=== hangman_round_ctrl ===
File: config.mk
export PLATFORM = sky130hd
export DESIGN_NAME = hangman_round_ctrl
export DESIGN_NICKNAME = d
export VERILOG_FILES = /design/src/rtl/hangman_round_ctrl.sv
export SDC_FILE = /design/constraint.sdc
export NUM_CORES = 1
export LEC_CHECK = 0
export CAP_MARGIN = 20
export CORE_UTILIZATION = 56
export CTS_CLUSTER_DIAMETER = 150
export DETAILED_ROUTE_END_ITERATION = 8
export PLACE_DENSITY_LB_ADDON = 0.05
export SLEW_MARGIN = 20
export SYNTH_ARGS = -nofsm -noshare
export SYNTH_HDL_FRONTEND = slang
export SYNTH_SLANG_ARGS = --single-unit
File: constraint.sdc
create_clock -name clk -period 4.5 [get_ports clk]
set_input_delay 0.675 -clock clk [delete_from_list [all_inputs] [get_ports clk]]
set_output_delay 0.675 -clock clk [all_outputs]
set_load 0.05 [all_outputs]
File: src/rtl/hangman_round_ctrl.sv
// hangman_round_ctrl
// Owns one hangman round from start to win/loss and keeps a session
// scoreboard of won and lost rounds.
//
// The word's letter mask is latched on start. Guessed letters arrive as
// one-cycle load pulses. Each accepted guess is resolved in a CHECK cycle
// that decides whether the round is won, lost or continues.
//
// Optional feature macro: HANGMAN_REPEAT_PENALTY_EN
//   When defined, a repeated valid guess also costs a wrong guess and is
//   followed by a CHECK cycle. When undefined, repeats are free.

module hangman_round_ctrl #(
    parameter int ALPHA     = 26,
    parameter int LW        = 5,
    parameter int MAX_WRONG = 6,
    parameter int WW        = 4,
    parameter int SW_W      = 8
) (
    input  logic              clk,
    input  logic              reset,
    input  logic              start,
    input  logic              load,
    input  logic [LW-1:0]     load_x,
    input  logic [ALPHA-1:0]  mask,
    output logic [ALPHA-1:0]  guessed_mask,
    output logic [1:0]        game_state,
    output logic [WW-1:0]     wrong_time,
    output logic              repeat_p,
    output logic              invalid_p,
    output logic [SW_W-1:0]   win_count,
    output logic [SW_W-1:0]   loss_count
);

    // One extra bit on the alphabet bound lets ALPHA == 2**LW compare correctly.
    localparam logic [LW:0]      ALPHA_W     = (LW + 1)'(ALPHA);
    localparam logic [WW-1:0]    MAX_WRONG_W = WW'(MAX_WRONG);
    localparam logic [WW-1:0]    WRONG_ONE   = WW'(1'b1);
    localparam logic [ALPHA-1:0] LETTER_ONE  = ALPHA'(1'b1);
    localparam logic [SW_W-1:0]  SCORE_ONE   = SW_W'(1'b1);
    localparam logic [SW_W-1:0]  SCORE_MAX   = {SW_W{1'b1}};

    typedef enum logic [2:0] {
        S_IDLE  = 3'd0,
        S_PLAY  = 3'd1,
        S_CHECK = 3'd2,
        S_WON   = 3'd3,
        S_LOST  = 3'd4
    } state_t;

    state_t            state_q, state_d;
    logic [ALPHA-1:0]  word_mask_q, word_mask_d;
    logic [ALPHA-1:0]  guessed_mask_q, guessed_mask_d;
    logic [WW-1:0]     wrong_time_q, wrong_time_d;
    logic [SW_W-1:0]   win_count_q, win_count_d;
    logic [SW_W-1:0]   loss_count_q, loss_count_d;
    logic              repeat_q, repeat_d;
    logic              invalid_q, invalid_d;
    logic [1:0]        game_state_q, game_state_d;

    logic              letter_invalid_s;
    logic [ALPHA-1:0]  letter_onehot_s;
    logic              letter_seen_s;
    logic              letter_in_word_s;
    logic              word_complete_s;

    // Scores stop at all-ones instead of wrapping back to zero.
    function automatic logic [SW_W-1:0] sat_inc(input logic [SW_W-1:0] value);
        logic [SW_W-1:0] result;
        if (value == SCORE_MAX) begin
            result = value;
        end else begin
            result = value + SCORE_ONE;
        end
        return result;
    endfunction

    // External encoding: both PLAY and CHECK look like "playing" outside.
    function automatic logic [1:0] encode_state(input state_t st);
        logic [1:0] code;
        case (st)
            S_IDLE:  code = 2'b00;
            S_PLAY:  code = 2'b01;
            S_CHECK: code = 2'b01;
            S_WON:   code = 2'b10;
            S_LOST:  code = 2'b11;
            default: code = 2'b00;
        endcase
        return code;
    endfunction

    // Decode the incoming letter: range check, one-hot form and lookups.
    always_comb begin
        letter_invalid_s = ({1'b0, load_x} >= ALPHA_W);
        letter_onehot_s  = LETTER_ONE << load_x;
        letter_seen_s    = |(guessed_mask_q & letter_onehot_s);
        letter_in_word_s = |(word_mask_q & letter_onehot_s);
        word_complete_s  = ((guessed_mask_q & word_mask_q) == word_mask_q);
    end

    // Next-state and next-output logic for the round FSM.
    always_comb begin
        state_d        = state_q;
        word_mask_d    = word_mask_q;
        guessed_mask_d = guessed_mask_q;
        wrong_time_d   = wrong_time_q;
        win_count_d    = win_count_q;
        loss_count_d   = loss_count_q;
        repeat_d       = 1'b0;
        invalid_d      = 1'b0;

        if (start) begin
            // A new round always takes precedence; a same-cycle load is dropped.
            word_mask_d    = mask;
            guessed_mask_d = {ALPHA{1'b0}};
            wrong_time_d   = {WW{1'b0}};
            state_d        = S_CHECK;
        end else begin
            case (state_q)
                S_IDLE: begin
                    state_d = S_IDLE;
                end
                S_PLAY: begin
                    if (!load) begin
                        state_d = S_PLAY;
                    end else if (letter_invalid_s) begin
                        invalid_d = 1'b1;
                    end else if (letter_seen_s) begin
                        repeat_d = 1'b1;
`ifdef HANGMAN_REPEAT_PENALTY_EN
                        // PLAY implies wrong_time < MAX_WRONG, so this cannot overshoot.
                        wrong_time_d = wrong_time_q + WRONG_ONE;
                        state_d      = S_CHECK;
`else
                        state_d = S_PLAY;
`endif
                    end else begin
                        guessed_mask_d = guessed_mask_q | letter_onehot_s;
                        if (letter_in_word_s) begin
                            wrong_time_d = wrong_time_q;
                        end else begin
                            wrong_time_d = wrong_time_q + WRONG_ONE;
                        end
                        state_d = S_CHECK;
                    end
                end
                S_CHECK: begin
                    // A completed word wins even if the wrong limit was also reached.
                    if (word_complete_s) begin
                        state_d     = S_WON;
                        win_count_d = sat_inc(win_count_q);
                    end else if (wrong_time_q >= MAX_WRONG_W) begin
                        state_d      = S_LOST;
                        loss_count_d = sat_inc(loss_count_q);
                    end else begin
                        state_d = S_PLAY;
                    end
                end
                S_WON: begin
                    state_d = S_WON;
                end
                S_LOST: begin
                    state_d = S_LOST;
                end
                default: begin
                    state_d = S_IDLE;
                end
            endcase
        end

        game_state_d = encode_state(state_d);
    end

    // Round state, scoreboard and pulse registers.
    always_ff @(posedge clk or negedge reset) begin
        if (!reset) begin
            state_q        <= S_IDLE;
            word_mask_q    <= {ALPHA{1'b0}};
            guessed_mask_q <= {ALPHA{1'b0}};
            wrong_time_q   <= {WW{1'b0}};
            win_count_q    <= {SW_W{1'b0}};
            loss_count_q   <= {SW_W{1'b0}};
            repeat_q       <= 1'b0;
            invalid_q      <= 1'b0;
            game_state_q   <= 2'b00;
        end else begin
            state_q        <= state_d;
            word_mask_q    <= word_mask_d;
            guessed_mask_q <= guessed_mask_d;
            wrong_time_q   <= wrong_time_d;
            win_count_q    <= win_count_d;
            loss_count_q   <= loss_count_d;
            repeat_q       <= repeat_d;
            invalid_q      <= invalid_d;
            game_state_q   <= game_state_d;
        end
    end

    assign guessed_mask = guessed_mask_q;
    assign game_state   = game_state_q;
    assign wrong_time   = wrong_time_q;
    assign repeat_p     = repeat_q;
    assign invalid_p    = invalid_q;
    assign win_count    = win_count_q;
    assign loss_count   = loss_count_q;

endmodule

=== ssd_scan_ctrl ===
===== src/rtl/ssd_scan_ctrl.sv =====
// Two-digit seven-segment scan controller: refresh-driven digit select, anti-ghost
// blanking at each switch, leading-digit suppression and a two-digit key entry buffer.
module ssd_scan_ctrl #(
  parameter int clk_freq     = 125_000_000,
  parameter int refresh_hz   = 100,
  parameter int blank_cycles = 16
) (
  input  logic       clk,
  input  logic       rst_n,
  input  logic       key_valid,
  input  logic [3:0] key_code,
  input  logic       clr,
  output logic [3:0] digit_val,
  output logic       chip_sel,
  output logic       blank,
  output logic [3:0] left_digit,
  output logic [3:0] right_digit,
  output logic [1:0] entry_count
);

  localparam int DWELL = clk_freq / (2 * refresh_hz);
  localparam int CW    = (DWELL > 1) ? $clog2(DWELL) : 1;
  localparam logic [CW-1:0] DWELL_LAST = CW'(DWELL - 1);
  localparam logic [CW-1:0] BLANK_END  = CW'(blank_cycles);

  generate
    if (blank_cycles < 1 || blank_cycles >= DWELL) begin : g_bad_blank
      $fatal(1, "ssd_scan_ctrl: blank_cycles must satisfy 1 <= blank_cycles < DWELL");
    end
  endgenerate

  typedef enum logic {SHOW_R = 1'b0, SHOW_L = 1'b1} state_t;

  state_t        state_q, state_d;
  logic [CW-1:0] cnt_q, cnt_d;
  logic [3:0]    left_q, left_d;
  logic [3:0]    right_q, right_d;
  logic [1:0]    count_q, count_d;
  logic [3:0]    dig_q, dig_d;
  logic          blank_q, blank_d;

  // Outputs are derived from next-state values so every registered output
  // stays consistent with the registered counter, state and buffer.
  always_comb begin
    cnt_d   = cnt_q + 1'b1;
    state_d = state_q;
    if (cnt_q == DWELL_LAST) begin
      cnt_d   = '0;
      state_d = (state_q == SHOW_R) ? SHOW_L : SHOW_R;
    end

    left_d  = left_q;
    right_d = right_q;
    count_d = count_q;
    if (clr) begin
      left_d  = 4'h0;
      right_d = 4'h0;
      count_d = 2'd0;
    end else if (key_valid) begin
      left_d  = right_q;
      right_d = key_code;
      count_d = (count_q == 2'd2) ? 2'd2 : count_q + 2'd1;
    end

    dig_d   = (state_d == SHOW_L) ? left_d : right_d;
    blank_d = (cnt_d < BLANK_END) || (count_d == 2'd0) ||
              ((count_d == 2'd1) && (state_d == SHOW_L));
  end

  always_ff @(posedge clk) begin
    if (!rst_n) begin
      state_q <= SHOW_R;
      cnt_q   <= '0;
      left_q  <= 4'h0;
      right_q <= 4'h0;
      count_q <= 2'd0;
      dig_q   <= 4'h0;
      blank_q <= 1'b1;
    end else begin
      state_q <= state_d;
      cnt_q   <= cnt_d;
      left_q  <= left_d;
      right_q <= right_d;
      count_q <= count_d;
      dig_q   <= dig_d;
      blank_q <= blank_d;
    end
  end

  assign chip_sel    = (state_q == SHOW_L);
  assign digit_val   = dig_q;
  assign blank       = blank_q;
  assign left_digit  = left_q;
  assign right_digit = right_q;
  assign entry_count = count_q;

endmodule


===== config.mk =====
export PLATFORM = sky130hd
export DESIGN_NAME = ssd_scan_ctrl
export DESIGN_NICKNAME = d
export VERILOG_FILES = /design/src/rtl/ssd_scan_ctrl.sv
export SDC_FILE = /design/constraint.sdc
export NUM_CORES = 1
export LEC_CHECK = 0
export CAP_MARGIN = 20
export CORE_AREA = 2 2 60 62
export CTS_CLUSTER_SIZE = 20
export DETAILED_ROUTE_END_ITERATION = 8
export DIE_AREA = 0 0 62 64
export DONT_BUFFER_PORTS = 1
export GPL_TIMING_DRIVEN = 0
export PLACE_DENSITY = 0.71
export SYNTH_ARGS = -nofsm -noshare
export SYNTH_HDL_FRONTEND = slang
export SYNTH_SLANG_ARGS = --single-unit

===== constraint.sdc =====
create_clock -name clk -period 3.03 [get_ports clk]
set_clock_uncertainty 0.05 [all_clocks]
set_input_delay 0.606 -clock clk [delete_from_list [all_inputs] [get_ports clk]]
set_output_delay 0.606 -clock clk [all_outputs]
set_load 0.1 [all_outputs]


==> screenshots <==
Routed metal, one colour a layer.
Two of the layers only.
image #1
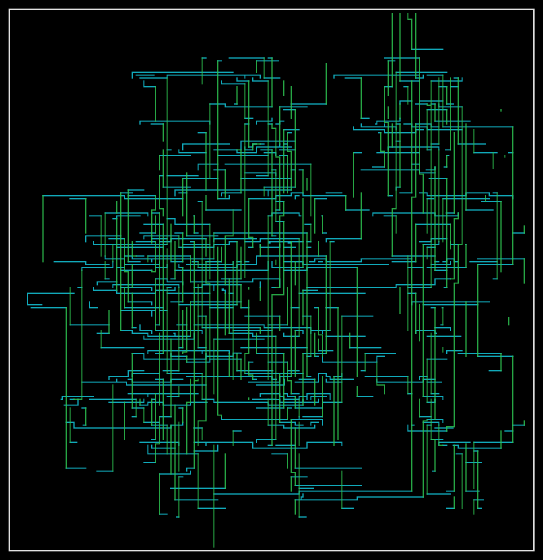
image #2
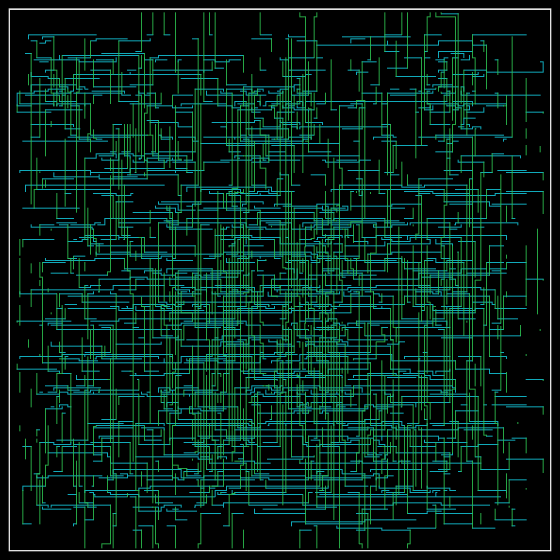
| from | picture |
|---|---|
| hangman_round_ctrl | image #2 |
| ssd_scan_ctrl | image #1 |

Key to image #1:
Cyan shows M1, wire length 1480 microns. Green shows M2, wire length 1710 microns.

### Clock routing, hangman_round_ctrl

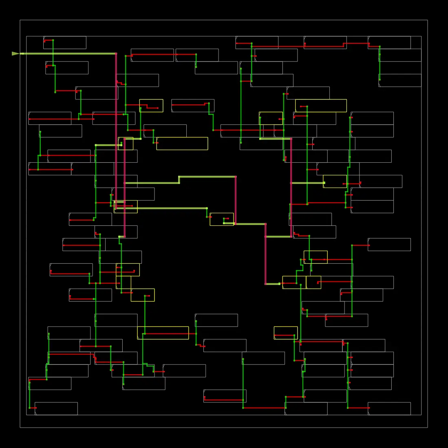
Insertion Delay late pin: 0.36 ns
Num Clock Sinks: 79
Power Clock: 660 uW
Clock Skews: 0.01041 ns

==> results.toml, hangman_round_ctrl <==
# yosys + openroad results
[setup_path]
critPathArrivalTime_ns = 3.60
end_kind = "register"
crit_path_top_delay_cell = "clkdlybuf4s50_1"
endpoint = "wrong_time[2]"
worst-setup-path-type = "in2reg"
cp_cell_sequence = "clkdlybuf4s50_1, buf_4, nor2_1, a22oi_1, o32ai_1, or4_1, nor4_4, a21oi_1, a31o_1"
r2r_start = "word_mask_q[8]"
cp.buffers_inverters = 2
cp.depth = 9

[logic_synthesis]
top_cell_area_share_pct = 47.92
adder_share_pct = 1.213
most_common_cell = "dfrtp_1"
syn_area_sq_um = 4125
yosys_area_sq_um = 4125
synthFlopType = "dfrtp_1"
topCombFamilyByArea = "simple AND/OR/NAND/NOR gates"
synth-xor-area-share_pct = 3.185
ys_ff = 79

[place]
io_buffers = 84
place_area_sq_um = 5021
gp_congestion = 0.9409
pre_cts_ws_ns = 0.8046

[global_routing]
grt_pass1_vias = 3329
grt_busiest_layer = "met1"
grt_overflow = 0

[cts]
post_cts_buffers = 0
htree_levels = 3
hold_buffers = 0
ctsLongestPathBuffers = 2
cts_root_buffer = "clkbuf_8"
cts_tree = "done"

[cells_and_area]
fin_nets = 526
comb_area_sq_um = 1918
post-route-util_pct = 75.96
layout-drive-gt1-share_pct = 12.20
buffer_area_share_pct = 16.79
final_cell_mix = "clkdlybuf4s50_1 (82), dfrtp_1 (79), inv_1 (32)"
mostFrequentLayoutCell = "clkdlybuf4s50_1"
flop_area_sq_um = 1977
sh_comb_area_pct = 36.36
nClkBuffers = 10

[sta]
setup_viol = 0
fin_crit_sh_pct = 74.66
relSlewSlack_pct = 34.85
rsz0062_at_grt = "no"

[die]
core_area_sq_um = 6944
fp.dieW_microns = 87.83
fp_util_pct = 59.41
num_tap_cells = 96

[power]
power_switching_uw = 402.9
pwr_density_cell_nw_per_um2 = 304.9
switching_share_pct = 25.05
p_total_mw = 1.608

[drt]
drt_wl_total_mm = 10.94
top_layer = "met4"
wl_met2_mm = 4.884

[run_status]
run_status = "finished, final reports clean"

[worst_hold_path]
holdCritPathClass = "in2async"
### I/O pins on the die edge, ssd_scan_ctrl

Pins as bars across the die edge, other pins in grey.
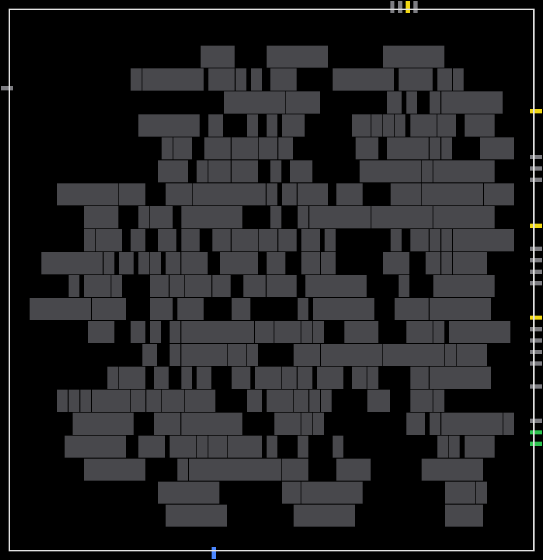
Green shows entry_count, pins 2, direction output, edge right. Blue shows rst_n, pins 1, direction input, edge bottom. Yellow shows digit_val, pins 4, direction output, edge 3 right, 1 top.
die height: 64 microns
I/O Buffers: 0
die width: 62 microns

==> results.toml, ssd_scan_ctrl <==
# yosys + openroad results
[run_status]
run_status = "finished, final reports clean"

[logic_synthesis]
yosysTopAreaCell = "dfxtp_1"
ys_cells = 204
top_cell_area_share_pct = 39.34
syn_inst = 204
edf_count = 0
adder_share_pct = 1.366
syn_nets = 214
ys_warn_count = 0

[power]
leakage_nw = 0.8614
p_total_uw = 884.8
pg_seq_uw = 522
power_switching_uw = 216.2
pwr-share-seq_pct = 59.0
p_clk_share_pct = 37.6
pwr_density_cell_nw_per_um2 = 450.1

[die]
num_tap_cells = 46
rows = 21
fp_util_pct = 55.77

[global_routing]
antenna_found_initial = 0
grt_util_met2_pct = 33.72
grtUsageTotal_pct = 19.37
met1_usage_pct = 20.93
grt_max_degree = 12

[sta]
relSlewSlack_pct = 33.06
slew_viol_final = 0

[cts]
ctsLongestPathBuffers = 2
cts_tree = "done"
htree_levels = 2

[cells_and_area]
design_area_sq_um = 1966
post-route-util_pct = 59.85
largest-register = "cnt_q"
flop-count = 36
nClkBuffers = 6
layout.cells.non_filler = 258
flop_area_sq_um = 720.7
comb_cells = 147
inverters = 10

[place]
place_area_sq_um = 1889

[setup_path]
r2r_end = "blank"
r2r_cells = 6
critPathLaunch = "chip_sel"
crit_required_ns = 2.37
crit_path_max_fanout = 2

[worst_hold_path]
worst_hold_path.endpoint = "cnt_q[13]"
holdCritPathClass = "in2reg"

[drt]
drt-wirelength-per-cell_microns = 13.34
wl_met2_mm = 1.714
dr_total_vias = 1353

=== stream_rr_sched ===
### Clock routing, stream_rr_sched

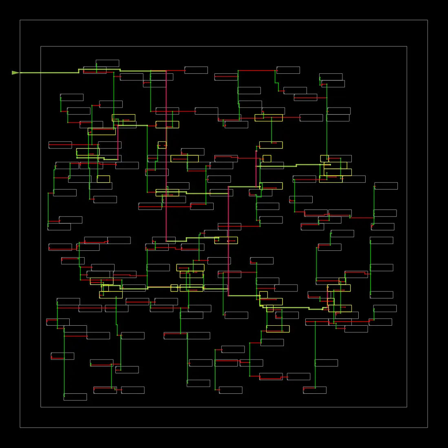

===== src/rtl/stream_rr_sched_pkg.sv =====
// Shared helpers for the round-robin stream scheduler.
package stream_rr_sched_pkg;

  // Index width for a count of items; never narrower than one bit.
  function automatic int unsigned idx_width(input int unsigned num);
    return (num > 32'd1) ? unsigned'($clog2(num)) : 32'd1;
  endfunction

endpackage


===== src/rtl/stream_rr_pick.sv =====
// Cyclic priority encoder: first valid index at or after start_i, wrapping.
module stream_rr_pick #(
  parameter int unsigned NumInp = 4,
  parameter int unsigned IdxW   = 2
) (
  input  logic [NumInp-1:0] valid_i,
  input  logic [IdxW-1:0]   start_i,
  output logic [IdxW-1:0]   idx_o,
  output logic              any_o
);

  int cand;

  // Scan from the farthest offset down so the nearest valid index wins last.
  always_comb begin
    idx_o = start_i;
    cand  = 0;
    for (int k = int'(NumInp) - 1; k >= 0; k--) begin
      cand = int'(start_i) + k;
      if (cand >= int'(NumInp)) cand = cand - int'(NumInp);
      if (valid_i[cand[IdxW-1:0]]) idx_o = cand[IdxW-1:0];
    end
  end

  assign any_o = |valid_i;

endmodule


===== src/rtl/stream_rr_sched.sv =====
// Round-robin scheduler sharing one ready/valid sink among NumInp sources,
// with per-grant burst allowance, stall lock and saturating transfer counters.
module stream_rr_sched
  import stream_rr_sched_pkg::*;
#(
  parameter type          data_t   = logic,
  parameter int unsigned  NumInp   = 4,
  parameter int unsigned  MaxBurst = 1,
  parameter int unsigned  CntWidth = 32,
  localparam int unsigned IdxW     = idx_width(NumInp)
) (
  input  logic                             clk_i,
  input  logic                             rst_ni,
  input  data_t [NumInp-1:0]               inp_data_i,
  input  logic  [NumInp-1:0]               inp_valid_i,
  output logic  [NumInp-1:0]               inp_ready_o,
  output data_t                            oup_data_o,
  output logic                             oup_valid_o,
  input  logic                             oup_ready_i,
  output logic  [IdxW-1:0]                 oup_idx_o,
  input  logic                             clr_cnt_i,
  output logic  [NumInp-1:0][CntWidth-1:0] xfer_cnt_o
);

  localparam int unsigned     BurstW    = idx_width(MaxBurst);
  localparam logic [BurstW-1:0] BurstLast = BurstW'(MaxBurst - 1);
  localparam logic [IdxW-1:0] LastIdx   = IdxW'(NumInp - 1);

  logic [IdxW-1:0]   prio_q, prio_d, lock_idx_q, lock_idx_d;
  logic [IdxW-1:0]   scan_idx, grant;
  logic [BurstW-1:0] burst_q, burst_d, burst_eff;
  logic              lock_q, lock_d, scan_any, hs, others_valid;
  logic [NumInp-1:0] grant_oh;
  logic [NumInp-1:0][CntWidth-1:0] cnt_q, cnt_d;

  stream_rr_pick #(
    .NumInp (NumInp),
    .IdxW   (IdxW)
  ) u_pick (
    .valid_i (inp_valid_i),
    .start_i (prio_q),
    .idx_o   (scan_idx),
    .any_o   (scan_any)
  );

  // Handshake: a transfer happens in a cycle where oup_valid_o and oup_ready_i
  // are both high; an offered-but-stalled beat locks the grant until it does.
  always_comb begin
    grant           = lock_q ? lock_idx_q : scan_idx;
    grant_oh        = '0;
    grant_oh[grant] = 1'b1;
    oup_data_o      = inp_data_i[grant];
    oup_valid_o     = inp_valid_i[grant];
    oup_idx_o       = grant;
    inp_ready_o     = scan_any ? (grant_oh & {NumInp{oup_ready_i}}) : '0;
    hs              = oup_valid_o & oup_ready_i;
    others_valid    = |(inp_valid_i & ~grant_oh);
  end

  always_comb begin
    prio_d     = prio_q;
    burst_d    = burst_q;
    lock_d     = oup_valid_o & ~oup_ready_i;
    lock_idx_d = lock_d ? grant : lock_idx_q;
    // A burst only continues if the grant stayed on the prioritised source.
    burst_eff  = (grant == prio_q) ? burst_q : '0;
    if (hs) begin
      if ((burst_eff == BurstLast) || !others_valid) begin
        burst_d = '0;
        prio_d  = (grant == LastIdx) ? '0 : grant + IdxW'(1);
      end else begin
        burst_d = burst_eff + BurstW'(1);
        prio_d  = grant;
      end
    end
    for (int i = 0; i < int'(NumInp); i++) begin
      cnt_d[i] = cnt_q[i];
      if (clr_cnt_i) begin
        cnt_d[i] = '0;
      end else if (hs && grant_oh[i] && (cnt_q[i] != '1)) begin
        cnt_d[i] = cnt_q[i] + CntWidth'(1);
      end
    end
  end

  always_ff @(posedge clk_i or negedge rst_ni) begin
    if (!rst_ni) begin
      prio_q     <= '0;
      burst_q    <= '0;
      lock_q     <= 1'b0;
      lock_idx_q <= '0;
      cnt_q      <= '0;
    end else begin
      prio_q     <= prio_d;
      burst_q    <= burst_d;
      lock_q     <= lock_d;
      lock_idx_q <= lock_idx_d;
      cnt_q      <= cnt_d;
    end
  end

  assign xfer_cnt_o = cnt_q;

  // A source must keep valid high until its offered beat is accepted.
  assert property (@(posedge clk_i) disable iff (!rst_ni) lock_q |-> inp_valid_i[lock_idx_q])
    else $error("stream_rr_sched: locked source %0d retracted valid", lock_idx_q);

endmodule

===== config.mk =====
export PLATFORM = sky130hd
export DESIGN_NAME = stream_rr_sched
export DESIGN_NICKNAME = d
export VERILOG_FILES = /design/src/rtl/stream_rr_sched_pkg.sv /design/src/rtl/stream_rr_pick.sv /design/src/rtl/stream_rr_sched.sv
export SDC_FILE = /design/constraint.sdc
export NUM_CORES = 1
export LEC_CHECK = 0
export CAP_MARGIN = 25
export CELL_PAD_IN_SITES_DETAIL_PLACEMENT = 0
export CELL_PAD_IN_SITES_GLOBAL_PLACEMENT = 1
export CORE_MARGIN = 8
export CORE_UTILIZATION = 35
export CTS_CLUSTER_SIZE = 25
export DETAILED_ROUTE_END_ITERATION = 10
export GPL_TIMING_DRIVEN = 0
export PLACE_DENSITY = 0.78
export SETUP_SLACK_MARGIN = 0.5
export SLEW_MARGIN = 10
export SYNTH_ARGS = -nofsm -noshare
export SYNTH_HDL_FRONTEND = slang
export SYNTH_SLANG_ARGS = --single-unit

===== constraint.sdc =====
create_clock -name clk_i -period 4.35 [get_ports clk_i]
set_input_delay 1.305 -clock clk_i [delete_from_list [all_inputs] [get_ports clk_i]]
set_output_delay 1.305 -clock clk_i [all_outputs]
set_load 0.03 [all_outputs]

=== slice_load_cnt ===
`config.mk`:
```
export PLATFORM = sky130hd
export DESIGN_NAME = slice_load_cnt
export DESIGN_NICKNAME = d
export VERILOG_FILES = /design/src/rtl/slice_cnt_pkg.sv /design/src/rtl/slice_load_cnt_slice_wr.sv /design/src/rtl/slice_load_cnt.sv
export SDC_FILE = /design/constraint.sdc
export NUM_CORES = 1
export LEC_CHECK = 0
export CAP_MARGIN = 20
export CORE_ASPECT_RATIO = 1.1
export CORE_MARGIN = 2
export CORE_UTILIZATION = 50
export CTS_BUF_LIST = sky130_fd_sc_hd__clkbuf_4
export CTS_CLUSTER_DIAMETER = 60
export DETAILED_ROUTE_END_ITERATION = 8
export PLACE_DENSITY = 0.78
export SLEW_MARGIN = 15
export SYNTH_ARGS = -nofsm -noshare
export SYNTH_HDL_FRONTEND = slang
export SYNTH_HIERARCHICAL = 1
export SYNTH_SLANG_ARGS = --single-unit
export TNS_END_PERCENT = 10
```
`constraint.sdc`:
```
create_clock -name CLK -period 3.6 [get_ports CLK]
set_input_delay 0.72 -clock CLK [delete_from_list [all_inputs] [get_ports CLK]]
set_output_delay 0.72 -clock CLK [all_outputs]
set_load 0.005 [all_outputs]
```
`src/rtl/slice_cnt_pkg.sv`:
```
// Shared mode encoding and sizing helper for the slice-loadable counter.
package slice_cnt_pkg;

  typedef enum logic [1:0] {
    MODE_WRAP = 2'd0,
    MODE_SAT  = 2'd1,
    MODE_RLD  = 2'd2,
    MODE_RSV  = 2'd3
  } cnt_mode_t;

  function automatic int ceil_div(input int a, input int b);
    return (a + b - 1) / b;
  endfunction

endpackage

```
`src/rtl/slice_load_cnt_slice_wr.sv`:
```
// Merges one SLICE_W-bit slice of data into a CNT_W-bit value; an out-of-range
// select or a partial top slice simply leaves the missing bits untouched/dropped.
module slice_wr
  import slice_cnt_pkg::*;
#(
  parameter  int CNT_W      = 6,
  parameter  int SLICE_W    = 4,
  localparam int NUM_SLICES = ceil_div(CNT_W, SLICE_W),
  localparam int SEL_W      = (NUM_SLICES > 1) ? $clog2(NUM_SLICES) : 1
) (
  input  logic [CNT_W-1:0]   cur,
  input  logic [SEL_W-1:0]   sel,
  input  logic [SLICE_W-1:0] d,
  input  logic               we,
  output logic [CNT_W-1:0]   nxt
);

  // Each result bit belongs to exactly one slice, so the merge is a per-bit mux.
  for (genvar i = 0; i < CNT_W; i++) begin : g_bit
    assign nxt[i] = (we && (sel == SEL_W'(i / SLICE_W))) ? d[i % SLICE_W] : cur[i];
  end

endmodule

```
`src/rtl/slice_load_cnt.sv`:
```
// Slice-loadable down-counter with zero detect, terminal-count pulse and
// wrap/saturate/auto-reload modes. Up-counting is added by SLICE_CNT_UPDN_EN.
module slice_load_cnt
  import slice_cnt_pkg::*;
#(
  parameter  int CNT_W      = 6,
  parameter  int SLICE_W    = 4,
  localparam int NUM_SLICES = ceil_div(CNT_W, SLICE_W),
  localparam int SEL_W      = (NUM_SLICES > 1) ? $clog2(NUM_SLICES) : 1
) (
  input  logic               CLK,
  input  logic               CLR,
  input  logic               LD,
  input  logic               TGT,
  input  logic [SEL_W-1:0]   SEL,
  input  logic [SLICE_W-1:0] D,
  input  logic               CE,
  input  logic [1:0]         MODE,
`ifdef SLICE_CNT_UPDN_EN
  input  logic               UP,
`endif
  output logic [CNT_W-1:0]   Q,
  output logic               ZD,
  output logic               TC
);

  localparam logic [CNT_W-1:0] ALL_ONES = '1;
  localparam logic [CNT_W-1:0] ONE      = CNT_W'(1);

  logic [CNT_W-1:0] q_q, q_d, q_wr;
  logic [CNT_W-1:0] rld_q, rld_d;
  logic             tc_q, tc_d;
  logic             q_ld, rld_ld;
  cnt_mode_t        mode;

  assign q_ld   = LD & ~TGT;
  assign rld_ld = LD & TGT;
  assign mode   = cnt_mode_t'(MODE);

  slice_wr #(.CNT_W(CNT_W), .SLICE_W(SLICE_W)) u_q_wr (
    .cur(q_q), .sel(SEL), .d(D), .we(q_ld), .nxt(q_wr)
  );

  slice_wr #(.CNT_W(CNT_W), .SLICE_W(SLICE_W)) u_rld_wr (
    .cur(rld_q), .sel(SEL), .d(D), .we(rld_ld), .nxt(rld_d)
  );

`ifdef SLICE_CNT_UPDN_EN
  logic [CNT_W-1:0] up_top;
  assign up_top = (mode == MODE_RLD) ? rld_q : ALL_ONES;
`endif

  always_comb begin
    q_d  = q_q;
    tc_d = 1'b0;
    if (q_ld) begin
      q_d = q_wr;
    end else if (CE) begin
`ifdef SLICE_CNT_UPDN_EN
      if (UP) begin
        if (q_q == up_top) begin
          q_d = (mode == MODE_SAT) ? q_q : '0;
        end else begin
          q_d  = q_q + ONE;
          tc_d = ((q_q + ONE) == up_top);
        end
      end else
`endif
      begin
        // Boundary handling only applies at zero; reload/wrap never pulse TC.
        if (q_q != '0) begin
          q_d  = q_q - ONE;
          tc_d = (q_q == ONE);
        end else begin
          case (mode)
            MODE_SAT: q_d = q_q;
            MODE_RLD: q_d = rld_q;
            default:  q_d = ALL_ONES;
          endcase
        end
      end
    end
  end

  always_ff @(posedge CLK) begin
    if (CLR) begin
      q_q   <= '0;
      rld_q <= '0;
      tc_q  <= 1'b0;
    end else begin
      q_q   <= q_d;
      rld_q <= rld_d;
      tc_q  <= tc_d;
    end
  end

  assign Q  = q_q;
  assign ZD = (q_q == '0);
  assign TC = tc_q;

endmodule
```
=== dp_sequencer ===
[src/rtl/dp_pkg.sv]
// Shared definitions for the MIPS multi-cycle control sequencer: opcodes, functs,
// ALU encodings, fault codes, FSM states and the decoded control bundle.
package dp_pkg;

  localparam logic [5:0] OpRtype = 6'h00;
  localparam logic [5:0] OpJ     = 6'h02;
  localparam logic [5:0] OpBeq   = 6'h04;
  localparam logic [5:0] OpAddi  = 6'h08;
  localparam logic [5:0] OpLw    = 6'h23;
  localparam logic [5:0] OpSw    = 6'h2B;

  localparam logic [5:0] FnAdd = 6'h20;
  localparam logic [5:0] FnSub = 6'h22;
  localparam logic [5:0] FnAnd = 6'h24;
  localparam logic [5:0] FnOr  = 6'h25;
  localparam logic [5:0] FnNor = 6'h27;
  localparam logic [5:0] FnSlt = 6'h2A;

  localparam logic [2:0] AluAnd = 3'b000;
  localparam logic [2:0] AluOr  = 3'b001;
  localparam logic [2:0] AluAdd = 3'b010;
  localparam logic [2:0] AluSub = 3'b110;
  localparam logic [2:0] AluSlt = 3'b111;
  localparam logic [2:0] AluNor = 3'b100;

  typedef enum logic [1:0] {
    FaultNone    = 2'b00,
    FaultIllegal = 2'b01,
    FaultImem    = 2'b10,
    FaultDmem    = 2'b11
  } fault_e;

  typedef enum logic [2:0] {
    StIdle,
    StFetch,
    StExec,
    StMem,
    StPause,
    StHalt
  } state_e;

  // mem_to_reg marks a load; the write-back itself is only enabled on dmem_ready.
  typedef struct packed {
    logic       reg_write;
    logic       reg_dst;
    logic       alu_src_b;
    logic       mem_to_reg;
    logic       branch;
    logic       jump;
    logic [2:0] alu_ctrl;
    logic       mem_access;
    logic       mem_store;
  } ctrl_t;

endpackage

[src/rtl/dp_decode.sv]
// Combinational instruction decoder: opcode/funct -> control bundle plus illegal flag.
// Illegal encodings produce an all-zero bundle.
module dp_decode
  import dp_pkg::*;
(
  input  logic [5:0] i_op,
  input  logic [5:0] i_funct,
  output ctrl_t      o_ctrl,
  output logic       o_illegal
);

  always_comb begin
    o_ctrl    = '0;
    o_illegal = 1'b0;
    unique case (i_op)
      OpRtype: begin
        o_ctrl.reg_write = 1'b1;
        o_ctrl.reg_dst   = 1'b1;
        unique case (i_funct)
          FnAdd:   o_ctrl.alu_ctrl = AluAdd;
          FnSub:   o_ctrl.alu_ctrl = AluSub;
          FnAnd:   o_ctrl.alu_ctrl = AluAnd;
          FnOr:    o_ctrl.alu_ctrl = AluOr;
          FnNor:   o_ctrl.alu_ctrl = AluNor;
          FnSlt:   o_ctrl.alu_ctrl = AluSlt;
          default: begin
            o_ctrl    = '0;
            o_illegal = 1'b1;
          end
        endcase
      end
      OpBeq: begin
        o_ctrl.branch   = 1'b1;
        o_ctrl.alu_ctrl = AluSub;
      end
      OpJ: begin
        o_ctrl.jump     = 1'b1;
        o_ctrl.alu_ctrl = AluAnd;
      end
      OpAddi: begin
        o_ctrl.alu_src_b = 1'b1;
        o_ctrl.reg_write = 1'b1;
        o_ctrl.alu_ctrl  = AluAdd;
      end
      OpLw, OpSw: begin
        o_ctrl.alu_src_b  = 1'b1;
        o_ctrl.alu_ctrl   = AluAdd;
        o_ctrl.mem_access = 1'b1;
        o_ctrl.mem_to_reg = (i_op == OpLw);
        o_ctrl.mem_store  = (i_op == OpSw);
      end
      default: o_illegal = 1'b1;
    endcase
  end

endmodule

[src/rtl/dp_sequencer.sv]
// Multi-cycle control sequencer for the single-cycle MIPS datapath: fetch over
// req/ready, decode, drive controls, stall on data memory and gate the PC with pc_we.
module dp_sequencer
  import dp_pkg::*;
#(
  parameter int unsigned WAIT_MAX = 16,
  parameter int unsigned CNT_W    = 16
) (
  input  logic             clk,
  input  logic             rst,
  input  logic             run,
  input  logic             step_mode,
  input  logic             step,
  output logic             imem_req,
  input  logic             imem_ready,
  input  logic [31:0]      imem_rdata,
  output logic             dmem_req,
  output logic             dmem_we,
  input  logic             dmem_ready,
  output logic             pc_we,
  output logic             RegWrite,
  output logic             RegDst,
  output logic             ALUSrc_B,
  output logic             MemtoReg,
  output logic             Branch,
  output logic             Jump,
  output logic [2:0]       ALU_Control,
  output logic [25:0]      inst_field,
  output logic             halted,
  output logic [1:0]       fault,
  output logic [CNT_W-1:0] instr_count
);

  localparam int unsigned     WaitW    = (WAIT_MAX < 2) ? 1 : $clog2(WAIT_MAX);
  localparam logic [WaitW-1:0] WaitLast = WaitW'(WAIT_MAX - 1);

  state_e           r_state, w_state_d, w_next;
  fault_e           r_fault, w_fault_d;
  logic [31:0]      r_ir;
  logic [WaitW-1:0] r_wait;
  logic [CNT_W-1:0] r_count;
  ctrl_t            w_ctrl;
  logic             w_illegal, w_wait_done, w_ir_load, w_commit;

  dp_decode u_decode (
    .i_op      (r_ir[31:26]),
    .i_funct   (r_ir[5:0]),
    .o_ctrl    (w_ctrl),
    .o_illegal (w_illegal)
  );

  assign w_wait_done = (r_wait == WaitLast);
  assign w_next      = step_mode ? StPause : (run ? StFetch : StIdle);

  always_ff @(posedge clk or negedge rst) begin
    if (!rst) begin
      r_state <= StIdle;
      r_fault <= FaultNone;
      r_ir    <= '0;
      r_wait  <= '0;
      r_count <= '0;
    end else begin
      r_state <= w_state_d;
      r_fault <= w_fault_d;
      if (w_ir_load) r_ir <= imem_rdata;
      // Any state change restarts the wait count, covering entry to FETCH and MEM.
      if (w_state_d != r_state) r_wait <= '0;
      else if (r_state == StFetch || r_state == StMem) r_wait <= r_wait + 1'b1;
      if (w_commit && (r_count != '1)) r_count <= r_count + 1'b1;
    end
  end

  always_comb begin
    w_state_d = r_state;
    w_fault_d = r_fault;
    w_ir_load = 1'b0;
    unique case (r_state)
      StIdle:  if (run) w_state_d = StFetch;
      StFetch: begin
        if (imem_ready) begin
          w_ir_load = 1'b1;
          w_state_d = StExec;
        end else if (w_wait_done) begin
          w_state_d = StHalt;
          w_fault_d = FaultImem;
        end
      end
      StExec: begin
        if (w_illegal) begin
          w_state_d = StHalt;
          w_fault_d = FaultIllegal;
        end else if (w_ctrl.mem_access) begin
          w_state_d = StMem;
        end else begin
          w_state_d = w_next;
        end
      end
      StMem: begin
        if (dmem_ready) begin
          w_state_d = w_next;
        end else if (w_wait_done) begin
          w_state_d = StHalt;
          w_fault_d = FaultDmem;
        end
      end
      StPause: begin
        if (step) w_state_d = StFetch;
        else if (!run) w_state_d = StIdle;
      end
      StHalt:  w_state_d = StHalt;
      default: w_state_d = StIdle;
    endcase
  end

  always_comb begin
    imem_req    = 1'b0;
    dmem_req    = 1'b0;
    dmem_we     = 1'b0;
    w_commit    = 1'b0;
    RegWrite    = 1'b0;
    RegDst      = 1'b0;
    ALUSrc_B    = 1'b0;
    MemtoReg    = 1'b0;
    Branch      = 1'b0;
    Jump        = 1'b0;
    ALU_Control = 3'b000;
    unique case (r_state)
      StFetch: imem_req = 1'b1;
      StExec: begin
        RegWrite    = w_ctrl.reg_write;
        RegDst      = w_ctrl.reg_dst;
        ALUSrc_B    = w_ctrl.alu_src_b;
        Branch      = w_ctrl.branch;
        Jump        = w_ctrl.jump;
        ALU_Control = w_ctrl.alu_ctrl;
        w_commit    = !w_illegal && !w_ctrl.mem_access;
      end
      StMem: begin
        dmem_req    = 1'b1;
        dmem_we     = w_ctrl.mem_store;
        ALUSrc_B    = w_ctrl.alu_src_b;
        ALU_Control = w_ctrl.alu_ctrl;
        // Load write-back only on the completing cycle, when Data_in is valid.
        w_commit    = dmem_ready;
        MemtoReg    = dmem_ready && w_ctrl.mem_to_reg;
        RegWrite    = dmem_ready && w_ctrl.mem_to_reg;
      end
      default: ;
    endcase
  end

  assign pc_we       = w_commit;
  assign inst_field  = r_ir[25:0];
  assign halted      = (r_state == StHalt);
  assign fault       = r_fault;
  assign instr_count = r_count;

endmodule
[config.mk]
export PLATFORM = sky130hd
export DESIGN_NAME = dp_sequencer
export DESIGN_NICKNAME = d
export VERILOG_FILES = /design/src/rtl/dp_pkg.sv /design/src/rtl/dp_decode.sv /design/src/rtl/dp_sequencer.sv
export SDC_FILE = /design/constraint.sdc
export NUM_CORES = 1
export LEC_CHECK = 0
export ABC_AREA = 1
export CAP_MARGIN = 20
export CORE_AREA = 2 2 117 74
export CTS_BUF_LIST = sky130_fd_sc_hd__clkbuf_16
export CTS_CLUSTER_SIZE = 40
export DETAILED_ROUTE_END_ITERATION = 16
export DIE_AREA = 0 0 119 76
export HOLD_SLACK_MARGIN = 0.02
export PLACE_DENSITY = 0.71
export REMOVE_ABC_BUFFERS = 1
export SETUP_SLACK_MARGIN = 0.2
export SLEW_MARGIN = 0
export SYNTH_ARGS = -nofsm -noshare
export SYNTH_HDL_FRONTEND = slang
export SYNTH_SLANG_ARGS = --single-unit
[constraint.sdc]
create_clock -name clk -period 1.77 [get_ports clk]
set_clock_uncertainty 0.05 [all_clocks]
set_input_delay 0.354 -clock clk [delete_from_list [all_inputs] [get_ports clk]]
set_output_delay 0.354 -clock clk [all_outputs]
set_load 0.02 [all_outputs]
=== uart_tx_fifo_flat ===
### src/rtl/uart_pkg.sv
// uart_pkg: definitions shared by the UART transmit FIFO block.
//   DATA_W        - byte width carried through the FIFO
//   DEFAULT_DEPTH - default FIFO depth (power of two)
//   tx_state_t    - launch FSM encoding (IDLE / LAUNCH / SEND)
package uart_pkg;

  localparam int DATA_W        = 8;
  localparam int DEFAULT_DEPTH = 16;

  typedef enum logic [1:0] {
    IDLE   = 2'd0,
    LAUNCH = 2'd1,
    SEND   = 2'd2
  } tx_state_t;

endpackage

### src/rtl/uart_tx_fifo_if.sv
// uart_tx_fifo_if: host push side plus transmitter handshake of uart_tx_fifo.
//   master : host / transmitter side (drives wr_en, wr_data, tx_busy)
//   slave  : the FIFO block (drives full, empty, count, tx_start, tx_data)
// Optional macro UART_TX_FIFO_OVF_EN adds overflow (slave out) and
// ovf_clr (master out).
interface uart_tx_fifo_if #(
  parameter int ADDR_W = 4
) ();

  logic                        wr_en;
  logic [uart_pkg::DATA_W-1:0] wr_data;
  logic                        full;
  logic                        empty;
  logic [ADDR_W:0]             count;
  logic                        tx_start;
  logic [uart_pkg::DATA_W-1:0] tx_data;
  logic                        tx_busy;
`ifdef UART_TX_FIFO_OVF_EN
  logic                        overflow;
  logic                        ovf_clr;

  modport master (
    output wr_en, wr_data, tx_busy, ovf_clr,
    input  full, empty, count, tx_start, tx_data, overflow
  );

  modport slave (
    input  wr_en, wr_data, tx_busy, ovf_clr,
    output full, empty, count, tx_start, tx_data, overflow
  );
`else
  modport master (
    output wr_en, wr_data, tx_busy,
    input  full, empty, count, tx_start, tx_data
  );

  modport slave (
    input  wr_en, wr_data, tx_busy,
    output full, empty, count, tx_start, tx_data
  );
`endif

endinterface

### src/rtl/uart_tx_fifo_sync_fifo.sv
// sync_fifo: single-clock byte FIFO with registered occupancy and flags.
//   clk, rst  - clock, synchronous active-high reset
//   i_push    - push request (ignored while full)
//   i_data    - byte to push
//   i_pop     - pop request (ignored while empty)
//   o_head    - byte at the read pointer
//   o_full    - occupancy == DEPTH
//   o_empty   - occupancy == 0
//   o_count   - occupancy 0..DEPTH
module sync_fifo #(
  parameter int DEPTH  = uart_pkg::DEFAULT_DEPTH,
  parameter int ADDR_W = 4
) (
  input  logic                        clk,
  input  logic                        rst,
  input  logic                        i_push,
  input  logic [uart_pkg::DATA_W-1:0] i_data,
  input  logic                        i_pop,
  output logic [uart_pkg::DATA_W-1:0] o_head,
  output logic                        o_full,
  output logic                        o_empty,
  output logic [ADDR_W:0]             o_count
);
  import uart_pkg::*;

  localparam logic [ADDR_W:0]   L_FULL_CNT = (ADDR_W + 1)'(DEPTH);
  localparam logic [ADDR_W:0]   L_CNT_ONE  = (ADDR_W + 1)'(1);
  localparam logic [ADDR_W:0]   L_CNT_ZERO = (ADDR_W + 1)'(0);
  localparam logic [ADDR_W-1:0] L_PTR_ONE  = ADDR_W'(1);
  localparam logic [ADDR_W-1:0] L_PTR_ZERO = ADDR_W'(0);

  logic [DATA_W-1:0] r_mem [DEPTH];
  logic [ADDR_W-1:0] r_wr_ptr;
  logic [ADDR_W-1:0] r_rd_ptr;
  logic [ADDR_W:0]   r_count;
  logic              r_full;
  logic              r_empty;
  logic [ADDR_W:0]   w_count_nxt;
  logic              w_push_ok;
  logic              w_pop_ok;

  // Push is gated by the registered full flag, so a push while full is
  // dropped even when a pop frees a slot in the same cycle.
  assign w_push_ok = i_push && !r_full;
  assign w_pop_ok  = i_pop && !r_empty;

  // Next occupancy: a simultaneous push and pop leaves the count unchanged.
  always_comb begin
    w_count_nxt = r_count;
    case ({w_push_ok, w_pop_ok})
      2'b10:   w_count_nxt = r_count + L_CNT_ONE;
      2'b01:   w_count_nxt = r_count - L_CNT_ONE;
      default: w_count_nxt = r_count;
    endcase
  end

  // Storage array write port (contents need no reset).
  always_ff @(posedge clk) begin
    if (w_push_ok) begin
      r_mem[r_wr_ptr] <= i_data;
    end
  end

  // Pointers, occupancy and flags; pointers wrap naturally at DEPTH.
  always_ff @(posedge clk) begin
    if (rst) begin
      r_wr_ptr <= L_PTR_ZERO;
      r_rd_ptr <= L_PTR_ZERO;
      r_count  <= L_CNT_ZERO;
      r_full   <= 1'b0;
      r_empty  <= 1'b1;
    end else begin
      if (w_push_ok) begin
        r_wr_ptr <= r_wr_ptr + L_PTR_ONE;
      end
      if (w_pop_ok) begin
        r_rd_ptr <= r_rd_ptr + L_PTR_ONE;
      end
      r_count <= w_count_nxt;
      r_full  <= (w_count_nxt == L_FULL_CNT);
      r_empty <= (w_count_nxt == L_CNT_ZERO);
    end
  end

  assign o_head  = r_mem[r_rd_ptr];
  assign o_full  = r_full;
  assign o_empty = r_empty;
  assign o_count = r_count;

endmodule

### src/rtl/uart_tx_fifo.sv
// uart_tx_fifo: byte queue in front of a UART transmitter.
//   clk - system clock, rising edge
//   rst - synchronous active-high reset
//   bus - uart_tx_fifo_if.slave: wr_en/wr_data push side, full/empty/count
//         status, tx_start/tx_data/tx_busy transmitter handshake
// Optional macro UART_TX_FIFO_OVF_EN: adds a sticky overflow flag (bus.overflow)
// set by a push while full and cleared by bus.ovf_clr (set wins).
module uart_tx_fifo #(
  parameter int DEPTH  = uart_pkg::DEFAULT_DEPTH,
  parameter int ADDR_W = 4
) (
  input  logic           clk,
  input  logic           rst,
  uart_tx_fifo_if.slave  bus
);
  import uart_pkg::*;

  tx_state_t         r_state;
  logic              r_tx_start;
  logic [DATA_W-1:0] r_tx_data;
  logic [DATA_W-1:0] w_head;
  logic              w_full;
  logic              w_empty;
  logic [ADDR_W:0]   w_count;
  logic              w_pop;

  // The only pop point is the IDLE->LAUNCH transition.
  assign w_pop = (r_state == IDLE) && !w_empty && !bus.tx_busy;

  sync_fifo #(
    .DEPTH  (DEPTH),
    .ADDR_W (ADDR_W)
  ) u_fifo (
    .clk     (clk),
    .rst     (rst),
    .i_push  (bus.wr_en),
    .i_data  (bus.wr_data),
    .i_pop   (w_pop),
    .o_head  (w_head),
    .o_full  (w_full),
    .o_empty (w_empty),
    .o_count (w_count)
  );

  // Launch FSM: tx_start is a level request held until busy is seen, and
  // tx_data stays frozen from launch until the next pop.
  always_ff @(posedge clk) begin
    if (rst) begin
      r_state    <= IDLE;
      r_tx_start <= 1'b0;
      r_tx_data  <= {DATA_W{1'b0}};
    end else begin
      case (r_state)
        IDLE: begin
          if (w_pop) begin
            r_tx_data  <= w_head;
            r_tx_start <= 1'b1;
            r_state    <= LAUNCH;
          end else begin
            r_tx_start <= 1'b0;
          end
        end
        LAUNCH: begin
          if (bus.tx_busy) begin
            r_tx_start <= 1'b0;
            r_state    <= SEND;
          end else begin
            r_tx_start <= 1'b1;
          end
        end
        SEND: begin
          r_tx_start <= 1'b0;
          if (!bus.tx_busy) begin
            r_state <= IDLE;
          end else begin
            r_state <= SEND;
          end
        end
        default: begin
          r_tx_start <= 1'b0;
          r_state    <= IDLE;
        end
      endcase
    end
  end

  assign bus.full     = w_full;
  assign bus.empty    = w_empty;
  assign bus.count    = w_count;
  assign bus.tx_start = r_tx_start;
  assign bus.tx_data  = r_tx_data;

`ifdef UART_TX_FIFO_OVF_EN
  logic r_overflow;

  // Sticky overflow flag; a new overflow outranks a simultaneous clear.
  always_ff @(posedge clk) begin
    if (rst) begin
      r_overflow <= 1'b0;
    end else if (bus.wr_en && w_full) begin
      r_overflow <= 1'b1;
    end else if (bus.ovf_clr) begin
      r_overflow <= 1'b0;
    end else begin
      r_overflow <= r_overflow;
    end
  end

  assign bus.overflow = r_overflow;
`endif

endmodule

### src/flat_wrapper.sv
// flat-port wrapper written by rule: the top's interface ports become plain ports
module uart_tx_fifo_flat import uart_pkg::*;
#(
  parameter int DEPTH  = uart_pkg::DEFAULT_DEPTH,
  parameter int ADDR_W = 4
)
  (clk, rst, bus_wr_en, bus_wr_data, bus_tx_busy, bus_full, bus_empty, bus_count, bus_tx_start, bus_tx_data);
  uart_tx_fifo_if #(.ADDR_W(ADDR_W)) bus_i ();
  input  logic clk;
  input  logic rst;
  input wire logic [$bits(bus_i.wr_en)-1:0] bus_wr_en;
  input wire logic [$bits(bus_i.wr_data)-1:0] bus_wr_data;
  input wire logic [$bits(bus_i.tx_busy)-1:0] bus_tx_busy;
  output wire logic [$bits(bus_i.full)-1:0] bus_full;
  output wire logic [$bits(bus_i.empty)-1:0] bus_empty;
  output wire logic [$bits(bus_i.count)-1:0] bus_count;
  output wire logic [$bits(bus_i.tx_start)-1:0] bus_tx_start;
  output wire logic [$bits(bus_i.tx_data)-1:0] bus_tx_data;
  assign bus_i.wr_en = bus_wr_en;
  assign bus_i.wr_data = bus_wr_data;
  assign bus_i.tx_busy = bus_tx_busy;
  assign bus_full = bus_i.full;
  assign bus_empty = bus_i.empty;
  assign bus_count = bus_i.count;
  assign bus_tx_start = bus_i.tx_start;
  assign bus_tx_data = bus_i.tx_data;
  uart_tx_fifo #(.DEPTH(DEPTH), .ADDR_W(ADDR_W)) u_core (.clk(clk), .rst(rst), .bus(bus_i));
endmodule
### config.mk
export PLATFORM = sky130hd
export DESIGN_NAME = uart_tx_fifo_flat
export DESIGN_NICKNAME = d
export VERILOG_FILES = /design/src/rtl/uart_pkg.sv /design/src/rtl/uart_tx_fifo_if.sv /design/src/rtl/uart_tx_fifo_sync_fifo.sv /design/src/rtl/uart_tx_fifo.sv /design/src/flat_wrapper.sv
export SDC_FILE = /design/constraint.sdc
export NUM_CORES = 1
export LEC_CHECK = 0
export CAP_MARGIN = 15
export CORE_MARGIN = 3
export CORE_UTILIZATION = 40
export DETAILED_ROUTE_END_ITERATION = 6
export GPL_TIMING_DRIVEN = 0
export PLACE_DENSITY = 0.64
export SLEW_MARGIN = 10
export SYNTH_ARGS = -nofsm -noshare
export SYNTH_HDL_FRONTEND = slang
export SYNTH_SLANG_ARGS = --single-unit
### constraint.sdc
create_clock -name clk -period 3.7 [get_ports clk]
set_input_delay 0.37 -clock clk [delete_from_list [all_inputs] [get_ports clk]]
set_output_delay 0.37 -clock clk [all_outputs]
set_load 0.005 [all_outputs]
### Where the registers sit, stream_rr_sched

Scale bar: 50 microns. Other sequential cells in the stronger grey, the rest of the logic in the fainter grey.
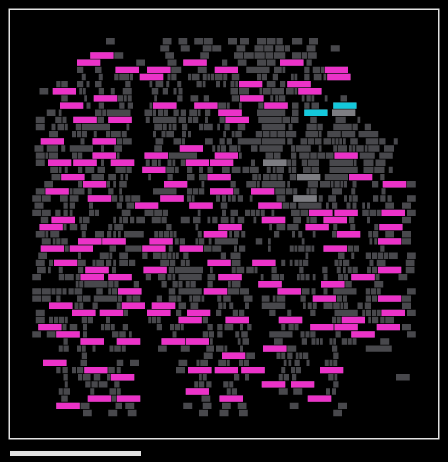
Cyan shows lock_idx_q, flops 2. Magenta shows xfer_cnt_o, flops 128, where widely spread.

About 'Clock routing' of stream_rr_sched:
Num Clock Sinks: 134
Insertion Delay late pin: 0.43 ns
CLK BUF: 18
Clock Skews: 0.01193 ns

==> results.toml, stream_rr_sched <==
# yosys + openroad results
[run_status]
run_status = "finished, final reports clean"

[global_routing]
met1_usage_pct = 24.71
grt_util_met2_pct = 31.87
grt_max_degree = 88
grt_pass1_wl_mm = 40.61
grt_pass1_vias = 7391

[cells_and_area]
comb_area_sq_um = 4140
sh_seq_area_pct = 31.83
fillers = 2018
buffer_area_share_pct = 18.30
comb_cells = 658
final_cell_mix = "dfrtp_1 (134), clkdlybuf4s50_1 (134), nor2_1 (75)"
layout-drive-gt1-share_pct = 12.51
largest_cell_class = "logic gates"
design_area_sq_um = 10530
antenna_cells = 0

[power]
switching_share_pct = 33.69
p_clk_mw = 1.63
pwr-share-seq_pct = 30.3
pg_comb_mw = 1.42
p_comb_share_pct = 32.3
pwr_density_cell_nw_per_um2 = 415.5
leakage_nw = 3.896
ir_worst_vdd_uv = 293.5

[setup_path]
endpoint = "oup_valid_o"
crit_required_ns = 3.04
critPathLaunch = "inp_valid_i[0]"
start_kind = "input pin"
crit_path_max_fanout = 4
critPathArrivalTime_ns = 2.90
cp.depth = 9
timing.reg2reg.setup_slack_ns = 0.95
crit_path_top_delay_cell = "a211oi_4"

[die]
die_y_microns = 162.8
num_tap_cells = 275
core_area_sq_um = 21090
pin_count = 148
fp.dieW_microns = 162.8

[drt]
dr_total_vias = 7440
wl_met1_mm = 11.48
via_per_inst = 5.561
wl_met2_mm = 12.19
drc_errors = 0
drt_wl_total_mm = 25.57
top_layer = "met4"

[logic_synthesis]
top_cell_area_share_pct = 44.43
yosys-top-cells-count = "dfrtp_1 (134), nor2_1 (76), a21oi_1 (69)"
syn_inst = 859
ys_seq_share_pct = 44.43
top_cells_by_area = "dfrtp_1 (44%), a21oi_1 (4.6%), nand4_1 (4.3%)"
ys_cells = 859
adder_share_pct = 1.326
async_flop_share_pct = 100.0
synth_cell_types = 52
simple_gate_share_pct = 30.12

[flow_run]
warnings = 32
max-cap-violations = 0

[cts]
cts_root_buffer = "clkbuf_16"
ctsLongestPathBuffers = 2
hold_buffers = 0
cts_tree = "done"

[sta]
layout_min_cycle_time_ns = 4.204
setup_ws_ns = 0.1465
fin_crit_sh_pct = 96.63
whs_ns = 0.4944
rsz0062_at_grt = "yes"

[place]
place_area_sq_um = 9512
placed_cells = 1282
pre_cts_ws_ns = -1.152
hpwl_mm = 17.66
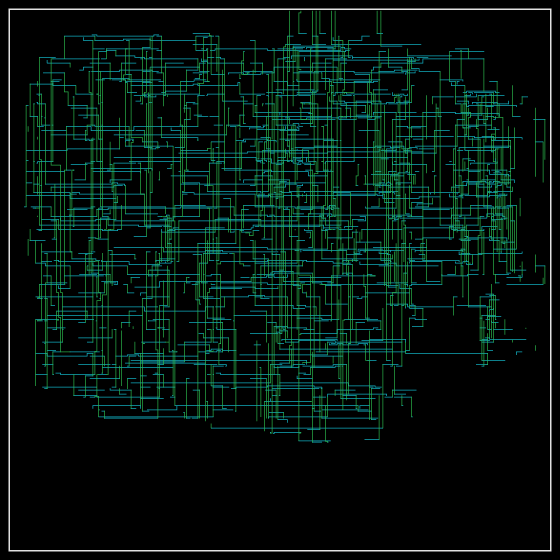
*Routed metal, one colour a layer, uart_tx_fifo_flat*
Two of the layers only.
Green shows M2, wire length 6060 microns. Cyan shows M1, wire length 5330 microns.

### Selected gate families, uart_tx_fifo_flat

Scale bar: 50 microns.
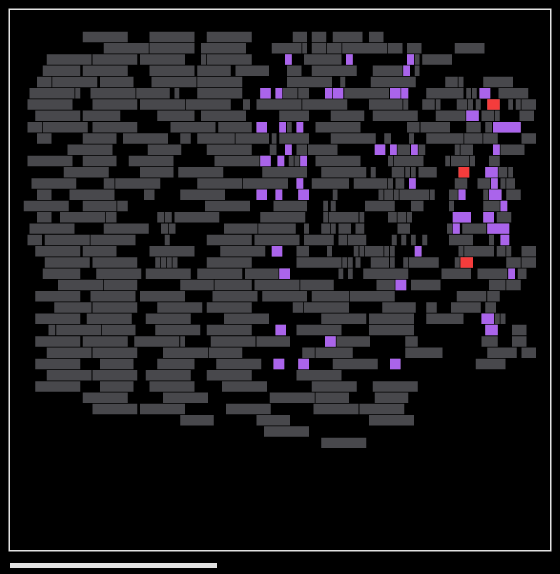
Purple shows aoi and oai cells, cells 51. Red shows non-inverting ao/oa cells, cells 3.

==> results.toml, uart_tx_fifo_flat <==
# yosys + openroad results
[run_status]
run_status = "finished, final reports clean"

[sta]
setup_ws_ns = 0.9927
setup_viol = 0
whs_ns = 0.3330
timing.fmax_ghz = 0.3694
max_slew.worst_pin.slew_ns = 0.8763

[cts]
numCtsBuffers = 17
hold_buffers = 0
clkTransAtPathRegs_ns = 0.06

[logic_synthesis]
ys_warn_count = 0
simple_gate_share_pct = 5.956
yosysTopAreaCell = "edfxtp_1"
top_cell_area_share_pct = 62.24
ys_cells = 363
syn_nets = 382
async_flop_share_pct = 0
ys_ff = 154

[drt]
wl_met2_mm = 6.055
antenna_left = 0
drt-wirelength-per-cell_microns = 20.26
top_layer = "met4"

[setup_path]
cp.depth = 12
start_kind = "input pin"
endpoint = "u_core.u_fifo.o_empty"
critPathArrivalTime_ns = 3.07
critPathLaunch = "bus_tx_busy"

[power]
pwr_density_cell_nw_per_um2 = 604.0
power_switching_mw = 1.083
p_total_mw = 4.391

[cells_and_area]
buffer_area_share_pct = 5.507
sh_seq_area_pct = 60.02
nClkBuffers = 19
largest-register = "u_core.u_fifo.r_mem"
comb_cells = 179

[die]
fp_util_pct = 41.70
pin_count = 28
fp.dieW_microns = 130.3
chipArea_sq_um = 16970

[place]
gp_congestion = 0.7786
hpwl_mm = 8.318

[global_routing]
grt_pass1_vias = 3387
grt_pass1_wl_mm = 19.20
antenna_found_initial = 0
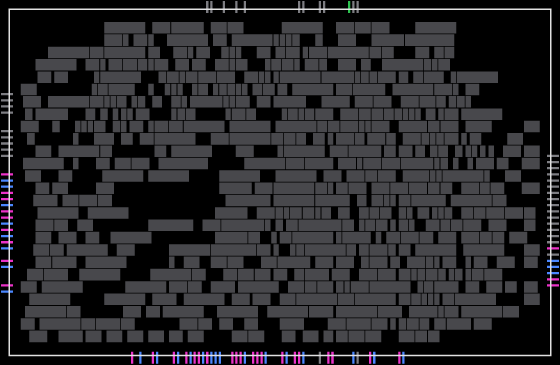
*I/O pins on the die edge, dp_sequencer*
Pins as bars across the die edge, other pins in grey.
Blue shows inst_field, pins 26, direction output, edge 15 bottom, 8 left, 3 right. Green shows pc_we, pins 1, direction output, edge top. Magenta shows imem_rdata, pins 32, direction input, edge 20 bottom, 9 left, 3 right.
die width: 119 microns
I/O Buffers: 96
die height: 76 microns

### Clock routing, dp_sequencer

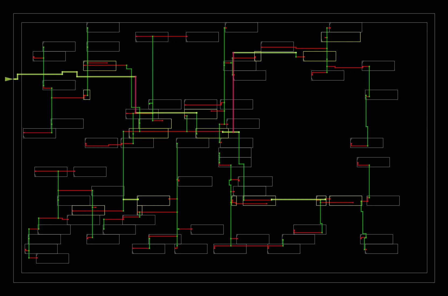
Power Clock: 1.81 mW
Num CTS Buffers: 9
registers: 57
Num Clock Sinks: 57
CLK BUF: 9

==> results.toml, dp_sequencer <==
# yosys + openroad results
[logic_synthesis]
compound_area_share_pct = 6.433
top_cell_area_share_pct = 43.91
mux_share_pct = 8.629
ys_seq_share_pct = 43.91
adder_share_pct = 0.7704

[cts]
cts_root_buffer = "clkbuf_16"

[cells_and_area]
largest_cell_class = "non-clock buffers"

[sta]
layout_min_cycle_time_ns = 2.180
setup_viol = 35
setup_ws_ns = -0.4099

[run_status]
run_status = "complete, but fails checks"
violations = "negative setup slack"

[setup_path]
cp.depth = 8

[global_routing]
grt_pass1_wl_mm = 14.82

[die]
rows = 26

[drt]
drc_errors = 0
### Selected gate families, slice_load_cnt

Scale bar: 10 microns.
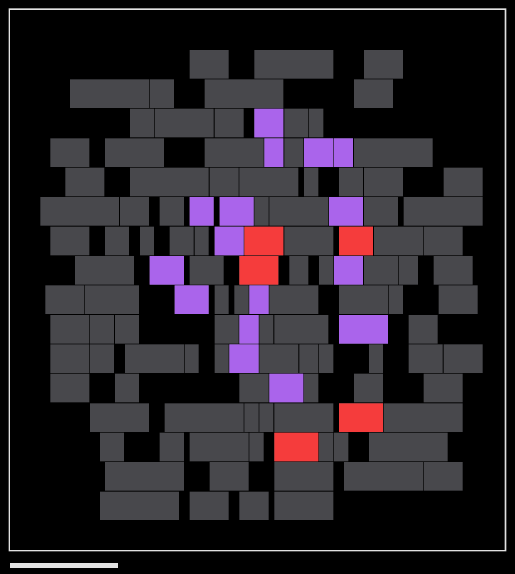
Red shows non-inverting ao/oa cells, cells 5, where middle. Purple shows aoi and oai cells, cells 16, where middle.

==> results.toml, slice_load_cnt <==
# yosys + openroad results
[drt]
via_per_inst = 6.264
drc_errors = 0
wl_met2_mm = 1.038
antenna_left = 0
first_iter_violations = 52

[cts]
post_cts_buffers = 0
numCtsBuffers = 3
cts_resized = 0
cts_root_buffer = "clkbuf_4"

[global_routing]
grt_pass1_wl_mm = 3.525
antenna_found_initial = 0
grt_busiest_layer = "met2"

[die]
chipArea_sq_um = 2281
rows = 16

[logic_synthesis]
yosysTopAreaCell = "dfxtp_1"
adder_share_pct = 3.922
yosys-top-cells-count = "dfxtp_1 (13), mux2_4 (12), nor2_1 (9)"
top_cell_area_share_pct = 27.19
syn_nets = 116
ys_warn_count = 6
synthFlopType = "dfxtp_1"
async_flop_share_pct = 0
synth-xor-area-share_pct = 1.830

[cells_and_area]
buffer_area_share_pct = 15.95
largest_cell_class = "logic gates"
fin_nets = 138
inverters = 7
comb_area_sq_um = 663.1
comb_cells = 79
layout.cells.non_filler = 140
fillers = 155
syn2layout_area_growth_pct = 24.57

[place]
pre_cts_ws_ns = 0.9304

[sta]
setup_viol = 0
slew_viol_final = 0
relSlewSlack_pct = 67.41
setup_ws_ns = 0.5968

[setup_path]
cp.buffers_inverters = 3
critPathArrivalTime_ns = 2.28
end_kind = "output pin"
start_kind = "register"

[worst_hold_path]
holdCritPathClass = "reg2reg"
whs_path_depth = 2

[power]
ir_worst_vdd_uv = 250.9
p_clk_uw = 104
pwr_density_cell_nw_per_um2 = 387.3
intPower_uw = 308.6
p_total_uw = 461.8
leakage_nw = 0.5209

[run_status]
run_status = "finished, final reports clean"


==> layout pictures side by side <==
Routed metal, one colour a layer.
Two of the layers only.
picture 1
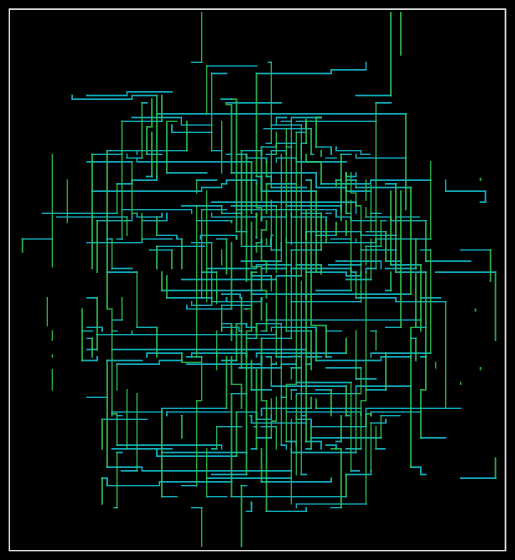
picture 2
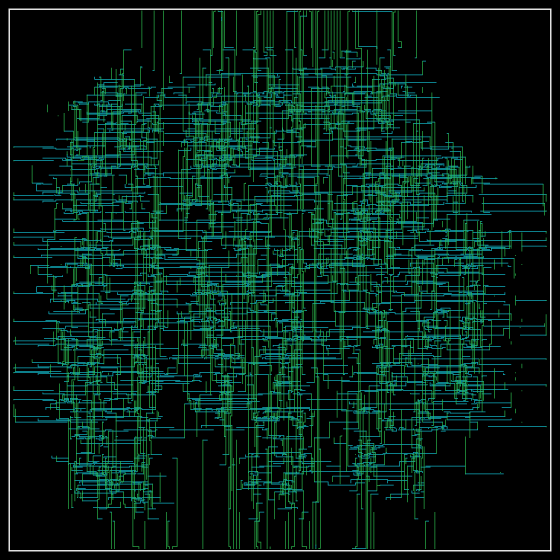
picture 3
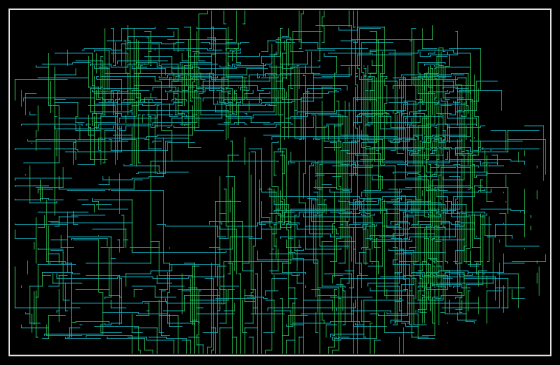
dp_sequencer -> picture 3
stream_rr_sched -> picture 2
slice_load_cnt -> picture 1


==> screenshots <==
Where the registers sit.
(a)
Scale bar: 50 microns. Other sequential cells in the stronger grey, the rest of the logic in the fainter grey.
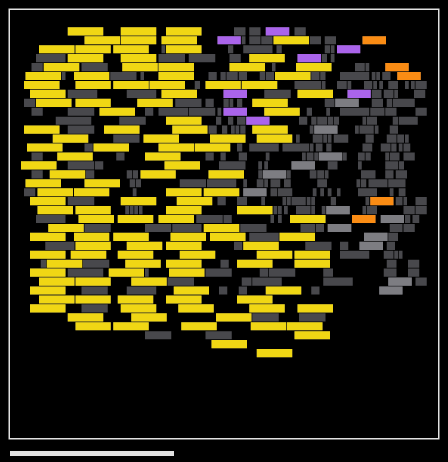
(b)
Scale bar: 20 microns. Other sequential cells in the stronger grey, the rest of the logic in the fainter grey.
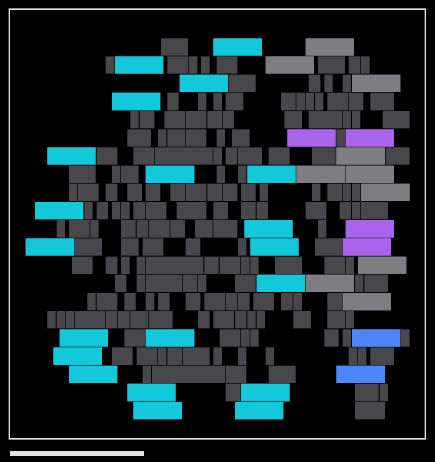
(c)
Scale bar: 20 microns. Other sequential cells in the stronger grey, the rest of the logic in the fainter grey.
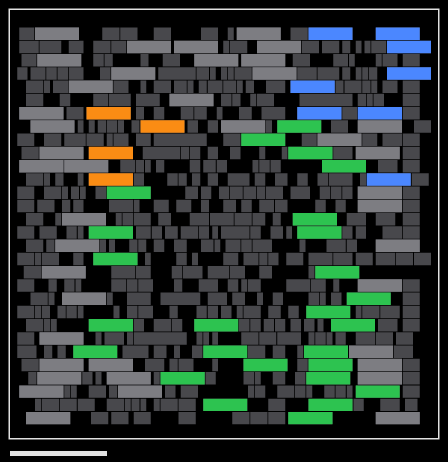
(d)
Scale bar: 20 microns. Other sequential cells in the stronger grey, the rest of the logic in the fainter grey.
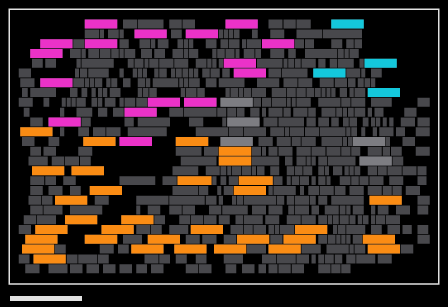
- hangman_round_ctrl = (c)
- dp_sequencer = (d)
- uart_tx_fifo_flat = (a)
- ssd_scan_ctrl = (b)
- smallest die: (b)

No activity file was given, so power comes from the tool's default toggle rates.
